# ncl_mult_seq_flat

`src/rtl/ncl_mult_seq_if.sv`:
```
// Dual-rail operand/product bundle with the four-phase Ki/Ko handshake for ncl_mult_seq.
// The producer/consumer side uses the master modport, the multiplier the slave modport.
interface ncl_mult_seq_if #(
  parameter int W = 3
);
  logic [W-1:0]   a_rail1;
  logic [W-1:0]   a_rail0;
  logic [W-1:0]   b_rail1;
  logic [W-1:0]   b_rail0;
  logic           ki;
  logic           ko;
  logic [2*W-1:0] p_rail1;
  logic [2*W-1:0] p_rail0;
  logic           busy;
  logic           err;

  modport master (
    output a_rail1, a_rail0, b_rail1, b_rail0, ki,
    input  ko, p_rail1, p_rail0, busy, err
  );

  modport slave (
    input  a_rail1, a_rail0, b_rail1, b_rail0, ki,
    output ko, p_rail1, p_rail0, busy, err
  );
endinterface

```
`src/rtl/ncl_mult_seq.sv`:
```
// Clocked W x W dual-rail NCL multiplier: synchronised four-phase handshake, shift-add core.
// Optional macro NCL_MULT_ILLEGAL_CHK_EN enables sticky detection of illegal 11 rail pairs.
module ncl_mult_seq #(
  parameter int W = 3
) (
  input logic           clk,
  input logic           rst_n,
  ncl_mult_seq_if.slave bus
);
  localparam int PW = 2 * W;
  localparam int SW = 4 * W + 1;
  localparam int CW = $clog2(W);

  typedef enum logic [2:0] {
    WAIT_DATA = 3'd0,
    MUL       = 3'd1,
    WAIT_KI   = 3'd2,
    HOLD      = 3'd3,
    WAIT_NULL = 3'd4
  } state_t;

  function automatic logic all_data(input logic [PW-1:0] r1, input logic [PW-1:0] r0);
    return &(r1 | r0);
  endfunction

  function automatic logic all_null(input logic [PW-1:0] r1, input logic [PW-1:0] r0);
    return ~|(r1 | r0);
  endfunction

  logic [SW-1:0] sync1_q;
  logic [SW-1:0] sync2_q;
  logic [1:0]    rst_sync_q;
  logic          run_s;

  logic [W-1:0]  a0_s;
  logic [W-1:0]  a1_s;
  logic [W-1:0]  b0_s;
  logic [W-1:0]  b1_s;
  logic          ki_s;
  logic [PW-1:0] r1_s;
  logic [PW-1:0] r0_s;
  logic          data_s;
  logic          null_s;
  logic          capture_s;
  logic [PW-1:0] addend_s;

  state_t        state_q, state_d;
  logic [W-1:0]  a_q, a_d;
  logic [W-1:0]  b_q, b_d;
  logic [PW-1:0] acc_q, acc_d;
  logic [CW-1:0] cnt_q, cnt_d;
  logic          ko_q, ko_d;
  logic          busy_q, busy_d;
  logic [PW-1:0] p1_q, p1_d;
  logic [PW-1:0] p0_q, p0_d;

  // Two-flop synchronisers for every input rail and ki, plus reset-release synchroniser
  always_ff @(posedge clk or negedge rst_n) begin
    if (!rst_n) begin
      sync1_q    <= {SW{1'b0}};
      sync2_q    <= {SW{1'b0}};
      rst_sync_q <= 2'b00;
    end else begin
      sync1_q    <= {bus.ki, bus.b_rail1, bus.b_rail0, bus.a_rail1, bus.a_rail0};
      sync2_q    <= sync1_q;
      rst_sync_q <= {rst_sync_q[0], 1'b1};
    end
  end

  assign run_s  = rst_sync_q[1];
  assign a0_s   = sync2_q[W-1:0];
  assign a1_s   = sync2_q[2*W-1:W];
  assign b0_s   = sync2_q[3*W-1:2*W];
  assign b1_s   = sync2_q[4*W-1:3*W];
  assign ki_s   = sync2_q[4*W];
  assign r1_s   = {b1_s, a1_s};
  assign r0_s   = {b0_s, a0_s};
  assign data_s = all_data(r1_s, r0_s);
  assign null_s = all_null(r1_s, r0_s);

`ifdef NCL_MULT_ILLEGAL_CHK_EN
  logic illegal_s;
  logic err_q, err_d;
  logic need_null_q, need_null_d;

  assign illegal_s = |(r1_s & r0_s);
  // An operand set that carried an 11 pair must fully return to NULL before a capture
  assign capture_s = run_s & data_s & ~illegal_s & ~need_null_q;

  // Sticky illegal-code flag and the pending NULL requirement it creates
  always_comb begin
    err_d       = err_q;
    need_null_d = need_null_q;
    if ((state_q == WAIT_DATA) && run_s && illegal_s) begin
      err_d       = 1'b1;
      need_null_d = 1'b1;
    end else if (null_s) begin
      need_null_d = 1'b0;
    end else begin
      need_null_d = need_null_q;
    end
  end

  // Illegal-code state registers
  always_ff @(posedge clk or negedge rst_n) begin
    if (!rst_n) begin
      err_q       <= 1'b0;
      need_null_q <= 1'b0;
    end else begin
      err_q       <= err_d;
      need_null_q <= need_null_d;
    end
  end

  assign bus.err = err_q;
`else
  assign capture_s = run_s & data_s;
  assign bus.err   = 1'b0;
`endif

  assign addend_s = {{W{1'b0}}, a_q} << cnt_q;

  // Next-state and registered-output logic for the handshake and shift-add sequence
  always_comb begin
    state_d = state_q;
    a_d     = a_q;
    b_d     = b_q;
    acc_d   = acc_q;
    cnt_d   = cnt_q;
    ko_d    = ko_q;
    busy_d  = busy_q;
    p1_d    = p1_q;
    p0_d    = p0_q;
    case (state_q)
      WAIT_DATA: begin
        ko_d   = 1'b1;
        busy_d = 1'b0;
        if (capture_s) begin
          a_d     = a1_s;
          b_d     = b1_s;
          acc_d   = {PW{1'b0}};
          cnt_d   = {CW{1'b0}};
          ko_d    = 1'b0;
          busy_d  = 1'b1;
          state_d = MUL;
        end else begin
          state_d = WAIT_DATA;
        end
      end
      MUL: begin
        if (b_q[cnt_q]) begin
          acc_d = acc_q + addend_s;
        end else begin
          acc_d = acc_q;
        end
        if (cnt_q == CW'(W - 1)) begin
          cnt_d   = {CW{1'b0}};
          state_d = WAIT_KI;
        end else begin
          cnt_d   = cnt_q + CW'(1);
          state_d = MUL;
        end
      end
      WAIT_KI: begin
        // Both rails switch on the same edge, so the output goes NULL to DATA with no mixed code
        if (ki_s) begin
          p1_d    = acc_q;
          p0_d    = ~acc_q;
          state_d = HOLD;
        end else begin
          state_d = WAIT_KI;
        end
      end
      HOLD: begin
        if (!ki_s && null_s) begin
          p1_d    = {PW{1'b0}};
          p0_d    = {PW{1'b0}};
          state_d = WAIT_NULL;
        end else begin
          state_d = HOLD;
        end
      end
      WAIT_NULL: begin
        ko_d    = 1'b1;
        busy_d  = 1'b0;
        state_d = WAIT_DATA;
      end
      default: begin
        ko_d    = 1'b1;
        busy_d  = 1'b0;
        p1_d    = {PW{1'b0}};
        p0_d    = {PW{1'b0}};
        state_d = WAIT_DATA;
      end
    endcase
  end

  // State, datapath and output registers; reset forces NULL outputs and ko high at once
  always_ff @(posedge clk or negedge rst_n) begin
    if (!rst_n) begin
      state_q <= WAIT_DATA;
      a_q     <= {W{1'b0}};
      b_q     <= {W{1'b0}};
      acc_q   <= {PW{1'b0}};
      cnt_q   <= {CW{1'b0}};
      ko_q    <= 1'b1;
      busy_q  <= 1'b0;
      p1_q    <= {PW{1'b0}};
      p0_q    <= {PW{1'b0}};
    end else begin
      state_q <= state_d;
      a_q     <= a_d;
      b_q     <= b_d;
      acc_q   <= acc_d;
      cnt_q   <= cnt_d;
      ko_q    <= ko_d;
      busy_q  <= busy_d;
      p1_q    <= p1_d;
      p0_q    <= p0_d;
    end
  end

  assign bus.ko      = ko_q;
  assign bus.busy    = busy_q;
  assign bus.p_rail1 = p1_q;
  assign bus.p_rail0 = p0_q;
endmodule

```
`src/flat_wrapper.sv`:
```
// flat-port wrapper written by rule: the top's interface ports become plain ports
module ncl_mult_seq_flat 
#(
  parameter int W = 3
)
  (clk, rst_n, bus_a_rail1, bus_a_rail0, bus_b_rail1, bus_b_rail0, bus_ki, bus_ko, bus_p_rail1, bus_p_rail0, bus_busy, bus_err);
  ncl_mult_seq_if #(.W(W)) bus_i ();
  input logic clk;
  input logic rst_n;
  input wire logic [$bits(bus_i.a_rail1)-1:0] bus_a_rail1;
  input wire logic [$bits(bus_i.a_rail0)-1:0] bus_a_rail0;
  input wire logic [$bits(bus_i.b_rail1)-1:0] bus_b_rail1;
  input wire logic [$bits(bus_i.b_rail0)-1:0] bus_b_rail0;
  input wire logic [$bits(bus_i.ki)-1:0] bus_ki;
  output wire logic [$bits(bus_i.ko)-1:0] bus_ko;
  output wire logic [$bits(bus_i.p_rail1)-1:0] bus_p_rail1;
  output wire logic [$bits(bus_i.p_rail0)-1:0] bus_p_rail0;
  output wire logic [$bits(bus_i.busy)-1:0] bus_busy;
  output wire logic [$bits(bus_i.err)-1:0] bus_err;
  assign bus_i.a_rail1 = bus_a_rail1;
  assign bus_i.a_rail0 = bus_a_rail0;
  assign bus_i.b_rail1 = bus_b_rail1;
  assign bus_i.b_rail0 = bus_b_rail0;
  assign bus_i.ki = bus_ki;
  assign bus_ko = bus_i.ko;
  assign bus_p_rail1 = bus_i.p_rail1;
  assign bus_p_rail0 = bus_i.p_rail0;
  assign bus_busy = bus_i.busy;
  assign bus_err = bus_i.err;
  ncl_mult_seq #(.W(W)) u_core (.clk(clk), .rst_n(rst_n), .bus(bus_i));
endmodule
```
`config.mk`:
```
export PLATFORM = sky130hd
export DESIGN_NAME = ncl_mult_seq_flat
export DESIGN_NICKNAME = d
export VERILOG_FILES = /design/src/rtl/ncl_mult_seq_if.sv /design/src/rtl/ncl_mult_seq.sv /design/src/flat_wrapper.sv
export SDC_FILE = /design/constraint.sdc
export NUM_CORES = 1
export LEC_CHECK = 0
export ABC_AREA = 0
export CAP_MARGIN = 20
export CORE_MARGIN = 3
export CORE_UTILIZATION = 40
export CTS_BUF_LIST = sky130_fd_sc_hd__clkbuf_8
export DETAILED_ROUTE_END_ITERATION = 8
export DONT_BUFFER_PORTS = 1
export MAX_ROUTING_LAYER = met4
export PLACE_DENSITY = 0.64
export SYNTH_ARGS = -nofsm -noshare
export SYNTH_HDL_FRONTEND = slang
export SYNTH_SLANG_ARGS = --single-unit
```
`constraint.sdc`:
```
create_clock -name clk -period 2.6 [get_ports clk]
set_input_delay 0.26 -clock clk [delete_from_list [all_inputs] [get_ports clk]]
set_output_delay 0.26 -clock clk [all_outputs]
set_load 0.05 [all_outputs]
```
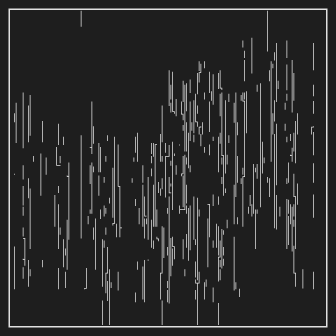
Figure 1: ncl_mult_seq_flat, met2 routing.
- wire length on this layer: 1810 um
- share of all routed wire: 48%
- main direction: vertical
GRT met2 Usage: 21.4%
Vias: 1429
DRT Wirelength: 3.81 mm

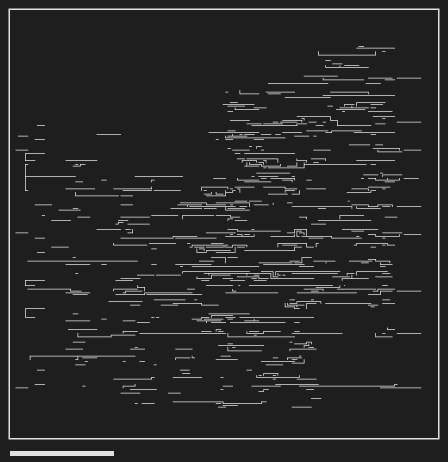
Figure 2: ncl_mult_seq_flat, met1 routing.
The bar under the picture is 20 um long.
- longest straight run: 21.2 um
- wire length on this layer: 1770 um
- main direction: horizontal
GRT met1 Usage: 15.2%

==> ci_impl_report.md <==
### Flow metrics

| Metric | Value |
|---|---|
| Post CTS Setup Buffer Count | 0 |
| Global-route wire length before repair | 6.56 mm |
| Crit-path leading delay family | AND-OR/OR-AND gates |
| Met3 Use GR | 4.34% |
| Combinational fraction of design power | 25.5% |
| Area share of fa/ha/maj cells after synthesis | 3.51% |
| CP Capture Type | flop |
| Diodes inserted | 0 |
| Pwr top | registers |
| Clock share of power | 27.8% |
| Final ANT Viol Nets | 0 |
| Die Wd | 82.7 um |
| Pin count of the biggest net entering global routing | 60 |
| Tap Count | 72 |
| Critical path's slowest cell | dfrtp_1 |
| DR iter-0 viols | 52 |
| P_seq | 1.50 mW |
| Max-cap violations | 0 |
| Min-Delay Startpoint | u_core.sync1_q[12] |
| H-tree levels | 3 |
| Clock-net power | 894 uW |
| Status | finished clean |
| Combinational power | 819 uW |
| Post-detail-place hpwl | 2.60 mm |

# phase_amp_pipe

===== config.mk =====
export PLATFORM = sky130hd
export DESIGN_NAME = phase_amp_pipe
export DESIGN_NICKNAME = d
export VERILOG_FILES = /design/src/rtl/phase_amp_pipe.sv
export SDC_FILE = /design/constraint.sdc
export NUM_CORES = 1
export LEC_CHECK = 0
export ABC_AREA = 1
export CAP_MARGIN = 20
export CORE_ASPECT_RATIO = 1.75
export CORE_MARGIN = 4
export CORE_UTILIZATION = 50
export DETAILED_ROUTE_END_ITERATION = 8
export GPL_ROUTABILITY_DRIVEN = 1
export PLACE_DENSITY = 0.72
export SETUP_SLACK_MARGIN = 0.02
export SYNTH_ARGS = -nofsm -noshare
export SYNTH_HDL_FRONTEND = slang
export SYNTH_SLANG_ARGS = --single-unit

===== constraint.sdc =====
create_clock -name clk -period 2.3 [get_ports clk]
set_clock_uncertainty 0.15 [all_clocks]
set_input_delay 0.345 -clock clk [delete_from_list [all_inputs] [get_ports clk]]
set_output_delay 0.345 -clock clk [all_outputs]
set_load 0.01 [all_outputs]

===== src/rtl/phase_amp_pipe.sv =====
// ---------------------------------------------------------------------------
// phase_amp_pipe
//
// Three-stage waveform generator back end. Each cycle it can accept one
// phase sample, add a phase offset to it, and turn the result into an
// unsigned offset-binary amplitude. The waveform is sine (quarter-wave
// table), triangle, square or sawtooth. The mode select travels down the
// pipe with its own sample, so a mode switch never disturbs samples that
// are already in flight.
//
// Ports
//   clk        in   1          sole clock, rising edge
//   rst        in   1          synchronous active-high reset
//   in_valid   in   1          phase/phase_off/mode hold a sample this cycle
//   phase      in   PHASE_W    accumulator phase, full scale = one period
//   phase_off  in   PHASE_W    phase offset (phase modulation input)
//   mode       in   2          0 sine, 1 triangle, 2 square, 3 sawtooth
//   out_valid  out  1          out holds a new sample this cycle
//   out        out  AMP_W      offset-binary amplitude, midscale 2^(AMP_W-1)
//
// Timing
//   The sample on the inputs in cycle c is captured by stage 1 at the end
//   of cycle c. Stage 2 captures it one edge later and stage 3 one edge
//   after that, so it is on out with out_valid high during cycle c+3.
//   Throughput is one sample per cycle and there is no backpressure.
// ---------------------------------------------------------------------------
module phase_amp_pipe #(
  parameter int PHASE_W    = 10,
  parameter int AMP_W      = 9,
  parameter int LUT_ADDR_W = 6
) (
  input  logic               clk,
  input  logic               rst,
  input  logic               in_valid,
  input  logic [PHASE_W-1:0] phase,
  input  logic [PHASE_W-1:0] phase_off,
  input  logic [1:0]         mode,
  output logic               out_valid,
  output logic [AMP_W-1:0]   out
);

  // Number of entries in the quarter-wave table.
  localparam int TABLE_SIZE = 1 << LUT_ADDR_W;

  // Triangle works on one more phase bit than the output width: the top
  // bit picks the rising or the falling half of the period.
  localparam int TRI_W = AMP_W + 1;

  // Midscale amplitude. It is also the value out takes under reset.
  localparam logic [AMP_W-1:0] MID = AMP_W'(1) << (AMP_W - 1);

  // pi/2 as a fixed-point number with 30 fractional bits.
  localparam longint HALF_PI_FX = 64'sd1686629713;

  // Waveform select encodings, carried through the pipe with each sample.
  typedef enum logic [1:0] {
    MODE_SINE     = 2'd0,
    MODE_TRIANGLE = 2'd1,
    MODE_SQUARE   = 2'd2,
    MODE_SAW      = 2'd3
  } waveMode_t;

  // -------------------------------------------------------------------------
  // Quarter-wave table entry
  //   Q(k) = round((MID-1) * sin(pi/2 * (k + 0.5) / TABLE_SIZE))
  // The half-step offset centres every entry in its slice of the quarter
  // wave. That keeps the table symmetric under the ~a mirror used in odd
  // quadrants, and no entry is ever 0 or MID exactly.
  // The sine comes from a Taylor series in 64-bit fixed point, so the ROM
  // contents are plain integer constants when the design elaborates. With
  // x <= pi/2 and terms up to x^19, the error is many orders of magnitude
  // below one output LSB.
  // -------------------------------------------------------------------------
  function automatic logic [AMP_W-2:0] sineEntry(input int k);
    longint x;
    longint x2;
    longint term;
    longint sum;
    longint scaled;
    x      = (HALF_PI_FX * longint'(2 * k + 1)) / longint'(2 * TABLE_SIZE);
    x2     = (x * x) >>> 30;
    term   = x;
    sum    = x;
    for (int n = 1; n <= 9; n++) begin
      term = -((term * x2) >>> 30) / longint'((2 * n) * (2 * n + 1));
      sum  = sum + term;
    end
    scaled = (longint'(MID) - 64'sd1) * sum + 64'sd536870912;
    scaled = scaled >>> 30;
    return scaled[AMP_W-2:0];
  endfunction

  // Pipeline registers. The suffix gives the stage that owns the register.
  logic               r_valid1;
  logic [PHASE_W-1:0] r_p1;
  logic [1:0]         r_mode1;

  logic               r_valid2;
  logic [PHASE_W-1:0] r_p2;
  logic [1:0]         r_mode2;
  logic               r_quadHi2;
  logic [AMP_W-2:0]   r_sine2;

  logic               r_valid3;
  logic [AMP_W-1:0]   r_out3;

  // Combinational helpers.
  logic [PHASE_W-1:0]    w_sum;
  logic [1:0]            w_quad;
  logic [LUT_ADDR_W-1:0] w_addr;
  logic [LUT_ADDR_W-1:0] w_index;
  logic [AMP_W-2:0]      w_sineRom [TABLE_SIZE];
  logic [TRI_W-1:0]      w_triPhase;
  logic [AMP_W-1:0]      w_triOut;
  logic [AMP_W-1:0]      w_sawOut;
  logic [AMP_W-1:0]      w_sqOut;
  logic [AMP_W-1:0]      w_sineOut;
  logic [AMP_W-1:0]      w_nextOut;

  // -------------------------------------------------------------------------
  // Constant quarter-wave ROM. Every entry is a constant function of its
  // own index, so the table has no clock and no reset, and synthesis folds
  // it into a lookup table.
  // -------------------------------------------------------------------------
  for (genvar k = 0; k < TABLE_SIZE; k++) begin : g_rom
    assign w_sineRom[k] = sineEntry(k);
  end

  // The phase add simply drops its carry, so it wraps modulo 2^PHASE_W.
  assign w_sum = phase + phase_off;

  // -------------------------------------------------------------------------
  // Sine addressing from the stage-1 phase. The top two bits give the
  // quadrant. The next LUT_ADDR_W bits give the position inside it. Any
  // lower bits are dropped. Odd quadrants run the table backwards,
  // which is the same as ~a.
  // -------------------------------------------------------------------------
  assign w_quad  = r_p1[PHASE_W-1 -: 2];
  assign w_addr  = r_p1[PHASE_W-3 -: LUT_ADDR_W];
  assign w_index = w_quad[0] ? ~w_addr : w_addr;

  // -------------------------------------------------------------------------
  // Triangle and sawtooth take the top bits of the stage-2 phase. If the
  // phase word is narrower than the slice, it is zero-padded on the right.
  // -------------------------------------------------------------------------
  if (PHASE_W >= TRI_W) begin : g_triSlice
    assign w_triPhase = r_p2[PHASE_W-1 -: TRI_W];
  end else begin : g_triPad
    assign w_triPhase = {r_p2, {(TRI_W - PHASE_W){1'b0}}};
  end

  if (PHASE_W >= AMP_W) begin : g_sawSlice
    assign w_sawOut = r_p2[PHASE_W-1 -: AMP_W];
  end else begin : g_sawPad
    assign w_sawOut = {r_p2, {(AMP_W - PHASE_W){1'b0}}};
  end

  // On the falling half the triangle is (2^AMP_W - 1) - u. That is the
  // bitwise inverse of u, so no subtractor is needed.
  assign w_triOut = w_triPhase[AMP_W] ? ~w_triPhase[AMP_W-1:0]
                                      : w_triPhase[AMP_W-1:0];

  // Square is high for the first half period and low for the second.
  assign w_sqOut = r_p2[PHASE_W-1] ? '0 : '1;

  // The table value is below MID, so neither the add nor the subtract
  // can wrap. The sine stays within 1 .. 2^AMP_W-1.
  assign w_sineOut = r_quadHi2 ? (MID - {1'b0, r_sine2})
                               : (MID + {1'b0, r_sine2});

  // -------------------------------------------------------------------------
  // Stage-3 waveform mux. Midscale is assigned first, so the block
  // always drives a value even though all four modes are decoded.
  // -------------------------------------------------------------------------
  always_comb begin
    w_nextOut = MID;
    case (waveMode_t'(r_mode2))
      MODE_SINE:     w_nextOut = w_sineOut;
      MODE_TRIANGLE: w_nextOut = w_triOut;
      MODE_SQUARE:   w_nextOut = w_sqOut;
      MODE_SAW:      w_nextOut = w_sawOut;
      default:       w_nextOut = MID;
    endcase
  end

  // -------------------------------------------------------------------------
  // Valid chain and output register. Reset clears every stage's valid bit,
  // so any samples in flight are dropped and never appear. in_valid is
  // ignored while rst is high, and out is forced to midscale.
  // out only loads when a valid sample reaches the last stage. Idle slots
  // therefore leave the previous amplitude on out.
  // -------------------------------------------------------------------------
  always_ff @(posedge clk) begin
    if (rst) begin
      r_valid1 <= 1'b0;
      r_valid2 <= 1'b0;
      r_valid3 <= 1'b0;
      r_out3   <= MID;
    end else begin
      r_valid1 <= in_valid;
      r_valid2 <= r_valid1;
      r_valid3 <= r_valid2;
      if (r_valid2) begin
        r_out3 <= w_nextOut;
      end
    end
  end

  // -------------------------------------------------------------------------
  // Data path registers for stages 1 and 2. These registers have no reset
  // and load every cycle. Their contents only count when the valid bit
  // that travels with them is set.
  // Stage 2 keeps only the upper quadrant bit. The lower bit has already
  // been used to mirror the table address.
  // -------------------------------------------------------------------------
  always_ff @(posedge clk) begin
    r_p1      <= w_sum;
    r_mode1   <= mode;
    r_p2      <= r_p1;
    r_mode2   <= r_mode1;
    r_quadHi2 <= w_quad[1];
    r_sine2   <= w_sineRom[w_index];
  end

  assign out_valid = r_valid3;
  assign out       = r_out3;

endmodule

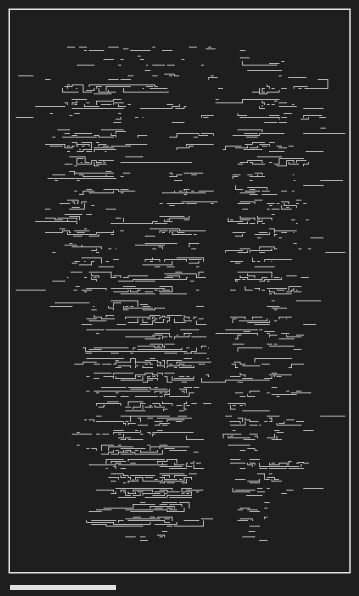
Figure 3: phase_amp_pipe, met1 routing.
The bar under the picture is 20 um long.
- share of all routed wire: 37%
- wire length on this layer: 2160 um
- main direction: horizontal
- longest straight run: 19.1 um
DRT Wirelength: 5.89 mm
GRT met1 Usage: 17.0%
Vias: 2594

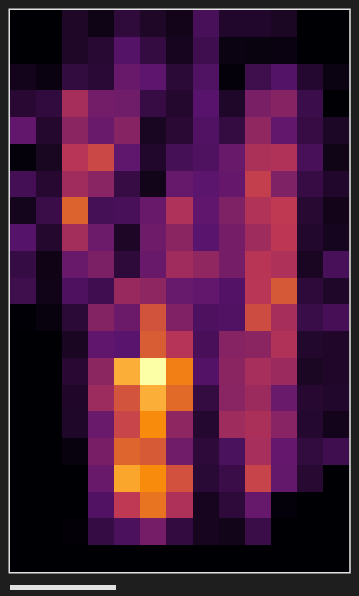
Figure 4: phase_amp_pipe, wire density map.
The bar under the picture is 20 um long. The die is cut into 13 by 21 equal tiles; black is low, pale yellow is high, scaled to the fullest tile. Values are wire area over tile area, all layers added.
- tiles over half the peak: 8.8%
- fullest tile: 0.64
- emptiest ninth of the die: lower left
routed len/inst: 11.4 um
GR Util All Layers: 17.9%

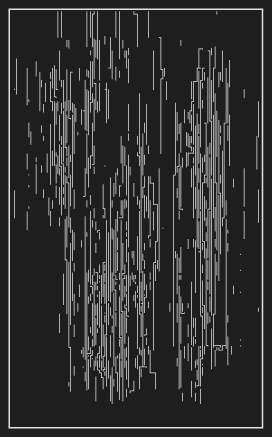
Figure 5: phase_amp_pipe, met2 routing.
- wire length on this layer: 3290 um
- main direction: vertical

==> ci_impl_report.md <==
### Flow metrics

| Metric | Value |
|---|---|
| Max VDD drop | 0.000387 V |
| Post-synth top cells | nand2_1, inv_1, nand3_1 |
| Area share of fa/ha/maj cells after synthesis | 9.83% |
| Final Core Density | 63.0% |
| Status | finished clean |
| Nets | 489 |
| CLK BUF | 5 |
| Clock share of power | 18.9% |
| Critical path's slowest cell | clkdlybuf4s50_1 |
| Net Sw Frac | 41.0% |
| Worst-case clock buffer depth | 2 |
| Finished Layout Cells | 518 |
| Tot Pwr | 3.16 mW |
| Buffering overhead | 13.6% |
| TritonRoute pass-1 iters | 4 |
| Combinational power | 1.54 mW |
| Area reported by Yosys stat | 2750 um^2 |
| Diodes inserted | 0 |
| Most common cell in the netlist | nand2_1 |
| Max-cap violations | 0 |
| PwrDens | 947 nW/um^2 |
| Combinational fraction of design power | 48.7% |

# async_counter

Figure 6. Met1 routing (async_counter).
The bar under the picture is 10 um long.
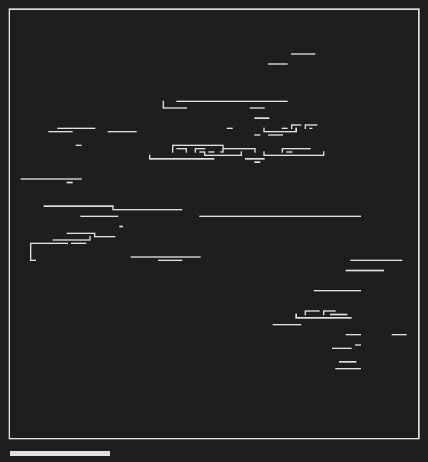
Figure 7. Wire density map (async_counter).
The bar under the picture is 10 um long. The die is cut into 8 by 9 equal tiles; black is low, pale yellow is high, scaled to the fullest tile. Values are wire area over tile area, all layers added.
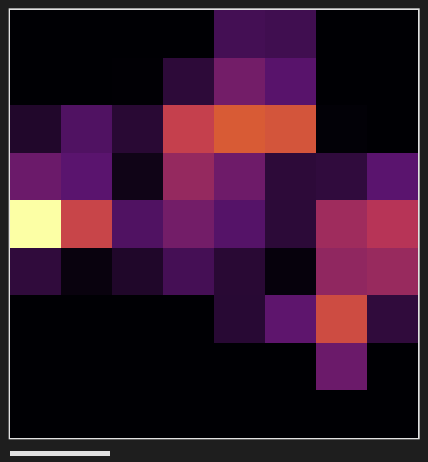
==> src/rtl/async_counter_pkg.sv <==
// ----------------------------------------------------------------------------
// async_counter_pkg
// Shared constants for the 3-bit ripple up/down counter.
//   CNT_W     : counter width (fixed at 3)
//   CNT_RST   : value every stage clears to on reset / power-up
//   MODE_UP   : value of the mode input that selects up counting
//   MODE_DOWN : value of the mode input that selects down counting
// ----------------------------------------------------------------------------
package async_counter_pkg;

    localparam int          CNT_W     = 3;
    localparam logic [2:0]  CNT_RST   = 3'b000;
    localparam logic        MODE_UP   = 1'b0;
    localparam logic        MODE_DOWN = 1'b1;

endpackage : async_counter_pkg

==> src/rtl/async_counter_t_ff.sv <==
// ----------------------------------------------------------------------------
// t_ff
// Rising-edge toggle flip-flop with asynchronous active-low clear. One of
// these forms each stage of the ripple counter.
// Ports:
//   clk   in  : stage clock (system clock or previous stage's selected output)
//   rst_n in  : asynchronous active-low clear
//   t     in  : toggle enable, sampled on the rising edge of clk
//   q     out : stage state
//   qbar  out : exact complement of q, taken from the same flop
// ----------------------------------------------------------------------------
module t_ff
    import async_counter_pkg::*;
(
    input  logic clk,
    input  logic rst_n,
    input  logic t,
    output logic q,
    output logic qbar
);

    // Declaration initialiser gives a defined power-up state so the counter
    // starts from zero even without a reset pulse.
    logic r_q = CNT_RST[0];

    always_ff @(posedge clk or negedge rst_n) begin
        if (!rst_n) begin
            r_q <= CNT_RST[0];
        end else if (t) begin
            r_q <= ~r_q;
        end
    end

    assign q    = r_q;
    assign qbar = ~r_q;

endmodule : t_ff

==> src/rtl/async_counter.sv <==
// ----------------------------------------------------------------------------
// async_counter
// 3-bit asynchronous (ripple) up/down counter built from three T flip-flops.
// Only stage A sees the system clock; stages B and C are clocked by the
// previous stage's true or complement output, chosen by the mode input.
// Ports:
//   clk        in  : system clock, clocks stage A on its rising edge
//   m          in  : mode, 0 = count up, 1 = count down
//   ta/tb/tc   in  : per-stage toggle enables (A = LSB, C = MSB)
//   qa/qb/qc   out : stage states, count value is {qc,qb,qa}
//   qabar..qcbar out : complements of qa..qc
//   rst_n      in  : asynchronous active-low reset, clears all stages
//   count_sync out : (only with ASYNC_COUNTER_SYNC_EN) {qc,qb,qa} registered
//                    on the rising edge of clk, a glitch-free view one cycle
//                    late
// Configuration macro: ASYNC_COUNTER_SYNC_EN
// ----------------------------------------------------------------------------
module async_counter
    import async_counter_pkg::*;
(
    input  logic clk,
    input  logic m,
    input  logic ta,
    input  logic tb,
    input  logic tc,
    output logic qa,
    output logic qb,
    output logic qc,
    output logic qabar,
    output logic qbbar,
    output logic qcbar,
    input  logic rst_n
`ifdef ASYNC_COUNTER_SYNC_EN
    ,
    output logic [CNT_W-1:0] count_sync
`endif
);

    logic w_ca;
    logic w_cb;

    // Counting down, a stage must advance when the previous stage rises, so
    // its true output is the clock; counting up it must advance when the
    // previous stage falls, which is a rising edge on the complement. The mux
    // is purely combinational, so flipping m can itself produce a stage clock.
    assign w_ca = (m == MODE_DOWN) ? qa : qabar;
    assign w_cb = (m == MODE_DOWN) ? qb : qbbar;

    t_ff u_stageA (
        .clk   (clk),
        .rst_n (rst_n),
        .t     (ta),
        .q     (qa),
        .qbar  (qabar)
    );

    t_ff u_stageB (
        .clk   (w_ca),
        .rst_n (rst_n),
        .t     (tb),
        .q     (qb),
        .qbar  (qbbar)
    );

    t_ff u_stageC (
        .clk   (w_cb),
        .rst_n (rst_n),
        .t     (tc),
        .q     (qc),
        .qbar  (qcbar)
    );

`ifdef ASYNC_COUNTER_SYNC_EN
    logic [CNT_W-1:0] r_countSync = CNT_RST;

    // Captures the value settled during the previous cycle, before stage A
    // reacts to this edge, so ripple transients never reach this output.
    always_ff @(posedge clk or negedge rst_n) begin
        if (!rst_n) begin
            r_countSync <= CNT_RST;
        end else begin
            r_countSync <= {qc, qb, qa};
        end
    end

    assign count_sync = r_countSync;
`endif

endmodule : async_counter

==> config.mk <==
export PLATFORM = sky130hd
export DESIGN_NAME = async_counter
export DESIGN_NICKNAME = d
export VERILOG_FILES = /design/src/rtl/async_counter_pkg.sv /design/src/rtl/async_counter_t_ff.sv /design/src/rtl/async_counter.sv
export SDC_FILE = /design/constraint.sdc
export NUM_CORES = 1
export LEC_CHECK = 0
export ABC_AREA = 1
export CAP_MARGIN = 20
export CORE_AREA = 2 2 39 41
export CTS_CLUSTER_SIZE = 14
export DETAILED_ROUTE_END_ITERATION = 12
export DIE_AREA = 0 0 41 43
export PLACE_DENSITY = 0.35
export SYNTH_ARGS = -nofsm -noshare
export SYNTH_HDL_FRONTEND = slang
export SYNTH_SLANG_ARGS = --single-unit
==> constraint.sdc <==
create_clock -name clk -period 0.8 [get_ports clk]
set_input_delay 0.12 -clock clk [delete_from_list [all_inputs] [get_ports clk]]
set_output_delay 0.12 -clock clk [all_outputs]
set_load 0.1 [all_outputs]
==> ci_impl_report.md <==
### Flow metrics

| Metric | Value |
|---|---|
| Clock skew after layout | 0 ns |
| Finished Layout Cells | 55 |
| Simple share | 35.7% |
| Failing checks | negative setup slack |
| Max Slew Vio Count | 0 |
| Final setup fails | 3 |
| Critical Path Source | u_stageA.q |
| Placed Area | 342 um^2 |
| Status | finished with violations |
| Number of unconstrained endpoints | 6 |
| # fillers | 153 |
| Area reported by Yosys stat | 158 um^2 |
| Most numerous logic cell after layout | nand2_1 |
| Final Worst Setup Slack | -0.0793 ns |
| Register pins left without a clock | 2 |
## Picture notes: Figure 6
- wire length on this layer: 179 um
- nets with wire on the layer: 37
GRT met1 Usage: 7.05%
Vias: 183
DRT Wirelength: 402 um

## Picture notes: Figure 7
- nearly empty tiles: 46%
- mean over tiles: 0.037
- fullest tile: 0.24
- emptiest ninth of the die: lower left
- densest ninth of the die: middle left
- tiles over half the peak: 8.3%
GR Util All Layers: 5.02%
routed len/inst: 7.31 um


# bip_ctrl_unit

Figure 8. Routing congestion map (bip_ctrl_unit).
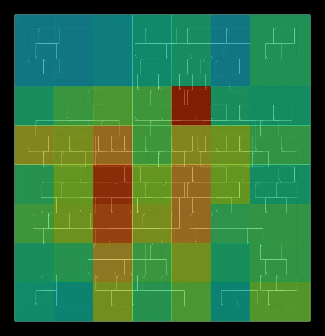
Figure 9. Met2 routing (bip_ctrl_unit).
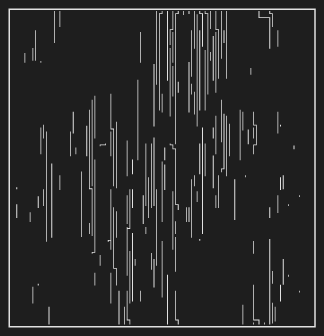
Figure 10. Wire density map (bip_ctrl_unit).
The bar under the picture is 20 um long. The die is cut into 10 by 11 equal tiles; black is low, pale yellow is high, scaled to the fullest tile. Values are wire area over tile area, all layers added.
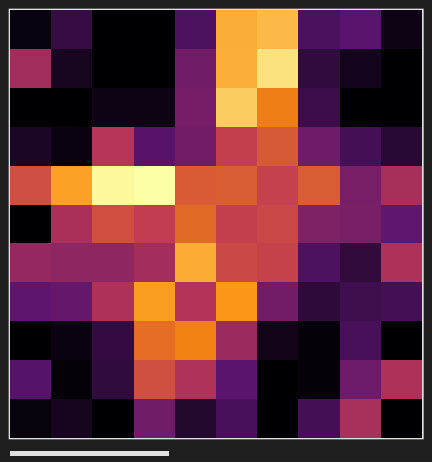
==> config.mk <==
export PLATFORM = sky130hd
export DESIGN_NAME = bip_ctrl_unit
export DESIGN_NICKNAME = d
export VERILOG_FILES = /design/src/rtl/bip_ctrl_unit.sv
export SDC_FILE = /design/constraint.sdc
export NUM_CORES = 1
export LEC_CHECK = 0
export ABC_CLOCK_PERIOD_IN_PS = 2000
export CORE_AREA = 2 2 50 52
export CTS_CLUSTER_SIZE = 8
export DETAILED_ROUTE_END_ITERATION = 10
export DIE_AREA = 0 0 52 54
export GPL_TIMING_DRIVEN = 0
export PLACE_DENSITY = 0.76
export SLEW_MARGIN = 10
export SYNTH_ARGS = -nofsm -noshare
export SYNTH_HDL_FRONTEND = slang
export SYNTH_SLANG_ARGS = --single-unit
export TNS_END_PERCENT = 100
==> constraint.sdc <==
create_clock -name i_clk -period 2 [get_ports i_clk]
set_input_delay 0.4 -clock i_clk [delete_from_list [all_inputs] [get_ports i_clk]]
set_output_delay 0.4 -clock i_clk [all_outputs]
set_load 0.05 [all_outputs]
==> src/rtl/bip_ctrl_unit.sv <==
// rtl/bip_ctrl_unit.sv - BIP accumulator-machine control unit (FSM, PC, decode)
// Optional feature macro: BIP_BRANCH_EN enables JMP/BEQ/BNE decode.
module bip_ctrl_unit #(
    parameter int INSTR_W  = 16,
    parameter int OPCODE_W = 5,
    parameter int PC_W     = 11
) (
    input  logic                         i_clk,
    input  logic                         i_reset,
    input  logic [INSTR_W-1:0]           i_instr,
    input  logic                         i_stall,
    input  logic                         i_acc_zero,
    output logic [PC_W-1:0]              o_PC,
    output logic [INSTR_W-OPCODE_W-1:0]  o_signal,
    output logic [1:0]                   o_selA,
    output logic                         o_selB,
    output logic                         o_WrAcc,
    output logic                         o_WrRam,
    output logic                         o_RdRam,
    output logic                         o_OP,
    output logic                         o_halted,
    output logic                         o_branch_taken
);

    typedef enum logic [1:0] {
        S_IDLE = 2'd0,
        S_RUN  = 2'd1,
        S_HALT = 2'd2
    } state_t;

    state_t           state_q, state_d;
    logic [PC_W-1:0]  pc_q, pc_d;

    logic [OPCODE_W-1:0] opcode;
    logic [4:0]          op5;
    logic                op_ok;
    logic                taken;

    assign opcode   = i_instr[INSTR_W-1 -: OPCODE_W];
    assign op5      = opcode[4:0];
    // Any set opcode bit above the low five turns the word into a NOP.
    assign op_ok    = ((opcode >> 5) == '0);
    assign o_signal = i_instr[INSTR_W-OPCODE_W-1:0];

`ifdef BIP_BRANCH_EN
    always_comb begin
        taken = 1'b0;
        if (op_ok) begin
            case (op5)
                5'b01000: taken = 1'b1;
                5'b01001: taken = i_acc_zero;
                5'b01010: taken = ~i_acc_zero;
                default:  taken = 1'b0;
            endcase
        end
    end
`else
    logic unused_acc_zero;
    assign unused_acc_zero = i_acc_zero;
    assign taken = 1'b0;
`endif

    always_comb begin
        state_d        = state_q;
        pc_d           = pc_q;
        o_selA         = 2'b00;
        o_selB         = 1'b0;
        o_WrAcc        = 1'b0;
        o_WrRam        = 1'b0;
        o_RdRam        = 1'b0;
        o_OP           = 1'b0;
        o_branch_taken = 1'b0;
        case (state_q)
            S_IDLE: state_d = S_RUN;
            S_RUN: begin
                // A stall suppresses everything, including HLT and branches.
                if (!i_stall) begin
                    pc_d = pc_q + PC_W'(1);
                    if (taken) begin
                        o_branch_taken = 1'b1;
                        pc_d           = o_signal[PC_W-1:0];
                    end else if (op_ok) begin
                        case (op5)
                            5'b00000: begin
                                state_d = S_HALT;
                                pc_d    = pc_q;
                            end
                            5'b00001: o_WrRam = 1'b1;
                            5'b00010: begin
                                o_RdRam = 1'b1;
                                o_WrAcc = 1'b1;
                            end
                            5'b00011: begin
                                o_selA  = 2'b01;
                                o_WrAcc = 1'b1;
                            end
                            5'b00100, 5'b00110: begin
                                o_RdRam = 1'b1;
                                o_selA  = 2'b10;
                                o_WrAcc = 1'b1;
                                o_OP    = op5[1];
                            end
                            5'b00101, 5'b00111: begin
                                o_selB  = 1'b1;
                                o_selA  = 2'b10;
                                o_WrAcc = 1'b1;
                                o_OP    = op5[1];
                            end
                            default: ;
                        endcase
                    end
                end
            end
            default: ;
        endcase
    end

    always_ff @(posedge i_clk or negedge i_reset) begin
        if (!i_reset) begin
            state_q <= S_IDLE;
            pc_q    <= '0;
        end else begin
            state_q <= state_d;
            pc_q    <= pc_d;
        end
    end

    assign o_PC     = pc_q;
    assign o_halted = (state_q == S_HALT);

endmodule

==> ci_impl_report.md <==
### Flow metrics

| Metric | Value |
|---|---|
| Status | finished with violations |
| Fraction of area in registers | 25.8% |
| Combinational fraction of design power | 52.4% |
| Crit-path leading delay family | simple AND/OR/NAND/NOR gates |
| Global-route wire length before repair | 2.55 mm |
| Failing checks | negative setup slack |
| Setup crit end | o_selA[0] |
| PwrDens | 967 nW/um^2 |
| Max layer used | met4 |
| H-tree levels | 1 |
| Final setup fails | 7 |
| Placeable core area | 2320 um^2 |
| Floorplan utilization | 32.5% |
| Hold crit path type | reg -> reg |
| CLK BUF | 4 |
| Clock network area share | 2.09% |
| Clock-net power | 165 uW |
| Resize count post-CTS | 53 |
| Met3 Use GR | 5.00% |
| Tot Pwr | 1.22 mW |
| Final ANT Viol Nets | 0 |
| Post-route minimum period | 2.24 ns |
| Hold path depth | 1 |
| Final Worst Setup Slack | -0.239 ns |
| Post-synth cell types | 25 |
| Clock skew after layout | 0.00188 ns |
About Figure 8:
routed len/inst: 12.0 um
Final Core Density: 54.3%
GRT Max-Usage Layer: met2
GRT met1 Usage: 14.2%

About Figure 9:
- main direction: vertical
- longest straight run: 22.3 um
- share of all routed wire: 54%
- wire length on this layer: 912 um

About Figure 10:
- emptiest ninth of the die: upper left
- mean over tiles: 0.098
- densest ninth of the die: centre
DRT Wirelength: 1.70 mm
GR Util All Layers: 12.4%


# game_move_seq_flat

Figure 11. Met1 routing (game_move_seq_flat).
The bar under the picture is 20 um long.
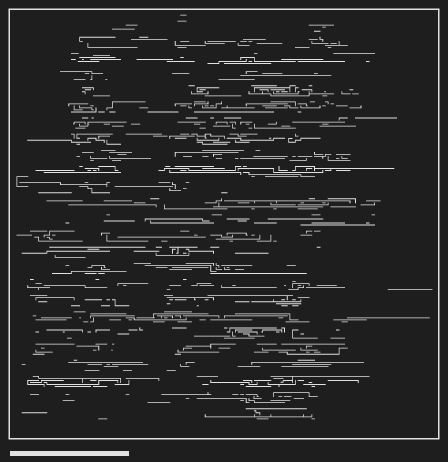
Figure 12. Wire density map (game_move_seq_flat).
The bar under the picture is 20 um long. The die is cut into 14 by 14 equal tiles; black is low, pale yellow is high, scaled to the fullest tile. Values are wire area over tile area, all layers added.
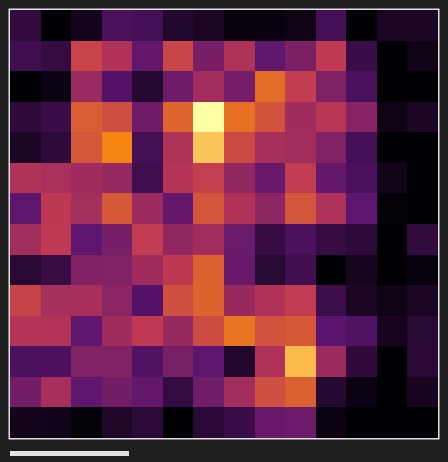
Figure 13. Met2 routing (game_move_seq_flat).
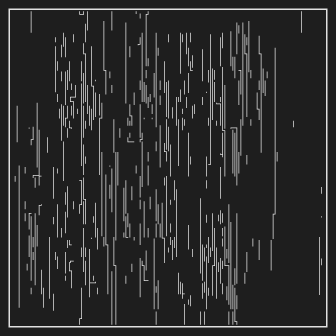
==> src/rtl/game_move_seq_if.sv <==
// game_move_seq_if: map input, solver handshake, move buffer and output bus of the move sequencer.
interface game_move_seq_if #(parameter int COLS = 64);
  localparam int AW = $clog2(COLS);
  logic          in_valid;
  logic [1:0]    init, in0, in1, in2, in3;
  logic          map_we;
  logic [AW-1:0] map_addr;
  logic [7:0]    map_wdata;
  logic          solve_start;
  logic [1:0]    solve_init;
  logic          solve_done;
  logic [AW-1:0] mv_addr;
  logic [1:0]    mv_data;
  logic          out_valid;
  logic [1:0]    out;
  logic          err;
  modport master (
    output in_valid, init, in0, in1, in2, in3, solve_done, mv_data,
    input  map_we, map_addr, map_wdata, solve_start, solve_init, mv_addr, out_valid, out, err
  );
  modport slave (
    input  in_valid, init, in0, in1, in2, in3, solve_done, mv_data,
    output map_we, map_addr, map_wdata, solve_start, solve_init, mv_addr, out_valid, out, err
  );
endinterface

==> src/rtl/game_move_seq.sv <==
// game_move_seq: loads the obstacle map, runs the path solver, streams its moves
// with a lane guard that masks moves leaving lanes 0..3.
module game_move_seq #(
  parameter int COLS    = 64,
  parameter int TIMEOUT = 2048
) (
  input logic           clk,
  input logic           rst_n,
  game_move_seq_if.slave bus
);
  localparam int AW = $clog2(COLS);
  localparam int WW = $clog2(TIMEOUT);
  localparam logic [AW-1:0] LAST_COL  = AW'(COLS - 1);
  localparam logic [AW-1:0] LAST_MV   = AW'(COLS - 2);
  localparam logic [WW-1:0] LAST_WAIT = WW'(TIMEOUT - 1);

  typedef enum logic [2:0] {IDLE, LOAD, SOLVE, WAIT, OUT} state_t;

  state_t        state_q;
  logic [AW-1:0] col_cnt_q, mv_idx_q;
  logic [WW-1:0] wait_cnt_q;
  logic [1:0]    lane_q, init_q, out_q;
  logic          out_valid_q, err_q, start_q, in_valid_q;
  logic          busy, spur, blocked;
  logic [1:0]    lane_d;

  // in_valid outside the load phase is flagged only on its rising cycle
  assign busy    = state_q inside {SOLVE, WAIT, OUT};
  assign spur    = busy & bus.in_valid & ~in_valid_q;
  assign blocked = (bus.mv_data == 2'd1 && lane_q == 2'd3) || (bus.mv_data == 2'd2 && lane_q == 2'd0);
  assign lane_d  = blocked              ? lane_q :
                   bus.mv_data == 2'd1  ? lane_q + 2'd1 :
                   bus.mv_data == 2'd2  ? lane_q - 2'd1 : lane_q;

  assign bus.map_we      = bus.in_valid & (state_q == IDLE || state_q == LOAD);
  assign bus.map_addr    = state_q == IDLE ? '0 : col_cnt_q;
  assign bus.map_wdata   = {bus.in3, bus.in2, bus.in1, bus.in0};
  assign bus.solve_start = start_q;
  assign bus.solve_init  = init_q;
  assign bus.mv_addr     = mv_idx_q;
  assign bus.out_valid   = out_valid_q;
  assign bus.out         = out_q;
  assign bus.err         = err_q;

  always_ff @(posedge clk or negedge rst_n) begin
    if (!rst_n) begin
      state_q     <= IDLE;
      col_cnt_q   <= '0;
      mv_idx_q    <= '0;
      wait_cnt_q  <= '0;
      lane_q      <= 2'd0;
      init_q      <= 2'd0;
      out_q       <= 2'd0;
      out_valid_q <= 1'b0;
      err_q       <= 1'b0;
      start_q     <= 1'b0;
      in_valid_q  <= 1'b0;
    end else begin
      in_valid_q  <= bus.in_valid;
      err_q       <= spur;
      start_q     <= 1'b0;
      out_valid_q <= 1'b0;
      out_q       <= 2'd0;
      case (state_q)
        IDLE: if (bus.in_valid) begin
          init_q    <= bus.init;
          lane_q    <= bus.init;
          col_cnt_q <= AW'(1);
          state_q   <= LOAD;
        end
        LOAD: if (!bus.in_valid) begin
          err_q   <= 1'b1;
          state_q <= IDLE;
        end else if (col_cnt_q == LAST_COL) begin
          col_cnt_q <= '0;
          start_q   <= 1'b1;
          state_q   <= SOLVE;
        end else begin
          col_cnt_q <= col_cnt_q + 1'b1;
        end
        SOLVE: begin
          wait_cnt_q <= '0;
          state_q    <= WAIT;
        end
        WAIT: if (bus.solve_done) begin
          mv_idx_q <= '0;
          state_q  <= OUT;
        end else if (wait_cnt_q == LAST_WAIT) begin
          err_q   <= 1'b1;
          state_q <= IDLE;
        end else begin
          wait_cnt_q <= wait_cnt_q + 1'b1;
        end
        OUT: begin
          out_valid_q <= 1'b1;
          out_q       <= blocked ? 2'd0 : bus.mv_data;
          err_q       <= spur | blocked;
          lane_q      <= lane_d;
          mv_idx_q    <= mv_idx_q == LAST_MV ? '0 : mv_idx_q + 1'b1;
          if (mv_idx_q == LAST_MV) state_q <= IDLE;
        end
        default: state_q <= IDLE;
      endcase
    end
  end
endmodule

==> src/flat_wrapper.sv <==
// flat-port wrapper written by rule: the top's interface ports become plain ports
module game_move_seq_flat 
#(
  parameter int COLS    = 64,
  parameter int TIMEOUT = 2048
)
  (clk, rst_n, bus_in_valid, bus_init, bus_in0, bus_in1, bus_in2, bus_in3, bus_solve_done, bus_mv_data, bus_map_we, bus_map_addr, bus_map_wdata, bus_solve_start, bus_solve_init, bus_mv_addr, bus_out_valid, bus_out, bus_err);
  game_move_seq_if #(.COLS(COLS)) bus_i ();
  input logic clk;
  input logic rst_n;
  input wire logic [$bits(bus_i.in_valid)-1:0] bus_in_valid;
  input wire logic [$bits(bus_i.init)-1:0] bus_init;
  input wire logic [$bits(bus_i.in0)-1:0] bus_in0;
  input wire logic [$bits(bus_i.in1)-1:0] bus_in1;
  input wire logic [$bits(bus_i.in2)-1:0] bus_in2;
  input wire logic [$bits(bus_i.in3)-1:0] bus_in3;
  input wire logic [$bits(bus_i.solve_done)-1:0] bus_solve_done;
  input wire logic [$bits(bus_i.mv_data)-1:0] bus_mv_data;
  output wire logic [$bits(bus_i.map_we)-1:0] bus_map_we;
  output wire logic [$bits(bus_i.map_addr)-1:0] bus_map_addr;
  output wire logic [$bits(bus_i.map_wdata)-1:0] bus_map_wdata;
  output wire logic [$bits(bus_i.solve_start)-1:0] bus_solve_start;
  output wire logic [$bits(bus_i.solve_init)-1:0] bus_solve_init;
  output wire logic [$bits(bus_i.mv_addr)-1:0] bus_mv_addr;
  output wire logic [$bits(bus_i.out_valid)-1:0] bus_out_valid;
  output wire logic [$bits(bus_i.out)-1:0] bus_out;
  output wire logic [$bits(bus_i.err)-1:0] bus_err;
  assign bus_i.in_valid = bus_in_valid;
  assign bus_i.init = bus_init;
  assign bus_i.in0 = bus_in0;
  assign bus_i.in1 = bus_in1;
  assign bus_i.in2 = bus_in2;
  assign bus_i.in3 = bus_in3;
  assign bus_i.solve_done = bus_solve_done;
  assign bus_i.mv_data = bus_mv_data;
  assign bus_map_we = bus_i.map_we;
  assign bus_map_addr = bus_i.map_addr;
  assign bus_map_wdata = bus_i.map_wdata;
  assign bus_solve_start = bus_i.solve_start;
  assign bus_solve_init = bus_i.solve_init;
  assign bus_mv_addr = bus_i.mv_addr;
  assign bus_out_valid = bus_i.out_valid;
  assign bus_out = bus_i.out;
  assign bus_err = bus_i.err;
  game_move_seq #(.COLS(COLS), .TIMEOUT(TIMEOUT)) u_core (.clk(clk), .rst_n(rst_n), .bus(bus_i));
endmodule
==> config.mk <==
export PLATFORM = sky130hd
export DESIGN_NAME = game_move_seq_flat
export DESIGN_NICKNAME = d
export VERILOG_FILES = /design/src/rtl/game_move_seq_if.sv /design/src/rtl/game_move_seq.sv /design/src/flat_wrapper.sv
export SDC_FILE = /design/constraint.sdc
export NUM_CORES = 1
export LEC_CHECK = 0
export ABC_AREA = 1
export CORE_UTILIZATION = 43
export DETAILED_ROUTE_END_ITERATION = 8
export DONT_BUFFER_PORTS = 1
export PLACE_DENSITY = 0.6
export SLEW_MARGIN = 15
export SYNTH_ARGS = -nofsm -noshare
export SYNTH_HDL_FRONTEND = slang
export SYNTH_SLANG_ARGS = --single-unit
export TNS_END_PERCENT = 5
==> constraint.sdc <==
create_clock -name clk -period 2.3 [get_ports clk]
set_clock_uncertainty 0.1 [all_clocks]
set_input_delay 0.46 -clock clk [delete_from_list [all_inputs] [get_ports clk]]
set_output_delay 0.46 -clock clk [all_outputs]
set_load 0.03 [all_outputs]
==> ci_impl_report.md <==
### Flow metrics

| Metric | Value |
|---|---|
| # fillers | 498 |
| Crit Reg-Reg Endpoint | u_core.state_q[0] |
| Buffering overhead | 2.02% |
| Status | finished clean |
| GR Overflow Total | 0 |
| Synth Seq Share | 42.7% |
| Comb area share | 43.8% |
| Critical Path Source | u_core.state_q[0] |
| Highest clock rate | 502 MHz |
| GRT met1 Usage | 22.6% |
| Pin count of the biggest net entering global routing | 37 |
| Fraction of layout cells with a size suffix above 1 | 13.8% |
| Non-Clock Inverter Count | 37 |
| Yosys warns | 0 |
| MI comb cells | 185 |
| Min-Delay Startpoint | bus_in_valid |
| Post-synth cell types | 33 |
| Combinational power | 120 uW |
About Figure 11:
- longest straight run: 21.2 um
- main direction: horizontal
- wire length on this layer: 1890 um
- nets with wire on the layer: 264

About Figure 12:
- mean over tiles: 0.12
- nearly empty tiles: 11%
- tiles over half the peak: 19%
- fullest tile: 0.42
routed len/inst: 11.8 um
DRT Wirelength: 3.96 mm
GR Util All Layers: 17.8%

About Figure 13:
- nets with wire on the layer: 219
- longest straight run: 37.9 um
- share of all routed wire: 46%
- wire length on this layer: 1820 um
- main direction: vertical
Vias: 1642
GRT met2 Usage: 27.8%


# xor_stream_cipher

Figure 14. Wire density map (xor_stream_cipher).
The bar under the picture is 50 um long. The die is cut into 26 by 32 equal tiles; black is low, pale yellow is high, scaled to the fullest tile. Values are wire area over tile area, all layers added.
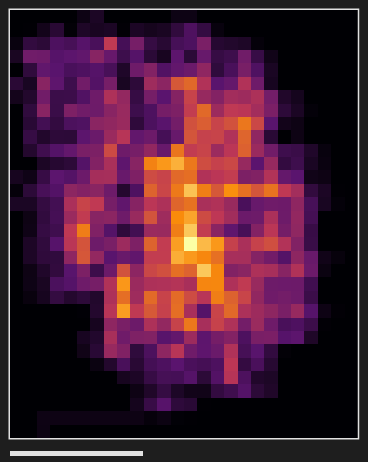
[config.mk]
export PLATFORM = sky130hd
export DESIGN_NAME = xor_stream_cipher
export DESIGN_NICKNAME = d
export VERILOG_FILES = /design/src/rtl/cipher_pkg.sv /design/src/rtl/key_schedule.sv /design/src/rtl/xor_stream_cipher.sv
export SDC_FILE = /design/constraint.sdc
export NUM_CORES = 1
export LEC_CHECK = 0
export ABC_AREA = 1
export ABC_CLOCK_PERIOD_IN_PS = 4210
export CAP_MARGIN = 20
export CORE_ASPECT_RATIO = 1.25
export CORE_MARGIN = 5
export CORE_UTILIZATION = 35
export CTS_BUF_LIST = sky130_fd_sc_hd__clkbuf_8
export DETAILED_ROUTE_END_ITERATION = 6
export PLACE_DENSITY = 0.54
export SYNTH_ARGS = -nofsm -noshare
export SYNTH_HDL_FRONTEND = slang
export SYNTH_SLANG_ARGS = --single-unit
[constraint.sdc]
create_clock -name clk -period 4.21 [get_ports clk]
set_input_delay 1.0525 -clock clk [delete_from_list [all_inputs] [get_ports clk]]
set_output_delay 1.0525 -clock clk [all_outputs]
set_load 0.02 [all_outputs]
[src/rtl/cipher_pkg.sv]
// Shared types and constants for the serial XOR stream cipher.
package cipher_pkg;

  typedef enum logic [1:0] {
    IDLE,
    LOAD,
    ENCRYPT,
    SEND
  } state_t;

  localparam logic MODE_REPEAT = 1'b0;
  localparam logic MODE_ROLL   = 1'b1;

endpackage

[src/rtl/key_schedule.sv]
// Per-chunk key derivation: plain key, or key rotated left
// by (chunk index mod KEY_W) in rolling mode.
module key_schedule
  import cipher_pkg::*;
#(
  parameter int KEY_W = 8,
  parameter int IDX_W = 8
) (
  input  logic [KEY_W-1:0] key,
  input  logic [IDX_W-1:0] idx,
  input  logic             mode,
  output logic [KEY_W-1:0] k_i
);

  logic [2*KEY_W-1:0] dbl;
  int unsigned        amt;

  always_comb begin
    amt = 32'(idx) % KEY_W;
    dbl = {key, key} >> (KEY_W - amt);
    k_i = (mode == MODE_ROLL) ? dbl[KEY_W-1:0] : key;
  end

endmodule

[src/rtl/xor_stream_cipher.sv]
// Serial-in / serial-out XOR cipher: key and message share
// one line, one KEY_W chunk encrypted per cycle.
module xor_stream_cipher
  import cipher_pkg::*;
#(
  parameter int KEY_W = 8,
  parameter int MSG_W = 64
) (
  input  logic clk,
  input  logic rst,
  input  logic ser_in,
  input  logic key_load,
  input  logic msg_load,
  input  logic mode,
  output logic ser_out,
  output logic out_valid,
  output logic busy,
  output logic key_ready,
  output logic err
);

  localparam int NCHUNK = MSG_W / KEY_W;
  localparam int CNT_W  = $clog2(MSG_W + 1);
  localparam int KCW    = $clog2(KEY_W + 1);

  localparam logic [CNT_W-1:0] MSG_END  = CNT_W'(MSG_W);
  localparam logic [CNT_W-1:0] SEND_END = CNT_W'(MSG_W - 1);
  localparam logic [CNT_W-1:0] ENC_END  = CNT_W'(NCHUNK - 1);
  localparam logic [KCW-1:0]   KEY_END  = KCW'(KEY_W);

  if (KEY_W < 2 || (MSG_W % KEY_W) != 0) begin : g_bad_params
    $error("xor_stream_cipher: MSG_W must be a multiple of KEY_W >= 2");
  end

  state_t             state_q, state_d;
  logic [KEY_W-1:0]   key_sr;
  logic [KCW-1:0]     key_cnt;
  logic               key_load_q;
  logic [MSG_W-1:0]   ct_sr;
  logic [CNT_W-1:0]   cnt;
  logic               mode_q;

  logic               idle;
  logic               key_shift;
  logic               key_rise;
  logic               msg_start;
  logic               msg_err;
  logic               load_done;
  logic               load_abort;
  logic               enc_last;
  logic               send_last;
  logic [KEY_W-1:0]   chunk;
  logic [KEY_W-1:0]   k_i;

  key_schedule #(
    .KEY_W (KEY_W),
    .IDX_W (CNT_W)
  ) u_key_schedule (
    .key  (key_sr),
    .idx  (cnt),
    .mode (mode_q),
    .k_i  (k_i)
  );

  always_comb begin
    idle       = (state_q == IDLE);
    key_shift  = idle & key_load & ~msg_load;
    key_rise   = key_shift & ~key_load_q;
    msg_start  = idle & msg_load & ~key_load & key_ready;
    msg_err    = idle & msg_load & (key_load | ~key_ready);
    load_done  = (state_q == LOAD) & (cnt == MSG_END);
    load_abort = (state_q == LOAD) & ~load_done & ~msg_load;
    enc_last   = (state_q == ENCRYPT) & (cnt == ENC_END);
    send_last  = (state_q == SEND) & (cnt == SEND_END);
    chunk      = ct_sr[cnt*KEY_W +: KEY_W];
  end

  always_comb begin
    state_d = state_q;
    unique case (state_q)
      IDLE:    if (msg_start) state_d = LOAD;
      LOAD:    if (load_done) state_d = ENCRYPT;
               else if (load_abort) state_d = IDLE;
      ENCRYPT: if (enc_last) state_d = SEND;
      SEND:    if (send_last) state_d = IDLE;
      default: state_d = IDLE;
    endcase
  end

  always_ff @(posedge clk or posedge rst) begin
    if (rst) state_q <= IDLE;
    else     state_q <= state_d;
  end

  // Key register only moves in IDLE, so it is frozen while busy.
  always_ff @(posedge clk or posedge rst) begin
    if (rst) begin
      key_sr     <= '0;
      key_cnt    <= '0;
      key_ready  <= 1'b0;
      key_load_q <= 1'b0;
    end else begin
      key_load_q <= key_load;
      if (key_shift) begin
        key_sr <= {key_sr[KEY_W-2:0], ser_in};
        if (key_rise) begin
          key_cnt   <= KCW'(1);
          key_ready <= 1'b0;
        end else if (key_cnt != KEY_END) begin
          key_cnt <= key_cnt + 1'b1;
          if (key_cnt == KEY_END - 1'b1) key_ready <= 1'b1;
        end
      end
    end
  end

  always_ff @(posedge clk or posedge rst) begin
    if (rst) begin
      ct_sr  <= '0;
      cnt    <= '0;
      mode_q <= 1'b0;
      err    <= 1'b0;
    end else begin
      unique case (state_q)
        IDLE: begin
          if (msg_err) err <= 1'b1;
          if (msg_start) begin
            ct_sr  <= {ct_sr[MSG_W-2:0], ser_in};
            cnt    <= CNT_W'(1);
            mode_q <= mode;
            err    <= 1'b0;
          end
        end
        LOAD: begin
          if (load_done) begin
            cnt <= '0;
          end else if (load_abort) begin
            ct_sr <= '0;
            cnt   <= '0;
            err   <= 1'b1;
          end else begin
            ct_sr <= {ct_sr[MSG_W-2:0], ser_in};
            cnt   <= cnt + 1'b1;
          end
        end
        ENCRYPT: begin
          ct_sr[cnt*KEY_W +: KEY_W] <= chunk ^ k_i;
          cnt <= enc_last ? '0 : cnt + 1'b1;
        end
        SEND: begin
          ct_sr <= {ct_sr[MSG_W-2:0], 1'b0};
          cnt   <= send_last ? '0 : cnt + 1'b1;
        end
        default: cnt <= '0;
      endcase
    end
  end

  assign busy      = ~idle;
  assign out_valid = (state_q == SEND);
  assign ser_out   = out_valid & ct_sr[MSG_W-1];

endmodule

==> ci_impl_report.md <==
### Flow metrics

| Metric | Value |
|---|---|
| Status | finished clean |
| Ys async rst share | 100% |
| Synth Seq Share | 35.0% |
| Post-route minimum period | 3.29 ns |
| Static Leakage | 3.25 nW |
| Seq pwr share | 56.1% |
| Tot Pwr | 1.53 mW |
| Clock-net power | 610 uW |
| Power Internal | 1.15 mW |
| Routed len/inst | 17.3 um |
| Area share of fa/ha/maj cells after synthesis | 0.983% |
| Post-synth top cells | nand2_1, inv_1, nand3_1 |
| Crit path largest cell delay | 0.39 ns |
| Worst-case clock buffer depth | 2 |
| CTS tree | yes |
| Worst Tran Pin Value | 0.845 ns |
| GR Util All Layers | 20.6% |
| GR Overflow Total | 0 |
| Yosys warns | 0 |
| Setup TNS | 0 ns |
| Avg Cell Area, Syn | 6.44 um^2 |
| Post-synth cell types | 40 |
About Figure 14:
- densest ninth of the die: centre
- tiles over half the peak: 13%
- fullest tile: 0.74
- mean over tiles: 0.16
- nearly empty tiles: 32%


# probe_pattern_gen

## src/rtl/probe_pattern_gen.sv

```systemverilog
// PRBS7 / square-wave / XOR probe pattern source with continuous or burst mode.
// Optional error injection on data_out when PROBE_ERR_INJECT_EN is defined.
module probe_pattern_gen #(
    parameter int unsigned HALF_W  = 16,
    parameter int unsigned BURST_W = 16,
    parameter logic [6:0]  SEED    = 7'h7F
) (
    input  logic               clk,
    input  logic               reset,
    input  logic               enable,
    input  logic [HALF_W-1:0]  half_period,
    input  logic [BURST_W-1:0] burst_len,
`ifdef PROBE_ERR_INJECT_EN
    input  logic               err_inject,
`endif
    output logic               data_out,
    output logic               square_out,
    output logic               xor_out,
    output logic               busy,
    output logic               frame_sync
);

    typedef enum logic [1:0] {StIdle, StRun, StDone} state_e;

    localparam logic [6:0] SeedNext = {SEED[5:0], SEED[6] ^ SEED[5]};

    state_e             state_q, state_d;
    logic [6:0]         lfsr_q, lfsr_d;
    logic [HALF_W-1:0]  hp_q, hp_d;
    logic [HALF_W-1:0]  half_cnt_q, half_cnt_d;
    logic [BURST_W-1:0] burst_q, burst_d;
    logic [BURST_W-1:0] burst_cnt_q, burst_cnt_d;
    logic [6:0]         bit_cnt_q, bit_cnt_d;
    logic               data_q, data_d;
    logic               square_q, square_d;
    logic               xor_q, xor_d;
    logic               busy_q, busy_d;
    logic               frame_q, frame_d;
    logic               inj;

`ifdef PROBE_ERR_INJECT_EN
    assign inj = err_inject;
`else
    assign inj = 1'b0;
`endif

    always_comb begin
        state_d     = state_q;
        lfsr_d      = SEED;
        hp_d        = hp_q;
        half_cnt_d  = half_cnt_q;
        burst_d     = burst_q;
        burst_cnt_d = burst_cnt_q;
        bit_cnt_d   = bit_cnt_q;
        data_d      = 1'b0;
        square_d    = 1'b0;
        busy_d      = 1'b0;
        frame_d     = 1'b0;

        unique case (state_q)
            StIdle: begin
                if (enable) begin
                    state_d     = StRun;
                    hp_d        = (half_period == '0) ? HALF_W'(1) : half_period;
                    burst_d     = burst_len;
                    data_d      = SEED[6];
                    lfsr_d      = SeedNext;
                    square_d    = 1'b1;
                    frame_d     = 1'b1;
                    busy_d      = 1'b1;
                    half_cnt_d  = '0;
                    bit_cnt_d   = '0;
                    burst_cnt_d = BURST_W'(1);
                end
            end
            StRun: begin
                if (!enable) begin
                    state_d = StIdle;
                end else if (burst_q != '0 && burst_cnt_q == burst_q) begin
                    state_d = StDone;
                end else begin
                    // burst_cnt counts bits already emitted; wraps harmlessly in continuous mode
                    data_d      = lfsr_q[6] ^ inj;
                    lfsr_d      = {lfsr_q[5:0], lfsr_q[6] ^ lfsr_q[5]};
                    bit_cnt_d   = (bit_cnt_q == 7'd126) ? 7'd0 : bit_cnt_q + 7'd1;
                    frame_d     = (bit_cnt_q == 7'd126);
                    busy_d      = 1'b1;
                    burst_cnt_d = burst_cnt_q + BURST_W'(1);
                    if (half_cnt_q == hp_q - HALF_W'(1)) begin
                        half_cnt_d = '0;
                        square_d   = ~square_q;
                    end else begin
                        half_cnt_d = half_cnt_q + HALF_W'(1);
                        square_d   = square_q;
                    end
                end
            end
            StDone: begin
                if (!enable) state_d = StIdle;
            end
            default: state_d = StIdle;
        endcase

        xor_d = data_d ^ square_d;
    end

    always_ff @(posedge clk) begin
        if (reset) begin
            state_q     <= StIdle;
            lfsr_q      <= SEED;
            hp_q        <= '0;
            half_cnt_q  <= '0;
            burst_q     <= '0;
            burst_cnt_q <= '0;
            bit_cnt_q   <= '0;
            data_q      <= 1'b0;
            square_q    <= 1'b0;
            xor_q       <= 1'b0;
            busy_q      <= 1'b0;
            frame_q     <= 1'b0;
        end else begin
            state_q     <= state_d;
            lfsr_q      <= lfsr_d;
            hp_q        <= hp_d;
            half_cnt_q  <= half_cnt_d;
            burst_q     <= burst_d;
            burst_cnt_q <= burst_cnt_d;
            bit_cnt_q   <= bit_cnt_d;
            data_q      <= data_d;
            square_q    <= square_d;
            xor_q       <= xor_d;
            busy_q      <= busy_d;
            frame_q     <= frame_d;
        end
    end

    assign data_out   = data_q;
    assign square_out = square_q;
    assign xor_out    = xor_q;
    assign busy       = busy_q;
    assign frame_sync = frame_q;

endmodule

```

## config.mk

```make
export PLATFORM = sky130hd
export DESIGN_NAME = probe_pattern_gen
export DESIGN_NICKNAME = d
export VERILOG_FILES = /design/src/rtl/probe_pattern_gen.sv
export SDC_FILE = /design/constraint.sdc
export NUM_CORES = 1
export LEC_CHECK = 0
export ABC_AREA = 1
export CORE_ASPECT_RATIO = 1.4
export CORE_MARGIN = 4
export CORE_UTILIZATION = 50
export CTS_CLUSTER_DIAMETER = 60
export DETAILED_ROUTE_END_ITERATION = 6
export GPL_TIMING_DRIVEN = 0
export PLACE_DENSITY_LB_ADDON = 0.1
export SYNTH_ARGS = -nofsm -noshare
export SYNTH_HDL_FRONTEND = slang
export SYNTH_SLANG_ARGS = --single-unit
```

## constraint.sdc

```tcl
create_clock -name clk -period 3.1 [get_ports clk]
set_input_delay 0.31 -clock clk [delete_from_list [all_inputs] [get_ports clk]]
set_output_delay 0.31 -clock clk [all_outputs]
set_load 0.01 [all_outputs]
```

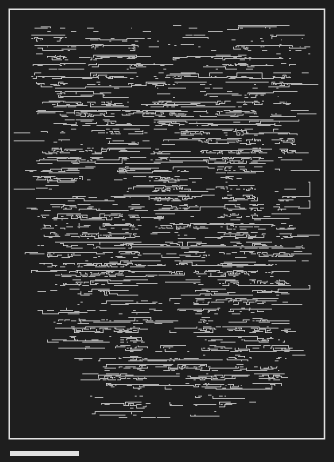
Figure 15: probe_pattern_gen, met1 routing.
The bar under the picture is 20 um long.
- share of all routed wire: 39%
- wire length on this layer: 5120 um
- longest straight run: 43.7 um
- main direction: horizontal
- nets with wire on the layer: 754
DRT Wirelength: 13.2 mm
Vias: 4767
GRT met1 Usage: 23.6%

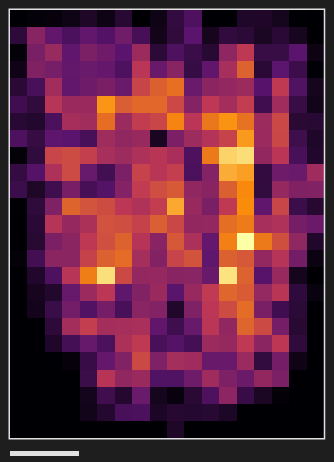
Figure 16: probe_pattern_gen, wire density map.
The bar under the picture is 20 um long. The die is cut into 18 by 25 equal tiles; black is low, pale yellow is high, scaled to the fullest tile. Values are wire area over tile area, all layers added.
- fullest tile: 0.64
- tiles over half the peak: 19%
- emptiest ninth of the die: lower left
- mean over tiles: 0.19
- nearly empty tiles: 16%

==> ci_impl_report.md <==
### Flow metrics

| Metric | Value |
|---|---|
| Status | finished with violations |
| Failing checks | design-rule violations |
| Max Slew Vio Count | 0 |
| CP Data Arrival Time | 2.60 ns |
| Met3 Use GR | 3.63% |
| Post-detail-place hpwl | 9.94 mm |
| Pin count of the biggest net entering global routing | 14 |
| P_seq | 1.18 mW |
| Max-cap violations | 0 |
| GRT Max-Usage Layer | met2 |
| Hold path depth | 2 |
| MI comb cells | 526 |
| Synth Seq Share | 35.6% |
| Avg Cell Area, Syn | 6.71 um^2 |
| Post-synth cell types | 34 |
| Main logic family after synthesis | simple AND/OR/NAND/NOR gates |
| Clock network area share | 5.61% |
| PwrDens | 508 nW/um^2 |
| Vias in the first global route | 4592 |
| Post CTS Setup Buffer Count | 0 |
| Post-route minimum period | 2.41 ns |
| CP required | 3.29 ns |
| Simple share | 37.2% |
| Worst R2R Path Depth | 15 |
| Power Internal | 2.05 mW |
| Remaining DRCs | 1 |
| Post-synth top cells | nand2_1, nor2_1, dfxtp_1 |
| Num CTS Buffers | 9 |

# adder_integrity_monitor

`src/rtl/adder_integrity_monitor.sv`:
```
// adder_integrity_monitor
// Sits beside an untrusted combinational adder. Each valid cycle it samples the
// operands and the adder's reported sum, recomputes the reference sum two edges
// later, and escalates repeated mismatches into a sticky alarm. The first
// failing vector is captured, and the differing bit positions are OR-accumulated.
//
// Input contract: valid_i qualifies a_i/b_i/sum_i for one cycle. There is no
// backpressure, so a new vector may be presented on every cycle. The
// operand/sum registers load only when valid_i is high, which keeps
// undriven (X) inputs out of the state.
module adder_integrity_monitor #(
  parameter int WIDTH        = 8,
  parameter int ALARM_THRESH = 2,
  parameter int CLEAN_WINDOW = 16,
  parameter int CNT_W        = 8
) (
  input  logic             clk,
  input  logic             rst_n,
  input  logic             valid_i,
  input  logic [WIDTH-1:0] a_i,
  input  logic [WIDTH-1:0] b_i,
  input  logic [WIDTH-1:0] sum_i,
  input  logic             clear_i,
  output logic             mismatch_o,
  output logic             alarm_o,
  output logic [1:0]       state_o,
  output logic [CNT_W-1:0] err_cnt_o,
  output logic [WIDTH-1:0] syndrome_o,
  output logic             cap_valid_o,
  output logic [WIDTH-1:0] cap_a_o,
  output logic [WIDTH-1:0] cap_b_o,
  output logic [WIDTH-1:0] cap_sum_o,
  output logic [WIDTH-1:0] cap_exp_o
);

  typedef enum logic [1:0] {
    ST_MONITOR = 2'b00,
    ST_SUSPECT = 2'b01,
    ST_ALARM   = 2'b10
  } state_t;

  localparam int               CLN_W   = $clog2(CLEAN_WINDOW + 1);
  localparam logic [CNT_W-1:0] CNT_MAX = '1;
  localparam logic [CNT_W-1:0] CNT_ONE = CNT_W'(1);
  localparam logic [CNT_W-1:0] THRESH  = CNT_W'(ALARM_THRESH);
  localparam logic [CLN_W-1:0] CLN_MAX = CLN_W'(CLEAN_WINDOW);
  localparam logic [CLN_W-1:0] CLN_ONE = CLN_W'(1);

  // Stage 1 registers
  logic             r_v1;
  logic [WIDTH-1:0] r_a1;
  logic [WIDTH-1:0] r_b1;
  logic [WIDTH-1:0] r_s1;

  // Stage 2 / status registers
  state_t           r_state;
  logic             r_alarm;
  logic             r_mismatch;
  logic [CNT_W-1:0] r_err_cnt;
  logic [WIDTH-1:0] r_syndrome;
  logic [CLN_W-1:0] r_clean;
  logic             r_cap_valid;
  logic [WIDTH-1:0] r_cap_a;
  logic [WIDTH-1:0] r_cap_b;
  logic [WIDTH-1:0] r_cap_sum;
  logic [WIDTH-1:0] r_cap_exp;

  // Stage 2 combinational compare
  logic [WIDTH-1:0] w_exp;
  logic [WIDTH-1:0] w_diff;
  logic             w_mis;
  logic             w_clean;
  logic [CNT_W-1:0] w_cnt_inc;
  logic [CLN_W-1:0] w_clean_inc;
  logic             w_thresh_hit;

  // Reference sum wraps at WIDTH bits, matching the monitored adder's dropped carry
  always_comb begin
    w_exp        = r_a1 + r_b1;
    w_diff       = w_exp ^ r_s1;
    w_mis        = r_v1 & (|w_diff);
    w_clean      = r_v1 & ~(|w_diff);
    w_cnt_inc    = (r_err_cnt == CNT_MAX) ? r_err_cnt : r_err_cnt + CNT_ONE;
    w_clean_inc  = (r_clean == CLN_MAX) ? r_clean : r_clean + CLN_ONE;
    w_thresh_hit = (w_cnt_inc >= THRESH);
  end

  // Stage 1: sample the vector; data held when not valid so X cannot leak in
  always_ff @(posedge clk or negedge rst_n) begin
    if (!rst_n) begin
      r_v1 <= 1'b0;
      r_a1 <= '0;
      r_b1 <= '0;
      r_s1 <= '0;
    end else if (clear_i) begin
      r_v1 <= 1'b0;
      r_a1 <= '0;
      r_b1 <= '0;
      r_s1 <= '0;
    end else begin
      r_v1 <= valid_i;
      if (valid_i) begin
        r_a1 <= a_i;
        r_b1 <= b_i;
        r_s1 <= sum_i;
      end
    end
  end

  // Stage 2: mismatch pulse, saturating counters, syndrome and first-fail capture
  always_ff @(posedge clk or negedge rst_n) begin
    if (!rst_n) begin
      r_mismatch  <= 1'b0;
      r_err_cnt   <= '0;
      r_syndrome  <= '0;
      r_clean     <= '0;
      r_cap_valid <= 1'b0;
      r_cap_a     <= '0;
      r_cap_b     <= '0;
      r_cap_sum   <= '0;
      r_cap_exp   <= '0;
    end else if (clear_i) begin
      r_mismatch  <= 1'b0;
      r_err_cnt   <= '0;
      r_syndrome  <= '0;
      r_clean     <= '0;
      r_cap_valid <= 1'b0;
      r_cap_a     <= '0;
      r_cap_b     <= '0;
      r_cap_sum   <= '0;
      r_cap_exp   <= '0;
    end else begin
      r_mismatch <= w_mis;
      if (w_mis) begin
        r_err_cnt  <= w_cnt_inc;
        r_syndrome <= r_syndrome | w_diff;
        r_clean    <= '0;
        if (!r_cap_valid) begin
          r_cap_valid <= 1'b1;
          r_cap_a     <= r_a1;
          r_cap_b     <= r_b1;
          r_cap_sum   <= r_s1;
          r_cap_exp   <= w_exp;
        end
      end else if (w_clean) begin
        r_clean <= w_clean_inc;
      end
    end
  end

  // Escalation FSM; alarm is registered alongside the state so it tracks ALARM exactly
  always_ff @(posedge clk or negedge rst_n) begin
    if (!rst_n) begin
      r_state <= ST_MONITOR;
      r_alarm <= 1'b0;
    end else if (clear_i) begin
      r_state <= ST_MONITOR;
      r_alarm <= 1'b0;
    end else begin
      case (r_state)
        ST_MONITOR: begin
          if (w_mis) begin
            if (w_thresh_hit) begin
              r_state <= ST_ALARM;
              r_alarm <= 1'b1;
            end else begin
              r_state <= ST_SUSPECT;
            end
          end
        end
        ST_SUSPECT: begin
          if (w_mis && w_thresh_hit) begin
            r_state <= ST_ALARM;
            r_alarm <= 1'b1;
          end else if (w_clean && (w_clean_inc == CLN_MAX)) begin
            r_state <= ST_MONITOR;
          end
        end
        ST_ALARM: begin
          r_alarm <= 1'b1;
        end
        default: begin
          r_state <= ST_MONITOR;
          r_alarm <= 1'b0;
        end
      endcase
    end
  end

  assign mismatch_o  = r_mismatch;
  assign alarm_o     = r_alarm;
  assign state_o     = r_state;
  assign err_cnt_o   = r_err_cnt;
  assign syndrome_o  = r_syndrome;
  assign cap_valid_o = r_cap_valid;
  assign cap_a_o     = r_cap_a;
  assign cap_b_o     = r_cap_b;
  assign cap_sum_o   = r_cap_sum;
  assign cap_exp_o   = r_cap_exp;

endmodule

```
`config.mk`:
```
export PLATFORM = sky130hd
export DESIGN_NAME = adder_integrity_monitor
export DESIGN_NICKNAME = d
export VERILOG_FILES = /design/src/rtl/adder_integrity_monitor.sv
export SDC_FILE = /design/constraint.sdc
export NUM_CORES = 1
export LEC_CHECK = 0
export ABC_AREA = 1
export CAP_MARGIN = 5
export CORE_ASPECT_RATIO = 0.8
export CORE_MARGIN = 1.5
export CORE_UTILIZATION = 50
export CTS_CLUSTER_DIAMETER = 40
export DETAILED_ROUTE_END_ITERATION = 6
export DONT_BUFFER_PORTS = 1
export GPL_ROUTABILITY_DRIVEN = 0
export HOLD_SLACK_MARGIN = 0.02
export PLACE_DENSITY = 0.64
export SETUP_SLACK_MARGIN = 0.02
export SKIP_CTS_REPAIR_TIMING = 1
export SYNTH_ARGS = -nofsm -noshare
export SYNTH_HDL_FRONTEND = slang
export SYNTH_SLANG_ARGS = --single-unit
```
`constraint.sdc`:
```
create_clock -name clk -period 4.1 [get_ports clk]
set_input_delay 0.82 -clock clk [delete_from_list [all_inputs] [get_ports clk]]
set_output_delay 0.82 -clock clk [all_outputs]
set_load 0.005 [all_outputs]
```
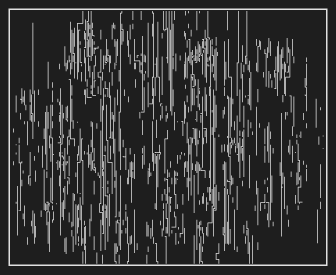
Figure 17: adder_integrity_monitor, met2 routing.
- share of all routed wire: 42%
- longest straight run: 40.8 um
- nets with wire on the layer: 411
Vias: 3278
GRT met2 Usage: 32.4%
DRT Wirelength: 9.44 mm

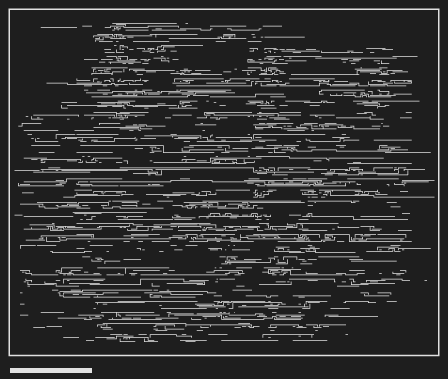
Figure 18: adder_integrity_monitor, met1 routing.
The bar under the picture is 20 um long.
- wire length on this layer: 4590 um
- nets with wire on the layer: 514
- main direction: horizontal
- longest straight run: 32.7 um
- share of all routed wire: 49%
GRT met1 Usage: 33.1%

==> ci_impl_report.md <==
### Flow metrics

| Metric | Value |
|---|---|
| Combinational power | 210 uW |
| Non-clock buffer count | 0 |
| Vias/cell | 5.24 |
| DR iter-0 viols | 170 |
| Remaining DRCs | 0 |
| Crit Reg-Reg Endpoint | cap_b_o[0] |
| Comb area share | 40.1% |
| Critical Path Start Type | flop |
| RSZ-0062 raised after global routing | false |
| Area delta synth->final | 6.54% |
| Clock sink count | 83 |
| Max-cap violations | 0 |
| Vias in the first global route | 3155 |
| Net Sw Frac | 27.3% |
| GR Overflow Total | 0 |
| Fin area | 4410 um^2 |
| Total standard cell area after synthesis | 4140 um^2 |
| Finished Layout Cells | 626 |
| Die H | 84.3 um |
| Crit-path leading delay family | simple AND/OR/NAND/NOR gates |
| Status | finished clean |
| Clock network area share | 4.91% |
| Buffering overhead | 0% |
| Crit path depth | 17 |
| Final period utilization | 71.3% |

# fire_indicator_frontend

Figure 19. Met1 routing (fire_indicator_frontend).
The bar under the picture is 10 um long.
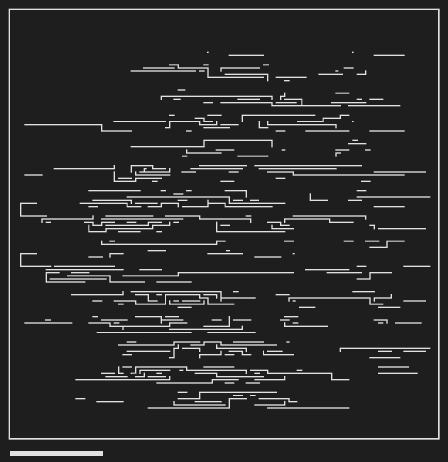
Figure 20. Met2 routing (fire_indicator_frontend).
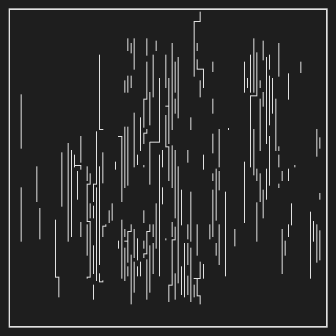
$ cat src/rtl/fire_indicator_frontend.sv
// fire_indicator_frontend
//   Sensor front end that builds the 2-bit fire_indicators bus.
//   Bit 0 is the smoke line after a 2-flop synchroniser and a debounce filter.
//   Bit 1 is the over-temperature flag. It uses hysteresis on strobed 8-bit
//   thermometer samples.
//   temp_fault flags a thermometer that has gone quiet for STALE_CYCLES cycles.
//   Optional feature macro: FIRE_SELFTEST_EN adds a 'selftest' input. While it
//   is high, fire_indicators is forced to 2'b11 one cycle later. The internal
//   state keeps running underneath.
module fire_indicator_frontend #(
  parameter int DEBOUNCE_CYCLES = 16,
  parameter int TEMP_ON         = 46,
  parameter int TEMP_HYST       = 3,
  parameter int STALE_CYCLES    = 1000
) (
  input  logic       clk,
  input  logic       rst,
  input  logic       smoke_raw,
  input  logic       temp_valid,
  input  logic [7:0] temp_data,
`ifdef FIRE_SELFTEST_EN
  input  logic       selftest,
`endif
  output logic [1:0] fire_indicators,
  output logic       temp_fault
);

  localparam int DB_W = $clog2(DEBOUNCE_CYCLES + 1);
  localparam int ST_W = $clog2(STALE_CYCLES + 1);

  // The debounce counter toggles the output on the cycle it would reach
  // DEBOUNCE_CYCLES. It therefore never actually holds that value.
  localparam logic [DB_W-1:0] DB_LAST = DB_W'(DEBOUNCE_CYCLES - 1);
  localparam logic [DB_W-1:0] DB_ONE  = DB_W'(1);
  localparam logic [DB_W-1:0] DB_ZERO = DB_W'(0);
  localparam logic [ST_W-1:0] ST_MAX  = ST_W'(STALE_CYCLES);
  localparam logic [ST_W-1:0] ST_ONE  = ST_W'(1);
  localparam logic [ST_W-1:0] ST_ZERO = ST_W'(0);
  localparam logic [7:0]      T_ON    = 8'(TEMP_ON);
  localparam logic [7:0]      T_OFF   = 8'(TEMP_ON - 1 - TEMP_HYST);

  logic            sync1_r;
  logic            sync2_r;
  logic            smoke_r;
  logic            temp_r;
  logic            temp_fault_r;
  logic [DB_W-1:0] db_cnt_r;
  logic [ST_W-1:0] stale_cnt_r;

  logic            smoke_nxt_s;
  logic            temp_nxt_s;
  logic            fault_nxt_s;
  logic [DB_W-1:0] db_cnt_nxt_s;
  logic [ST_W-1:0] stale_cnt_nxt_s;

  // Next-state logic for debounce, hysteresis and stale monitor
  always_comb begin
    smoke_nxt_s     = smoke_r;
    db_cnt_nxt_s    = DB_ZERO;
    temp_nxt_s      = temp_r;
    stale_cnt_nxt_s = stale_cnt_r;

    if (sync2_r != smoke_r) begin
      if (db_cnt_r >= DB_LAST) begin
        smoke_nxt_s  = ~smoke_r;
        db_cnt_nxt_s = DB_ZERO;
      end else begin
        db_cnt_nxt_s = db_cnt_r + DB_ONE;
      end
    end else begin
      db_cnt_nxt_s = DB_ZERO;
    end

    // Between the two thresholds the flag simply holds.
    if (temp_valid) begin
      if (temp_data >= T_ON) begin
        temp_nxt_s = 1'b1;
      end else if (temp_data <= T_OFF) begin
        temp_nxt_s = 1'b0;
      end else begin
        temp_nxt_s = temp_r;
      end
    end else begin
      temp_nxt_s = temp_r;
    end

    if (temp_valid) begin
      stale_cnt_nxt_s = ST_ZERO;
    end else if (stale_cnt_r >= ST_MAX) begin
      stale_cnt_nxt_s = ST_MAX;
    end else begin
      stale_cnt_nxt_s = stale_cnt_r + ST_ONE;
    end

    // Registered from the next count, so the fault matches the saturated counter
    fault_nxt_s = (stale_cnt_nxt_s == ST_MAX);
  end

  // State registers: synchroniser, filters, counters and fault flag
  always_ff @(posedge clk) begin
    if (rst) begin
      sync1_r      <= 1'b0;
      sync2_r      <= 1'b0;
      smoke_r      <= 1'b0;
      temp_r       <= 1'b0;
      temp_fault_r <= 1'b0;
      db_cnt_r     <= DB_ZERO;
      stale_cnt_r  <= ST_ZERO;
    end else begin
      sync1_r      <= smoke_raw;
      sync2_r      <= sync1_r;
      smoke_r      <= smoke_nxt_s;
      temp_r       <= temp_nxt_s;
      temp_fault_r <= fault_nxt_s;
      db_cnt_r     <= db_cnt_nxt_s;
      stale_cnt_r  <= stale_cnt_nxt_s;
    end
  end

`ifdef FIRE_SELFTEST_EN
  logic [1:0] fire_out_r;

  // Output register: the self-test override sits on top of the true state
  always_ff @(posedge clk) begin
    if (rst) begin
      fire_out_r <= 2'b00;
    end else if (selftest) begin
      fire_out_r <= 2'b11;
    end else begin
      fire_out_r <= {temp_nxt_s, smoke_nxt_s};
    end
  end

  assign fire_indicators = fire_out_r;
`else
  assign fire_indicators = {temp_r, smoke_r};
`endif

  assign temp_fault = temp_fault_r;

endmodule

$ cat config.mk
export PLATFORM = sky130hd
export DESIGN_NAME = fire_indicator_frontend
export DESIGN_NICKNAME = d
export VERILOG_FILES = /design/src/rtl/fire_indicator_frontend.sv
export SDC_FILE = /design/constraint.sdc
export NUM_CORES = 1
export LEC_CHECK = 0
export ABC_AREA = 0
export CAP_MARGIN = 20
export CORE_MARGIN = 1
export CORE_UTILIZATION = 50
export DETAILED_ROUTE_END_ITERATION = 16
export MAX_ROUTING_LAYER = met4
export PLACE_DENSITY = 0.78
export SYNTH_ARGS = -nofsm -noshare
export SYNTH_HDL_FRONTEND = slang
export SYNTH_SLANG_ARGS = --single-unit
$ cat constraint.sdc
create_clock -name clk -period 4.2 [get_ports clk]
set_clock_uncertainty 0.1 [all_clocks]
set_input_delay 0.84 -clock clk [delete_from_list [all_inputs] [get_ports clk]]
set_output_delay 0.84 -clock clk [all_outputs]
set_load 0.03 [all_outputs]
==> ci_impl_report.md <==
### Flow metrics

| Metric | Value |
|---|---|
| Post-Synthesis Cells | 111 |
| Tap Count | 25 |
| Max FFs per register | 10 |
| Clk slew on worst S/H paths | 0.12 ns |
| RSZ-0062 raised after global routing | false |
| Clock network area share | 4.51% |
| Dpl cells | 145 |
| Max_slew headroom | 63.1% |
| Final ANT Viol Nets | 0 |
| M1 WL | 921 um |
| Clock sink count | 20 |
| Flip-flops | 20 |
| Status | finished clean |
| Critical Path Start Type | flop |
| Post-synth cell types | 35 |
| Post-synth top flop | dfxtp_1 |
| Crit Reg-Reg Endpoint | temp_fault |
| Critical path class | reg -> out |
| PwrDens | 325 nW/um^2 |
| Area reported by Yosys stat | 977 um^2 |
| Skew-Pair Late Insertion Delay | 0.31 ns |
| Largest cells by area | dfxtp_1, nor2_1, ha_1, a21oi_1, xnor2_1 |
| Max VDD drop | 0.000158 V |
| GRT Max-Usage Layer | met2 |
| Placeable core area | 1780 um^2 |
| Pwr top | registers |
| Power Internal | 303 uW |
| CTS tree | yes |
| Reg-to-Reg Start | stale_cnt_r[0] |
About Figure 19:
- nets with wire on the layer: 123
- longest straight run: 12.4 um
- share of all routed wire: 51%
Vias: 794
GRT met1 Usage: 24.3%

About Figure 20:
- main direction: vertical
- nets with wire on the layer: 114
- wire length on this layer: 802 um
- share of all routed wire: 44%
- longest straight run: 17.7 um
DRT Wirelength: 1.82 mm
GRT met2 Usage: 32.4%


# lsm_wb_master

Figure 21. Cell density map (lsm_wb_master).
The bar under the picture is 20 um long. The die is cut into 12 by 12 equal tiles; black is low, pale yellow is high, 0 to 100% covered.
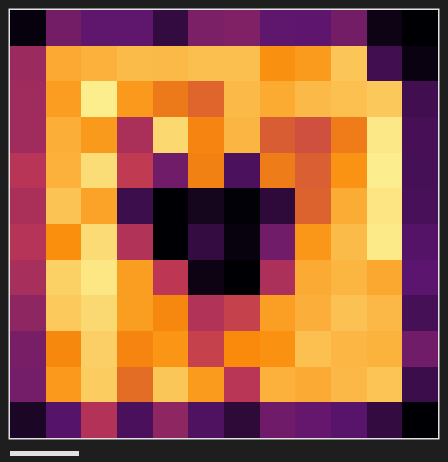
Figure 22. Routing congestion map (lsm_wb_master).
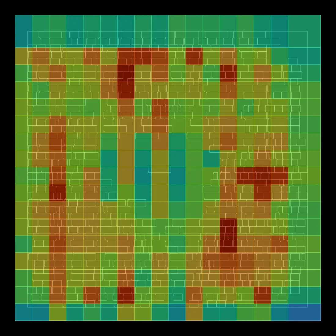
File: config.mk
export PLATFORM = sky130hd
export DESIGN_NAME = lsm_wb_master
export DESIGN_NICKNAME = d
export VERILOG_FILES = /design/src/rtl/ecap5_dproc_pkg.sv /design/src/rtl/lsm_align.sv /design/src/rtl/lsm_wb_master.sv
export SDC_FILE = /design/constraint.sdc
export NUM_CORES = 1
export LEC_CHECK = 0
export CAP_MARGIN = 20
export CORE_MARGIN = 5
export CORE_UTILIZATION = 45
export DETAILED_ROUTE_END_ITERATION = 16
export PLACE_DENSITY = 0.88
export SKIP_CTS_REPAIR_TIMING = 1
export SLEW_MARGIN = 25
export SYNTH_ARGS = -nofsm -noshare
export SYNTH_HDL_FRONTEND = slang
export SYNTH_HIERARCHICAL = 1
export SYNTH_SLANG_ARGS = --single-unit
File: constraint.sdc
create_clock -name clk_i -period 2.2 [get_ports clk_i]
set_input_delay 0.44 -clock clk_i [delete_from_list [all_inputs] [get_ports clk_i]]
set_output_delay 0.44 -clock clk_i [all_outputs]
set_load 0.05 [all_outputs]
File: src/rtl/ecap5_dproc_pkg.sv
`default_nettype none
// +------------------------------------------------------------------+
// | ecap5_dproc_pkg : load/store size codes and master FSM states    |
// | Rev 1.0                                                          |
// +------------------------------------------------------------------+
package ecap5_dproc_pkg;

  localparam logic [1:0] LSM_SIZE_BYTE = 2'd0;
  localparam logic [1:0] LSM_SIZE_HALF = 2'd1;
  localparam logic [1:0] LSM_SIZE_WORD = 2'd2;

  typedef enum logic [2:0] {
    IDLE     = 3'd0,
    REQUEST  = 3'd1,
    WAIT_ACK = 3'd2,
    RESPOND  = 3'd3,
    ERROR    = 3'd4
  } lsm_state_t;

endpackage
`default_nettype wire

File: src/rtl/lsm_align.sv
`default_nettype none
// +------------------------------------------------------------------+
// | lsm_align : byte-lane select, store replication, load extension  |
// | Rev 1.0                                                          |
// +------------------------------------------------------------------+
module lsm_align
  import ecap5_dproc_pkg::*;
(
  input  logic [1:0]  req_off_i,
  input  logic [1:0]  req_size_i,
  input  logic [31:0] req_wdata_i,
  output logic [3:0]  sel_o,
  output logic [31:0] dat_o,
  output logic        misalign_o,
  input  logic [1:0]  ld_off_i,
  input  logic [1:0]  ld_size_i,
  input  logic        ld_unsigned_i,
  input  logic [31:0] ld_data_i,
  output logic [31:0] ld_ext_o
);

  logic [31:0] ld_shifted;

  always_comb begin
    sel_o      = 4'b1111;
    dat_o      = req_wdata_i;
    misalign_o = 1'b0;
    case (req_size_i)
      LSM_SIZE_BYTE: begin
        sel_o = 4'b0001 << req_off_i;
        dat_o = {4{req_wdata_i[7:0]}};
      end
      LSM_SIZE_HALF: begin
        sel_o      = 4'b0011 << req_off_i;
        dat_o      = {2{req_wdata_i[15:0]}};
        misalign_o = req_off_i[0];
      end
      LSM_SIZE_WORD: misalign_o = |req_off_i;
      default:       misalign_o = 1'b1;
    endcase
  end

  // Bring the addressed lane down to bit 0, then extend from the access width.
  always_comb begin
    ld_shifted = ld_data_i >> {ld_off_i, 3'b000};
    case (ld_size_i)
      LSM_SIZE_BYTE: ld_ext_o = {{24{ld_shifted[7] & ~ld_unsigned_i}}, ld_shifted[7:0]};
      LSM_SIZE_HALF: ld_ext_o = {{16{ld_shifted[15] & ~ld_unsigned_i}}, ld_shifted[15:0]};
      default:       ld_ext_o = ld_shifted;
    endcase
  end

endmodule
`default_nettype wire

File: src/rtl/lsm_wb_master.sv
`default_nettype none
// +------------------------------------------------------------------+
// | lsm_wb_master : single-outstanding Wishbone pipelined LSU master |
// | Rev 1.0 ; optional watchdog when LSM_TIMEOUT_EN is defined       |
// +------------------------------------------------------------------+
module lsm_wb_master
  import ecap5_dproc_pkg::*;
#(
  parameter int unsigned TIMEOUT_CYCLES = 255
) (
  input  logic        clk_i,
  input  logic        rst_i,
  input  logic        req_valid_i,
  output logic        req_ready_o,
  input  logic        req_we_i,
  input  logic [31:0] req_addr_i,
  input  logic [31:0] req_wdata_i,
  input  logic [1:0]  req_size_i,
  input  logic        req_unsigned_i,
  input  logic [4:0]  req_rd_i,
  output logic        rsp_valid_o,
  output logic [31:0] rsp_rdata_o,
  output logic [4:0]  rsp_rd_o,
  output logic        rsp_err_o,
  output logic [31:0] wb_adr_o,
  output logic [31:0] wb_dat_o,
  input  logic [31:0] wb_dat_i,
  output logic        wb_we_o,
  output logic [3:0]  wb_sel_o,
  output logic        wb_stb_o,
  output logic        wb_cyc_o,
  input  logic        wb_ack_i,
  input  logic        wb_stall_i
);

  if (TIMEOUT_CYCLES < 1 || TIMEOUT_CYCLES > 65535) begin : g_bad_timeout
    $error("lsm_wb_master: TIMEOUT_CYCLES must be 1..65535");
  end

  lsm_state_t  state_q, state_d;
  logic [31:0] adr_q, dat_q;
  logic [3:0]  sel_q;
  logic        we_q, uns_q;
  logic [1:0]  off_q, size_q;
  logic [4:0]  rd_q;
  logic        rsp_valid_q, rsp_err_q;
  logic [31:0] rsp_rdata_q;
  logic [4:0]  rsp_rd_q;

  logic        accept, misalign, timeout;
  logic [3:0]  sel_w;
  logic [31:0] dat_w, ld_ext;

  lsm_align u_align (
    .req_off_i     (req_addr_i[1:0]),
    .req_size_i    (req_size_i),
    .req_wdata_i   (req_wdata_i),
    .sel_o         (sel_w),
    .dat_o         (dat_w),
    .misalign_o    (misalign),
    .ld_off_i      (off_q),
    .ld_size_i     (size_q),
    .ld_unsigned_i (uns_q),
    .ld_data_i     (wb_dat_i),
    .ld_ext_o      (ld_ext)
  );

`ifdef LSM_TIMEOUT_EN
  localparam logic [15:0] TIMEOUT_LIM = 16'(TIMEOUT_CYCLES);
  logic [15:0] tmo_cnt_q;

  // REQUEST is only entered from IDLE, so clearing in IDLE clears on entry.
  always_ff @(posedge clk_i or negedge rst_i) begin
    if (!rst_i)                                        tmo_cnt_q <= '0;
    else if (state_q == IDLE)                          tmo_cnt_q <= '0;
    else if (state_q == REQUEST || state_q == WAIT_ACK) tmo_cnt_q <= tmo_cnt_q + 16'd1;
  end

  assign timeout = (state_q == REQUEST || state_q == WAIT_ACK) &&
                   (tmo_cnt_q == TIMEOUT_LIM - 16'd1);
`else
  assign timeout = 1'b0;
`endif

  always_ff @(posedge clk_i or negedge rst_i) begin
    if (!rst_i) state_q <= IDLE;
    else        state_q <= state_d;
  end

  always_comb begin
    state_d = state_q;
    accept  = 1'b0;
    case (state_q)
      IDLE: if (req_valid_i) begin
        accept  = 1'b1;
        state_d = misalign ? ERROR : REQUEST;
      end
      REQUEST:  if (timeout) state_d = ERROR;
                else if (!wb_stall_i) state_d = WAIT_ACK;
      // An ack on the final watchdog cycle still completes the access.
      WAIT_ACK: if (wb_ack_i) state_d = RESPOND;
                else if (timeout) state_d = ERROR;
      RESPOND:  state_d = IDLE;
      ERROR:    state_d = IDLE;
      default:  state_d = IDLE;
    endcase
  end

  always_ff @(posedge clk_i or negedge rst_i) begin
    if (!rst_i) begin
      adr_q  <= '0;
      dat_q  <= '0;
      sel_q  <= '0;
      we_q   <= 1'b0;
      uns_q  <= 1'b0;
      off_q  <= '0;
      size_q <= '0;
      rd_q   <= '0;
    end else if (accept) begin
      adr_q  <= {req_addr_i[31:2], 2'b00};
      dat_q  <= dat_w;
      sel_q  <= sel_w;
      we_q   <= req_we_i;
      uns_q  <= req_unsigned_i;
      off_q  <= req_addr_i[1:0];
      size_q <= req_size_i;
      rd_q   <= req_rd_i;
    end
  end

  // Load data is extended at ack time, so no raw read buffer is needed.
  always_ff @(posedge clk_i or negedge rst_i) begin
    if (!rst_i) begin
      rsp_valid_q <= 1'b0;
      rsp_err_q   <= 1'b0;
      rsp_rdata_q <= '0;
      rsp_rd_q    <= '0;
    end else begin
      rsp_valid_q <= 1'b0;
      rsp_err_q   <= 1'b0;
      if (state_q == WAIT_ACK && wb_ack_i) begin
        rsp_valid_q <= 1'b1;
        rsp_rdata_q <= we_q ? 32'd0 : ld_ext;
        rsp_rd_q    <= rd_q;
      end else if (state_q == ERROR) begin
        rsp_valid_q <= 1'b1;
        rsp_err_q   <= 1'b1;
        rsp_rdata_q <= '0;
        rsp_rd_q    <= rd_q;
      end
    end
  end

  assign req_ready_o = (state_q == IDLE);
  assign wb_cyc_o    = (state_q == REQUEST) || (state_q == WAIT_ACK);
  assign wb_stb_o    = (state_q == REQUEST);
  assign wb_adr_o    = adr_q;
  assign wb_dat_o    = dat_q;
  assign wb_sel_o    = sel_q;
  assign wb_we_o     = we_q;
  assign rsp_valid_o = rsp_valid_q;
  assign rsp_err_o   = rsp_err_q;
  assign rsp_rdata_o = rsp_rdata_q;
  assign rsp_rd_o    = rsp_rd_q;

endmodule
`default_nettype wire

==> ci_impl_report.md <==
### Flow metrics

| Metric | Value |
|---|---|
| Max layer used | met4 |
| Total standard cell area after synthesis | 5800 um^2 |
| GRT Max-Usage Layer | met2 |
| Worst-path fanout max | 3 |
| Clock skew after layout | 0.00478 ns |
| Tap Count | 172 |
| Main logic family after synthesis | multiplexers |
| Port Buffers | 218 |
| Clock-net power | 2.64 mW |
| I/O pins | 221 |
| Final Worst Setup Slack | 0.107 ns |
| Simple share | 5.00% |
| Worst R2R Path Depth | 5 |
| Global-route wire length before repair | 25.4 mm |
| Die H | 124 um |
| Yosys xor share | 0.151% |
| Max_slew headroom | 56.5% |
| Reg-to-Reg Start | off_q[1] |
| Final ANT Viol Nets | 0 |
| Largest cells by area | dfrtp_1, mux2_2, mux2_4, a22o_1, mux2i_1 |
| Post-route minimum period | 2.09 ns |
| Max-cap violations | 0 |
| Final hold violation count | 0 |
| Non-clock buffer count | 233 |
| Crit path largest cell delay | 0.84 ns |
| Leading area contributor after synthesis | dfrtp_1 |
| Most instantiated logic cells after routing | clkdlybuf4s50_1, dfrtp_1, mux2_2 |
| Status | finished clean |
## Picture notes: Figure 21
- mean over tiles: 56%
- tiles over 75% full: 43%
- nearly empty tiles: 4.9%
- emptiest ninth of the die: centre
- fullest tile: 96%
floorplan utilization: 46.0%
placeable core area: 12600 um^2
Final Core Density: 68.8%

## Picture notes: Figure 22
met3 Use GR: 10.2%
GR Util All Layers: 21.8%
GRT met1 Usage: 24.8%


# ysyx_22040895_pcu

--- src/rtl/ysyx_22040895_pcu_pkg.sv ---
// rtl/ysyx_22040895_pcu_pkg.sv - shared fetch-unit state encoding, widths and reset PC
`ifndef YSYX_22040895_REGBUS_W
`define YSYX_22040895_REGBUS_W 64
`endif

package ysyx_22040895_pcu_pkg;

    localparam int          PCU_XLEN     = `YSYX_22040895_REGBUS_W;
    localparam int          PCU_INST_W   = 32;
    localparam logic [63:0] PCU_RESET_PC = 64'h8000_0000;

    typedef enum logic [2:0] {
        S_IDLE = 3'd0,
        S_REQ  = 3'd1,
        S_WAIT = 3'd2,
        S_HOLD = 3'd3,
        S_DROP = 3'd4
    } pcu_state_e;

endpackage

--- src/rtl/ysyx_22040895_pcu_outbuf.sv ---
// rtl/ysyx_22040895_pcu_outbuf.sv - single-entry {inst, pc, valid} register towards decode
module ysyx_22040895_pcu_outbuf #(
    parameter int XLEN   = 64,
    parameter int INST_W = 32
) (
    input  logic              clk,
    input  logic              rst_n,
    input  logic              load,
    input  logic              flush,
    input  logic              ready,
    input  logic [INST_W-1:0] inst_in,
    input  logic [XLEN-1:0]   pc_in,
    output logic              valid,
    output logic [INST_W-1:0] inst,
    output logic [XLEN-1:0]   pc
);

    always_ff @(posedge clk or negedge rst_n) begin
        if (!rst_n) begin
            valid <= 1'b0;
            inst  <= '0;
            pc    <= '0;
        end else begin
            // flush wins over a same-cycle handshake: the held entry is simply dropped
            if (flush) begin
                valid <= 1'b0;
            end else if (load) begin
                valid <= 1'b1;
                inst  <= inst_in;
                pc    <= pc_in;
            end else if (valid && ready) begin
                valid <= 1'b0;
            end
        end
    end

endmodule

--- src/rtl/ysyx_22040895_pcu.sv ---
// rtl/ysyx_22040895_pcu.sv - PC register and fetch FSM; optional YSYX_22040895_PCU_MISALIGN_CHK_EN
module ysyx_22040895_pcu
    import ysyx_22040895_pcu_pkg::*;
#(
    parameter int              XLEN     = PCU_XLEN,
    parameter int              INST_W   = PCU_INST_W,
    parameter logic [XLEN-1:0] RESET_PC = XLEN'(PCU_RESET_PC)
) (
    input  logic              clk_i_pcu,
    input  logic              rst_n_i_pcu,
    input  logic              jump_branch_i_pcu,
    input  logic [XLEN-1:0]   dnpc_i_pcu,
    input  logic              jump_i_pcu,
    input  logic [XLEN-1:0]   jtarget_i_pcu,
    output logic              imem_req_o_pcu,
    output logic [XLEN-1:0]   imem_addr_o_pcu,
    input  logic              imem_gnt_i_pcu,
    input  logic              imem_rvalid_i_pcu,
    input  logic [INST_W-1:0] imem_rdata_i_pcu,
    output logic              inst_valid_o_pcu,
    input  logic              inst_ready_i_pcu,
    output logic [INST_W-1:0] inst_o_pcu,
    output logic [XLEN-1:0]   pc_o_pcu,
    output logic              misalign_o_pcu
);

    pcu_state_e      state;
    logic [XLEN-1:0] pc;
    logic            misalign_q;

    logic            redir;
    logic [XLEN-1:0] target;
    logic            tgt_bad;
    logic            park;
    pcu_state_e      resume_state;
    logic            load;

    // redirects are ignored while IDLE; the branch unit has priority over jal/jalr
    assign redir  = (jump_branch_i_pcu | jump_i_pcu) && (state != S_IDLE);
    assign target = jump_branch_i_pcu ? dnpc_i_pcu : jtarget_i_pcu;

`ifdef YSYX_22040895_PCU_MISALIGN_CHK_EN
    assign tgt_bad = redir && (target[1:0] != 2'b00);
`else
    assign tgt_bad = 1'b0;
`endif

    // once a bad target has been seen, anything that would refetch parks in IDLE instead
    assign park         = misalign_q | tgt_bad;
    assign resume_state = park ? S_IDLE : S_REQ;
    assign load         = (state == S_WAIT) && imem_rvalid_i_pcu && !redir;

    always_ff @(posedge clk_i_pcu or negedge rst_n_i_pcu) begin
        if (!rst_n_i_pcu) begin
            state      <= S_IDLE;
            pc         <= RESET_PC;
            misalign_q <= 1'b0;
        end else if (redir) begin
            if (tgt_bad) begin
                misalign_q <= 1'b1;
            end else begin
                pc <= target;
            end
            case (state)
                S_REQ:   state <= imem_gnt_i_pcu    ? S_DROP       : resume_state;
                S_WAIT:  state <= imem_rvalid_i_pcu ? resume_state : S_DROP;
                S_HOLD:  state <= resume_state;
                S_DROP:  state <= imem_rvalid_i_pcu ? resume_state : S_DROP;
                default: state <= state;
            endcase
        end else begin
            case (state)
                S_IDLE: if (!misalign_q) state <= S_REQ;
                S_REQ:  if (imem_gnt_i_pcu) state <= S_WAIT;
                S_WAIT: begin
                    if (imem_rvalid_i_pcu) begin
                        pc    <= pc + XLEN'(4);
                        state <= S_HOLD;
                    end
                end
                S_HOLD: if (inst_ready_i_pcu) state <= S_REQ;
                S_DROP: if (imem_rvalid_i_pcu) state <= resume_state;
                default: state <= S_IDLE;
            endcase
        end
    end

    assign imem_req_o_pcu  = (state == S_REQ);
    assign imem_addr_o_pcu = pc;
    assign misalign_o_pcu  = misalign_q;

    ysyx_22040895_pcu_outbuf #(
        .XLEN   (XLEN),
        .INST_W (INST_W)
    ) u_outbuf (
        .clk     (clk_i_pcu),
        .rst_n   (rst_n_i_pcu),
        .load    (load),
        .flush   (redir),
        .ready   (inst_ready_i_pcu),
        .inst_in (imem_rdata_i_pcu),
        .pc_in   (pc),
        .valid   (inst_valid_o_pcu),
        .inst    (inst_o_pcu),
        .pc      (pc_o_pcu)
    );

endmodule
--- config.mk ---
export PLATFORM = sky130hd
export DESIGN_NAME = ysyx_22040895_pcu
export DESIGN_NICKNAME = d
export VERILOG_FILES = /design/src/rtl/ysyx_22040895_pcu_pkg.sv /design/src/rtl/ysyx_22040895_pcu_outbuf.sv /design/src/rtl/ysyx_22040895_pcu.sv
export SDC_FILE = /design/constraint.sdc
export NUM_CORES = 1
export LEC_CHECK = 0
export ABC_AREA = 1
export CORE_MARGIN = 3
export CORE_UTILIZATION = 30
export DETAILED_ROUTE_END_ITERATION = 12
export GPL_TIMING_DRIVEN = 1
export HOLD_SLACK_MARGIN = 0.02
export PLACE_DENSITY = 0.59
export SETUP_SLACK_MARGIN = 0.15
export SYNTH_ARGS = -nofsm -noshare
export SYNTH_HDL_FRONTEND = slang
export SYNTH_SLANG_ARGS = --single-unit
--- constraint.sdc ---
create_clock -name clk_i_pcu -period 1.75 [get_ports clk_i_pcu]
set_input_delay 0.35 -clock clk_i_pcu [delete_from_list [all_inputs] [get_ports clk_i_pcu]]
set_output_delay 0.35 -clock clk_i_pcu [all_outputs]
set_load 0.01 [all_outputs]
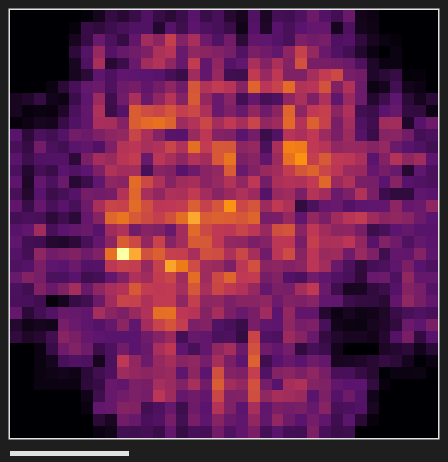
Figure 23: ysyx_22040895_pcu, wire density map.
The bar under the picture is 50 um long. The die is cut into 36 by 36 equal tiles; black is low, pale yellow is high, scaled to the fullest tile. Values are wire area over tile area, all layers added.
- nearly empty tiles: 9.9%
- emptiest ninth of the die: lower right
- mean over tiles: 0.24
- densest ninth of the die: centre
Vias: 11.9k
routed len/inst: 20.4 um

==> ci_impl_report.md <==
### Flow metrics

| Metric | Value |
|---|---|
| Pre-CTS setup slack | -0.329 ns |
| Final setup fails | 42 |
| Status | finished with violations |
| CP Data Arrival Time | 2.15 ns |
| Final Worst Setup Slack | -0.0733 ns |
| Placeable core area | 29800 um^2 |
| Yosys stat cell total | 1325 |
| RePlAce Congestion | 0.935 |
| Remaining DRCs | 0 |
| Tool warnings | 29 |
| RSZ-0062 raised after global routing | true |
| Failing checks | negative setup slack |
| Final ANT Viol Nets | 0 |
| DR WL met2 | 22.4 mm |
| Max-area cell class | buffers |
| Yosys warns | 0 |
| Critical Path Start Type | flop |
| H-tree levels | 4 |
| Post CTS Setup Buffer Count | 66 |
| Vias/cell | 5.01 |

# memory_port_arbiter

Figure 24. Wire density map (memory_port_arbiter).
The bar under the picture is 50 um long. The die is cut into 36 by 29 equal tiles; black is low, pale yellow is high, scaled to the fullest tile. Values are wire area over tile area, all layers added.
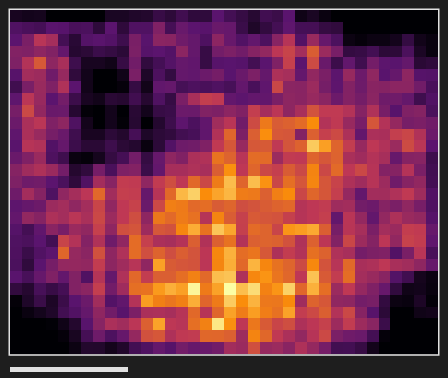
Figure 25. Routing congestion map (memory_port_arbiter).
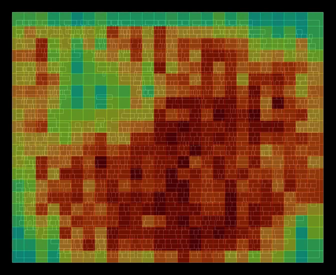
Figure 26. Met1 routing (memory_port_arbiter).
The bar under the picture is 50 um long.
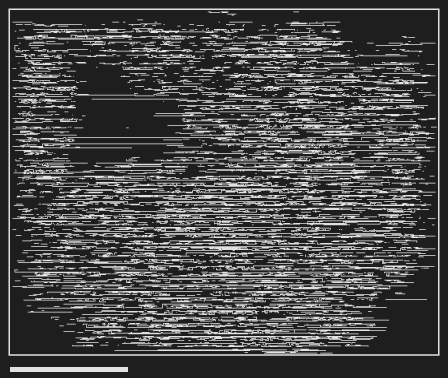
--- src/rtl/memory_port_arbiter.sv ---
// memory_port_arbiter: shares one single-ported memory bus between I-fetch reads and D loads/stores.
// Latency: grant edge -> mem_req next cycle; mem_ready edge -> *_done next cycle (2 cycles + memory latency).
// Backpressure: mem_req and its fields hold until mem_ready; requesters hold activate until done.
// Build option: MEM_ARB_ROUND_ROBIN_EN alternates I/D on ties; undefined gives fixed D priority.
module memory_port_arbiter #(
  parameter int ADDR_WIDTH = 32,
  parameter int DATA_WIDTH = 32,
  localparam int BYTES_WIDTH = $clog2(DATA_WIDTH/8) + 1
) (
  input  logic                   clk,
  input  logic                   rst,
  // instruction fetch (read only)
  input  logic [ADDR_WIDTH-1:0]  i_fetch_addr,
  input  logic                   i_fetch_activate,
  output logic [DATA_WIDTH-1:0]  i_fetched_data,
  output logic                   i_fetch_done,
  // memory stage load
  input  logic [ADDR_WIDTH-1:0]  d_fetch_addr,
  input  logic                   d_fetch_activate,
  output logic [DATA_WIDTH-1:0]  d_fetched_data,
  output logic                   d_fetch_done,
  // memory stage store
  input  logic [ADDR_WIDTH-1:0]  d_write_addr,
  input  logic [DATA_WIDTH-1:0]  d_write_data,
  input  logic [BYTES_WIDTH-1:0] d_bytes_to_write,
  input  logic                   d_write_activate,
  output logic                   d_write_done,
  // memory bus
  output logic                   mem_req,
  output logic                   mem_we,
  output logic [ADDR_WIDTH-1:0]  mem_addr,
  output logic [DATA_WIDTH-1:0]  mem_wdata,
  output logic [BYTES_WIDTH-1:0] mem_bytes,
  input  logic                   mem_ready,
  input  logic [DATA_WIDTH-1:0]  mem_rdata
);

  localparam logic [BYTES_WIDTH-1:0] WORD_BYTES = BYTES_WIDTH'(DATA_WIDTH/8);

  typedef enum logic [1:0] {
    IDLE   = 2'd0,
    BUSY_I = 2'd1,
    BUSY_D = 2'd2
  } state_t;

  // One bus transaction as presented on mem_*.
  typedef struct packed {
    logic                   we;
    logic [ADDR_WIDTH-1:0]  addr;
    logic [DATA_WIDTH-1:0]  wdata;
    logic [BYTES_WIDTH-1:0] bytes;
  } bus_txn_t;

  state_t   state_q, state_d;
  bus_txn_t txn_q, grant_txn;
  logic     req_q;
  logic     grant_i, grant_d, grant_store;
  logic     bus_done;

  // Per-port completion flags, copies of the granted fields, and read buffers.
  logic                   i_held_q, dl_held_q, ds_held_q;
  logic [ADDR_WIDTH-1:0]  i_cmp_addr_q, dl_cmp_addr_q, ds_cmp_addr_q;
  logic [DATA_WIDTH-1:0]  ds_cmp_wdata_q;
  logic [BYTES_WIDTH-1:0] ds_cmp_bytes_q;
  logic [DATA_WIDTH-1:0]  i_buf_q, dl_buf_q;

  logic i_hold, dl_hold, ds_hold;
  logic i_elig, dl_elig, ds_elig, d_elig;
  logic i_cpl, dl_cpl, ds_cpl;

  // A port stays complete only while it keeps presenting exactly the request that was served;
  // any change or a dropped activate releases it and makes it eligible in the same cycle.
  assign i_hold  = i_held_q && i_fetch_activate && (i_fetch_addr == i_cmp_addr_q);
  assign dl_hold = dl_held_q && d_fetch_activate && (d_fetch_addr == dl_cmp_addr_q);
  assign ds_hold = ds_held_q && d_write_activate &&
                   (d_write_addr == ds_cmp_addr_q) &&
                   (d_write_data == ds_cmp_wdata_q) &&
                   (d_bytes_to_write == ds_cmp_bytes_q);

  assign i_elig  = i_fetch_activate && !i_hold;
  assign dl_elig = d_fetch_activate && !dl_hold;
  assign ds_elig = d_write_activate && !ds_hold;
  assign d_elig  = ds_elig || dl_elig;

  // The bus is only ever busy while mem_req is up, so a stray mem_ready in IDLE is ignored.
  assign bus_done = (state_q != IDLE) && mem_ready;
  assign i_cpl    = bus_done && (state_q == BUSY_I);
  assign dl_cpl   = bus_done && (state_q == BUSY_D) && !txn_q.we;
  assign ds_cpl   = bus_done && (state_q == BUSY_D) && txn_q.we;

  // The store side wins inside D so a store issued ahead of a load completes first.
  assign grant_store = grant_d && ds_elig;

`ifdef MEM_ARB_ROUND_ROBIN_EN
  logic last_d_q;

  // Remember which requester got the bus last; starts at D so I wins the first tie.
  always_ff @(posedge clk) begin
    if (rst) begin
      last_d_q <= 1'b1;
    end else if (grant_i) begin
      last_d_q <= 1'b0;
    end else if (grant_d) begin
      last_d_q <= 1'b1;
    end
  end
`endif

  // Bus FSM state register.
  always_ff @(posedge clk) begin
    if (rst) begin
      state_q <= IDLE;
    end else begin
      state_q <= state_d;
    end
  end

  // Arbitration in IDLE and return to IDLE on completion (which forces one idle cycle between accesses).
  always_comb begin
    state_d = state_q;
    grant_i = 1'b0;
    grant_d = 1'b0;
    case (state_q)
      IDLE: begin
        if (d_elig && i_elig) begin
`ifdef MEM_ARB_ROUND_ROBIN_EN
          if (last_d_q) begin
            grant_i = 1'b1;
          end else begin
            grant_d = 1'b1;
          end
`else
          grant_d = 1'b1;
`endif
        end else if (d_elig) begin
          grant_d = 1'b1;
        end else if (i_elig) begin
          grant_i = 1'b1;
        end
        if (grant_d) begin
          state_d = BUSY_D;
        end else if (grant_i) begin
          state_d = BUSY_I;
        end
      end
      BUSY_I, BUSY_D: begin
        if (mem_ready) begin
          state_d = IDLE;
        end
      end
      default: state_d = IDLE;
    endcase
  end

  // Select the fields captured for the bus at grant; reads always request a full word.
  always_comb begin
    grant_txn       = '0;
    grant_txn.bytes = WORD_BYTES;
    if (grant_store) begin
      grant_txn.we    = 1'b1;
      grant_txn.addr  = d_write_addr;
      grant_txn.wdata = d_write_data;
      grant_txn.bytes = d_bytes_to_write;
    end else if (grant_d) begin
      grant_txn.addr  = d_fetch_addr;
    end else begin
      grant_txn.addr  = i_fetch_addr;
    end
  end

  // Bus request and latched transaction; fields stay frozen until the next grant.
  always_ff @(posedge clk) begin
    if (rst) begin
      req_q <= 1'b0;
      txn_q <= '0;
    end else if (grant_i || grant_d) begin
      req_q <= 1'b1;
      txn_q <= grant_txn;
    end else if (bus_done) begin
      req_q <= 1'b0;
    end
  end

  // I port: capture granted address, then hold completion and data until released.
  always_ff @(posedge clk) begin
    if (rst) begin
      i_held_q     <= 1'b0;
      i_cmp_addr_q <= '0;
      i_buf_q      <= '0;
    end else begin
      i_held_q <= i_hold;
      if (grant_i) begin
        i_cmp_addr_q <= i_fetch_addr;
      end
      if (i_cpl) begin
        i_held_q <= 1'b1;
        i_buf_q  <= mem_rdata;
      end
    end
  end

  // D load port: same hold scheme as I.
  always_ff @(posedge clk) begin
    if (rst) begin
      dl_held_q     <= 1'b0;
      dl_cmp_addr_q <= '0;
      dl_buf_q      <= '0;
    end else begin
      dl_held_q <= dl_hold;
      if (grant_d && !grant_store) begin
        dl_cmp_addr_q <= d_fetch_addr;
      end
      if (dl_cpl) begin
        dl_held_q <= 1'b1;
        dl_buf_q  <= mem_rdata;
      end
    end
  end

  // D store port: completion is held against address, data and size.
  always_ff @(posedge clk) begin
    if (rst) begin
      ds_held_q      <= 1'b0;
      ds_cmp_addr_q  <= '0;
      ds_cmp_wdata_q <= '0;
      ds_cmp_bytes_q <= '0;
    end else begin
      ds_held_q <= ds_hold;
      if (grant_store) begin
        ds_cmp_addr_q  <= d_write_addr;
        ds_cmp_wdata_q <= d_write_data;
        ds_cmp_bytes_q <= d_bytes_to_write;
      end
      if (ds_cpl) begin
        ds_held_q <= 1'b1;
      end
    end
  end

  assign i_fetch_done   = i_hold;
  assign i_fetched_data = i_buf_q;
  assign d_fetch_done   = dl_hold;
  assign d_fetched_data = dl_buf_q;
  assign d_write_done   = ds_hold;

  assign mem_req   = req_q;
  assign mem_we    = txn_q.we;
  assign mem_addr  = txn_q.addr;
  assign mem_wdata = txn_q.wdata;
  assign mem_bytes = txn_q.bytes;

endmodule
--- config.mk ---
export PLATFORM = sky130hd
export DESIGN_NAME = memory_port_arbiter
export DESIGN_NICKNAME = d
export VERILOG_FILES = /design/src/rtl/memory_port_arbiter.sv
export SDC_FILE = /design/constraint.sdc
export NUM_CORES = 1
export LEC_CHECK = 0
export CAP_MARGIN = 30
export CORE_ASPECT_RATIO = 0.8
export CORE_MARGIN = 2
export CORE_UTILIZATION = 44
export CTS_CLUSTER_SIZE = 8
export DETAILED_ROUTE_END_ITERATION = 10
export PLACE_DENSITY = 0.86
export SLEW_MARGIN = 20
export SYNTH_ARGS = -nofsm -noshare
export SYNTH_HDL_FRONTEND = slang
export SYNTH_SLANG_ARGS = --single-unit
--- constraint.sdc ---
create_clock -name clk -period 2.6 [get_ports clk]
set_clock_uncertainty 0.1 [all_clocks]
set_input_delay 0.65 -clock clk [delete_from_list [all_inputs] [get_ports clk]]
set_output_delay 0.65 -clock clk [all_outputs]
set_load 0.01 [all_outputs]
==> ci_impl_report.md <==
### Flow metrics

| Metric | Value |
|---|---|
| Main logic family after synthesis | simple AND/OR/NAND/NOR gates |
| Failing checks | negative setup slack |
| Max Slew Vio Count | 0 |
| Synthesized Nets | 1493 |
| Clock share of power | 36.2% |
| Internal reg-to-reg setup slack | -1.32 ns |
| Final setup fails | 205 |
| Area share of fa/ha/maj cells after synthesis | 0.338% |
| Static Leakage | 7.99 nW |
| Setup crit end | mem_addr[22] |
| Finished Layout Cells | 2114 |
| Post CTS Setup Buffer Count | 15 |
| Final Worst Setup Slack | -1.48 ns |
| Status | finished with violations |
| Dpl cells | 1993 |
About Figure 24:
- tiles over half the peak: 27%
- densest ninth of the die: bottom centre
- mean over tiles: 0.41

About Figure 25:
routed len/inst: 27.6 um
GR Util All Layers: 32.3%
Final Core Density: 80.1%
GRT met2 Usage: 53.1%
GRT met1 Usage: 39.5%

About Figure 26:
- longest straight run: 70.4 um
- main direction: horizontal
- nets with wire on the layer: 1835
- share of all routed wire: 33%



==> screenshots <==
Met1 routing.
panel A
The bar under the picture is 20 um long.
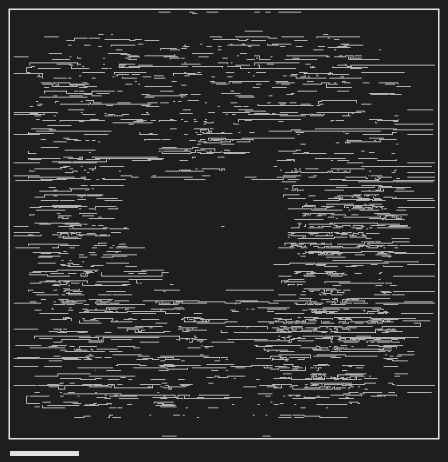
panel B
The bar under the picture is 50 um long.
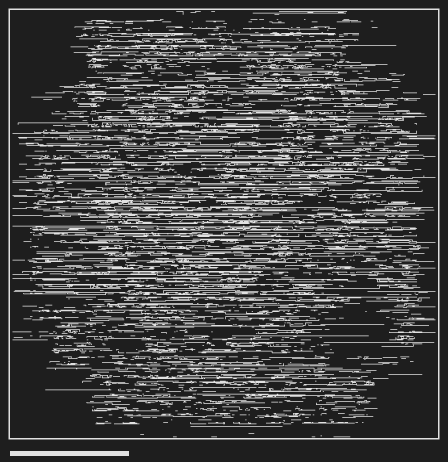
panel C
The bar under the picture is 50 um long.
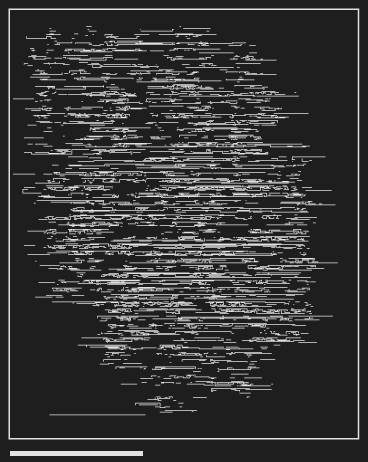
panel D
The bar under the picture is 20 um long.
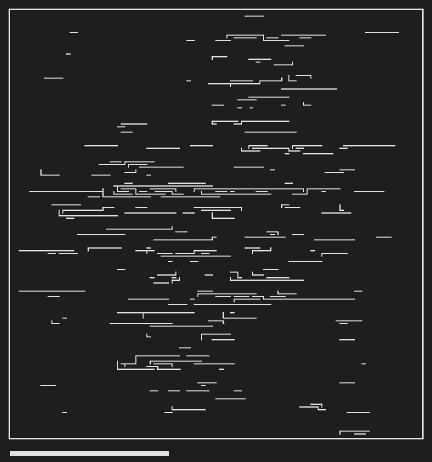
| from | picture |
|---|---|
| lsm_wb_master | panel A |
| ysyx_22040895_pcu | panel B |
| bip_ctrl_unit | panel D |
| xor_stream_cipher | panel C |


==> screenshots <==
Cell density map.
image #1
The bar under the picture is 10 um long. The die is cut into 9 by 9 equal tiles; black is low, pale yellow is high, 0 to 100% covered.
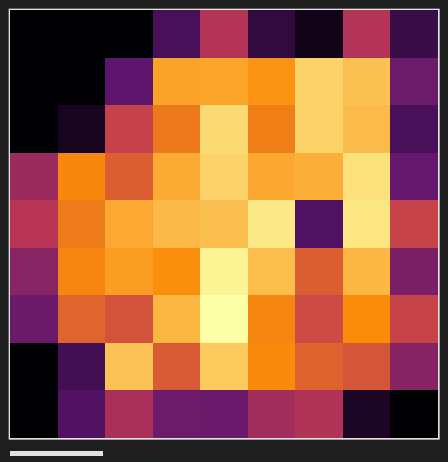
image #2
The bar under the picture is 20 um long. The die is cut into 7 by 7 equal tiles; black is low, pale yellow is high, 0 to 100% covered.
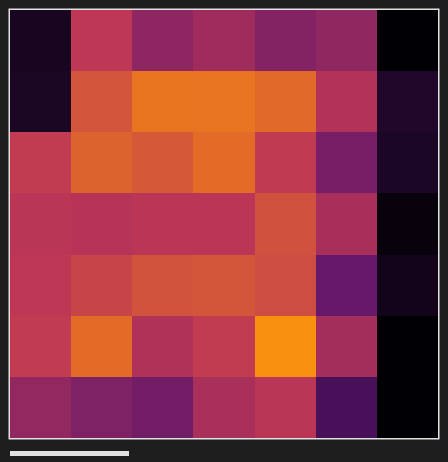
image #3
The bar under the picture is 50 um long. The die is cut into 18 by 18 equal tiles; black is low, pale yellow is high, 0 to 100% covered.
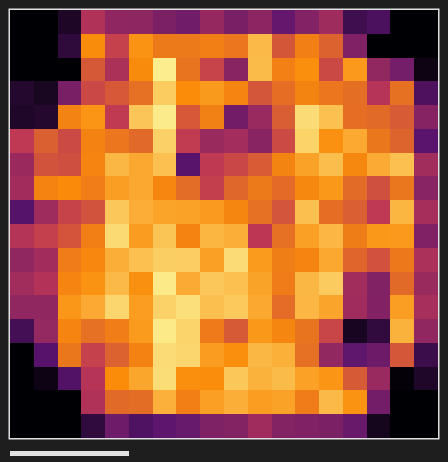
image #4
The bar under the picture is 10 um long. The die is cut into 8 by 9 equal tiles; black is low, pale yellow is high, 0 to 100% covered.
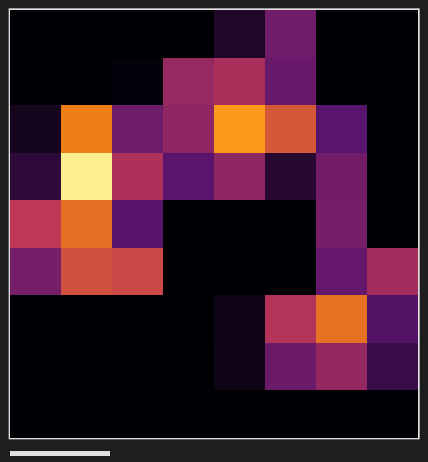
image #5
The bar under the picture is 50 um long. The die is cut into 18 by 15 equal tiles; black is low, pale yellow is high, 0 to 100% covered.
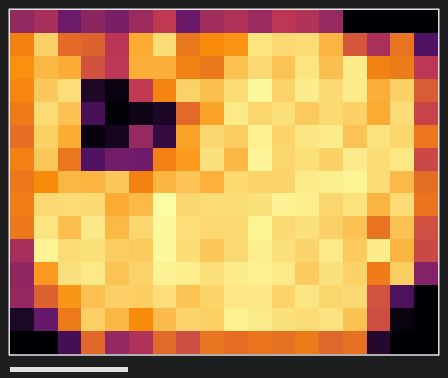
image #6
The bar under the picture is 20 um long. The die is cut into 9 by 12 equal tiles; black is low, pale yellow is high, 0 to 100% covered.
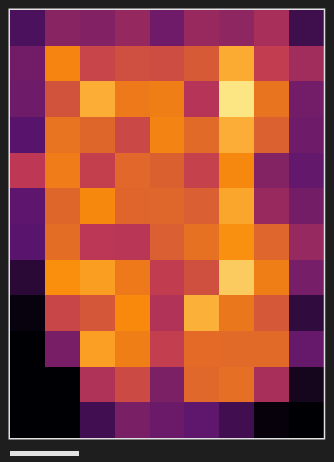
| from | picture |
|---|---|
| game_move_seq_flat | image #2 |
| memory_port_arbiter | image #5 |
| fire_indicator_frontend | image #1 |
| async_counter | image #4 |
| probe_pattern_gen | image #6 |
| ysyx_22040895_pcu | image #3 |
Of these, largest die: image #3
Of these, highest utilization: image #5

Power figures rest on the tool's default switching activity, not on a simulated workload.
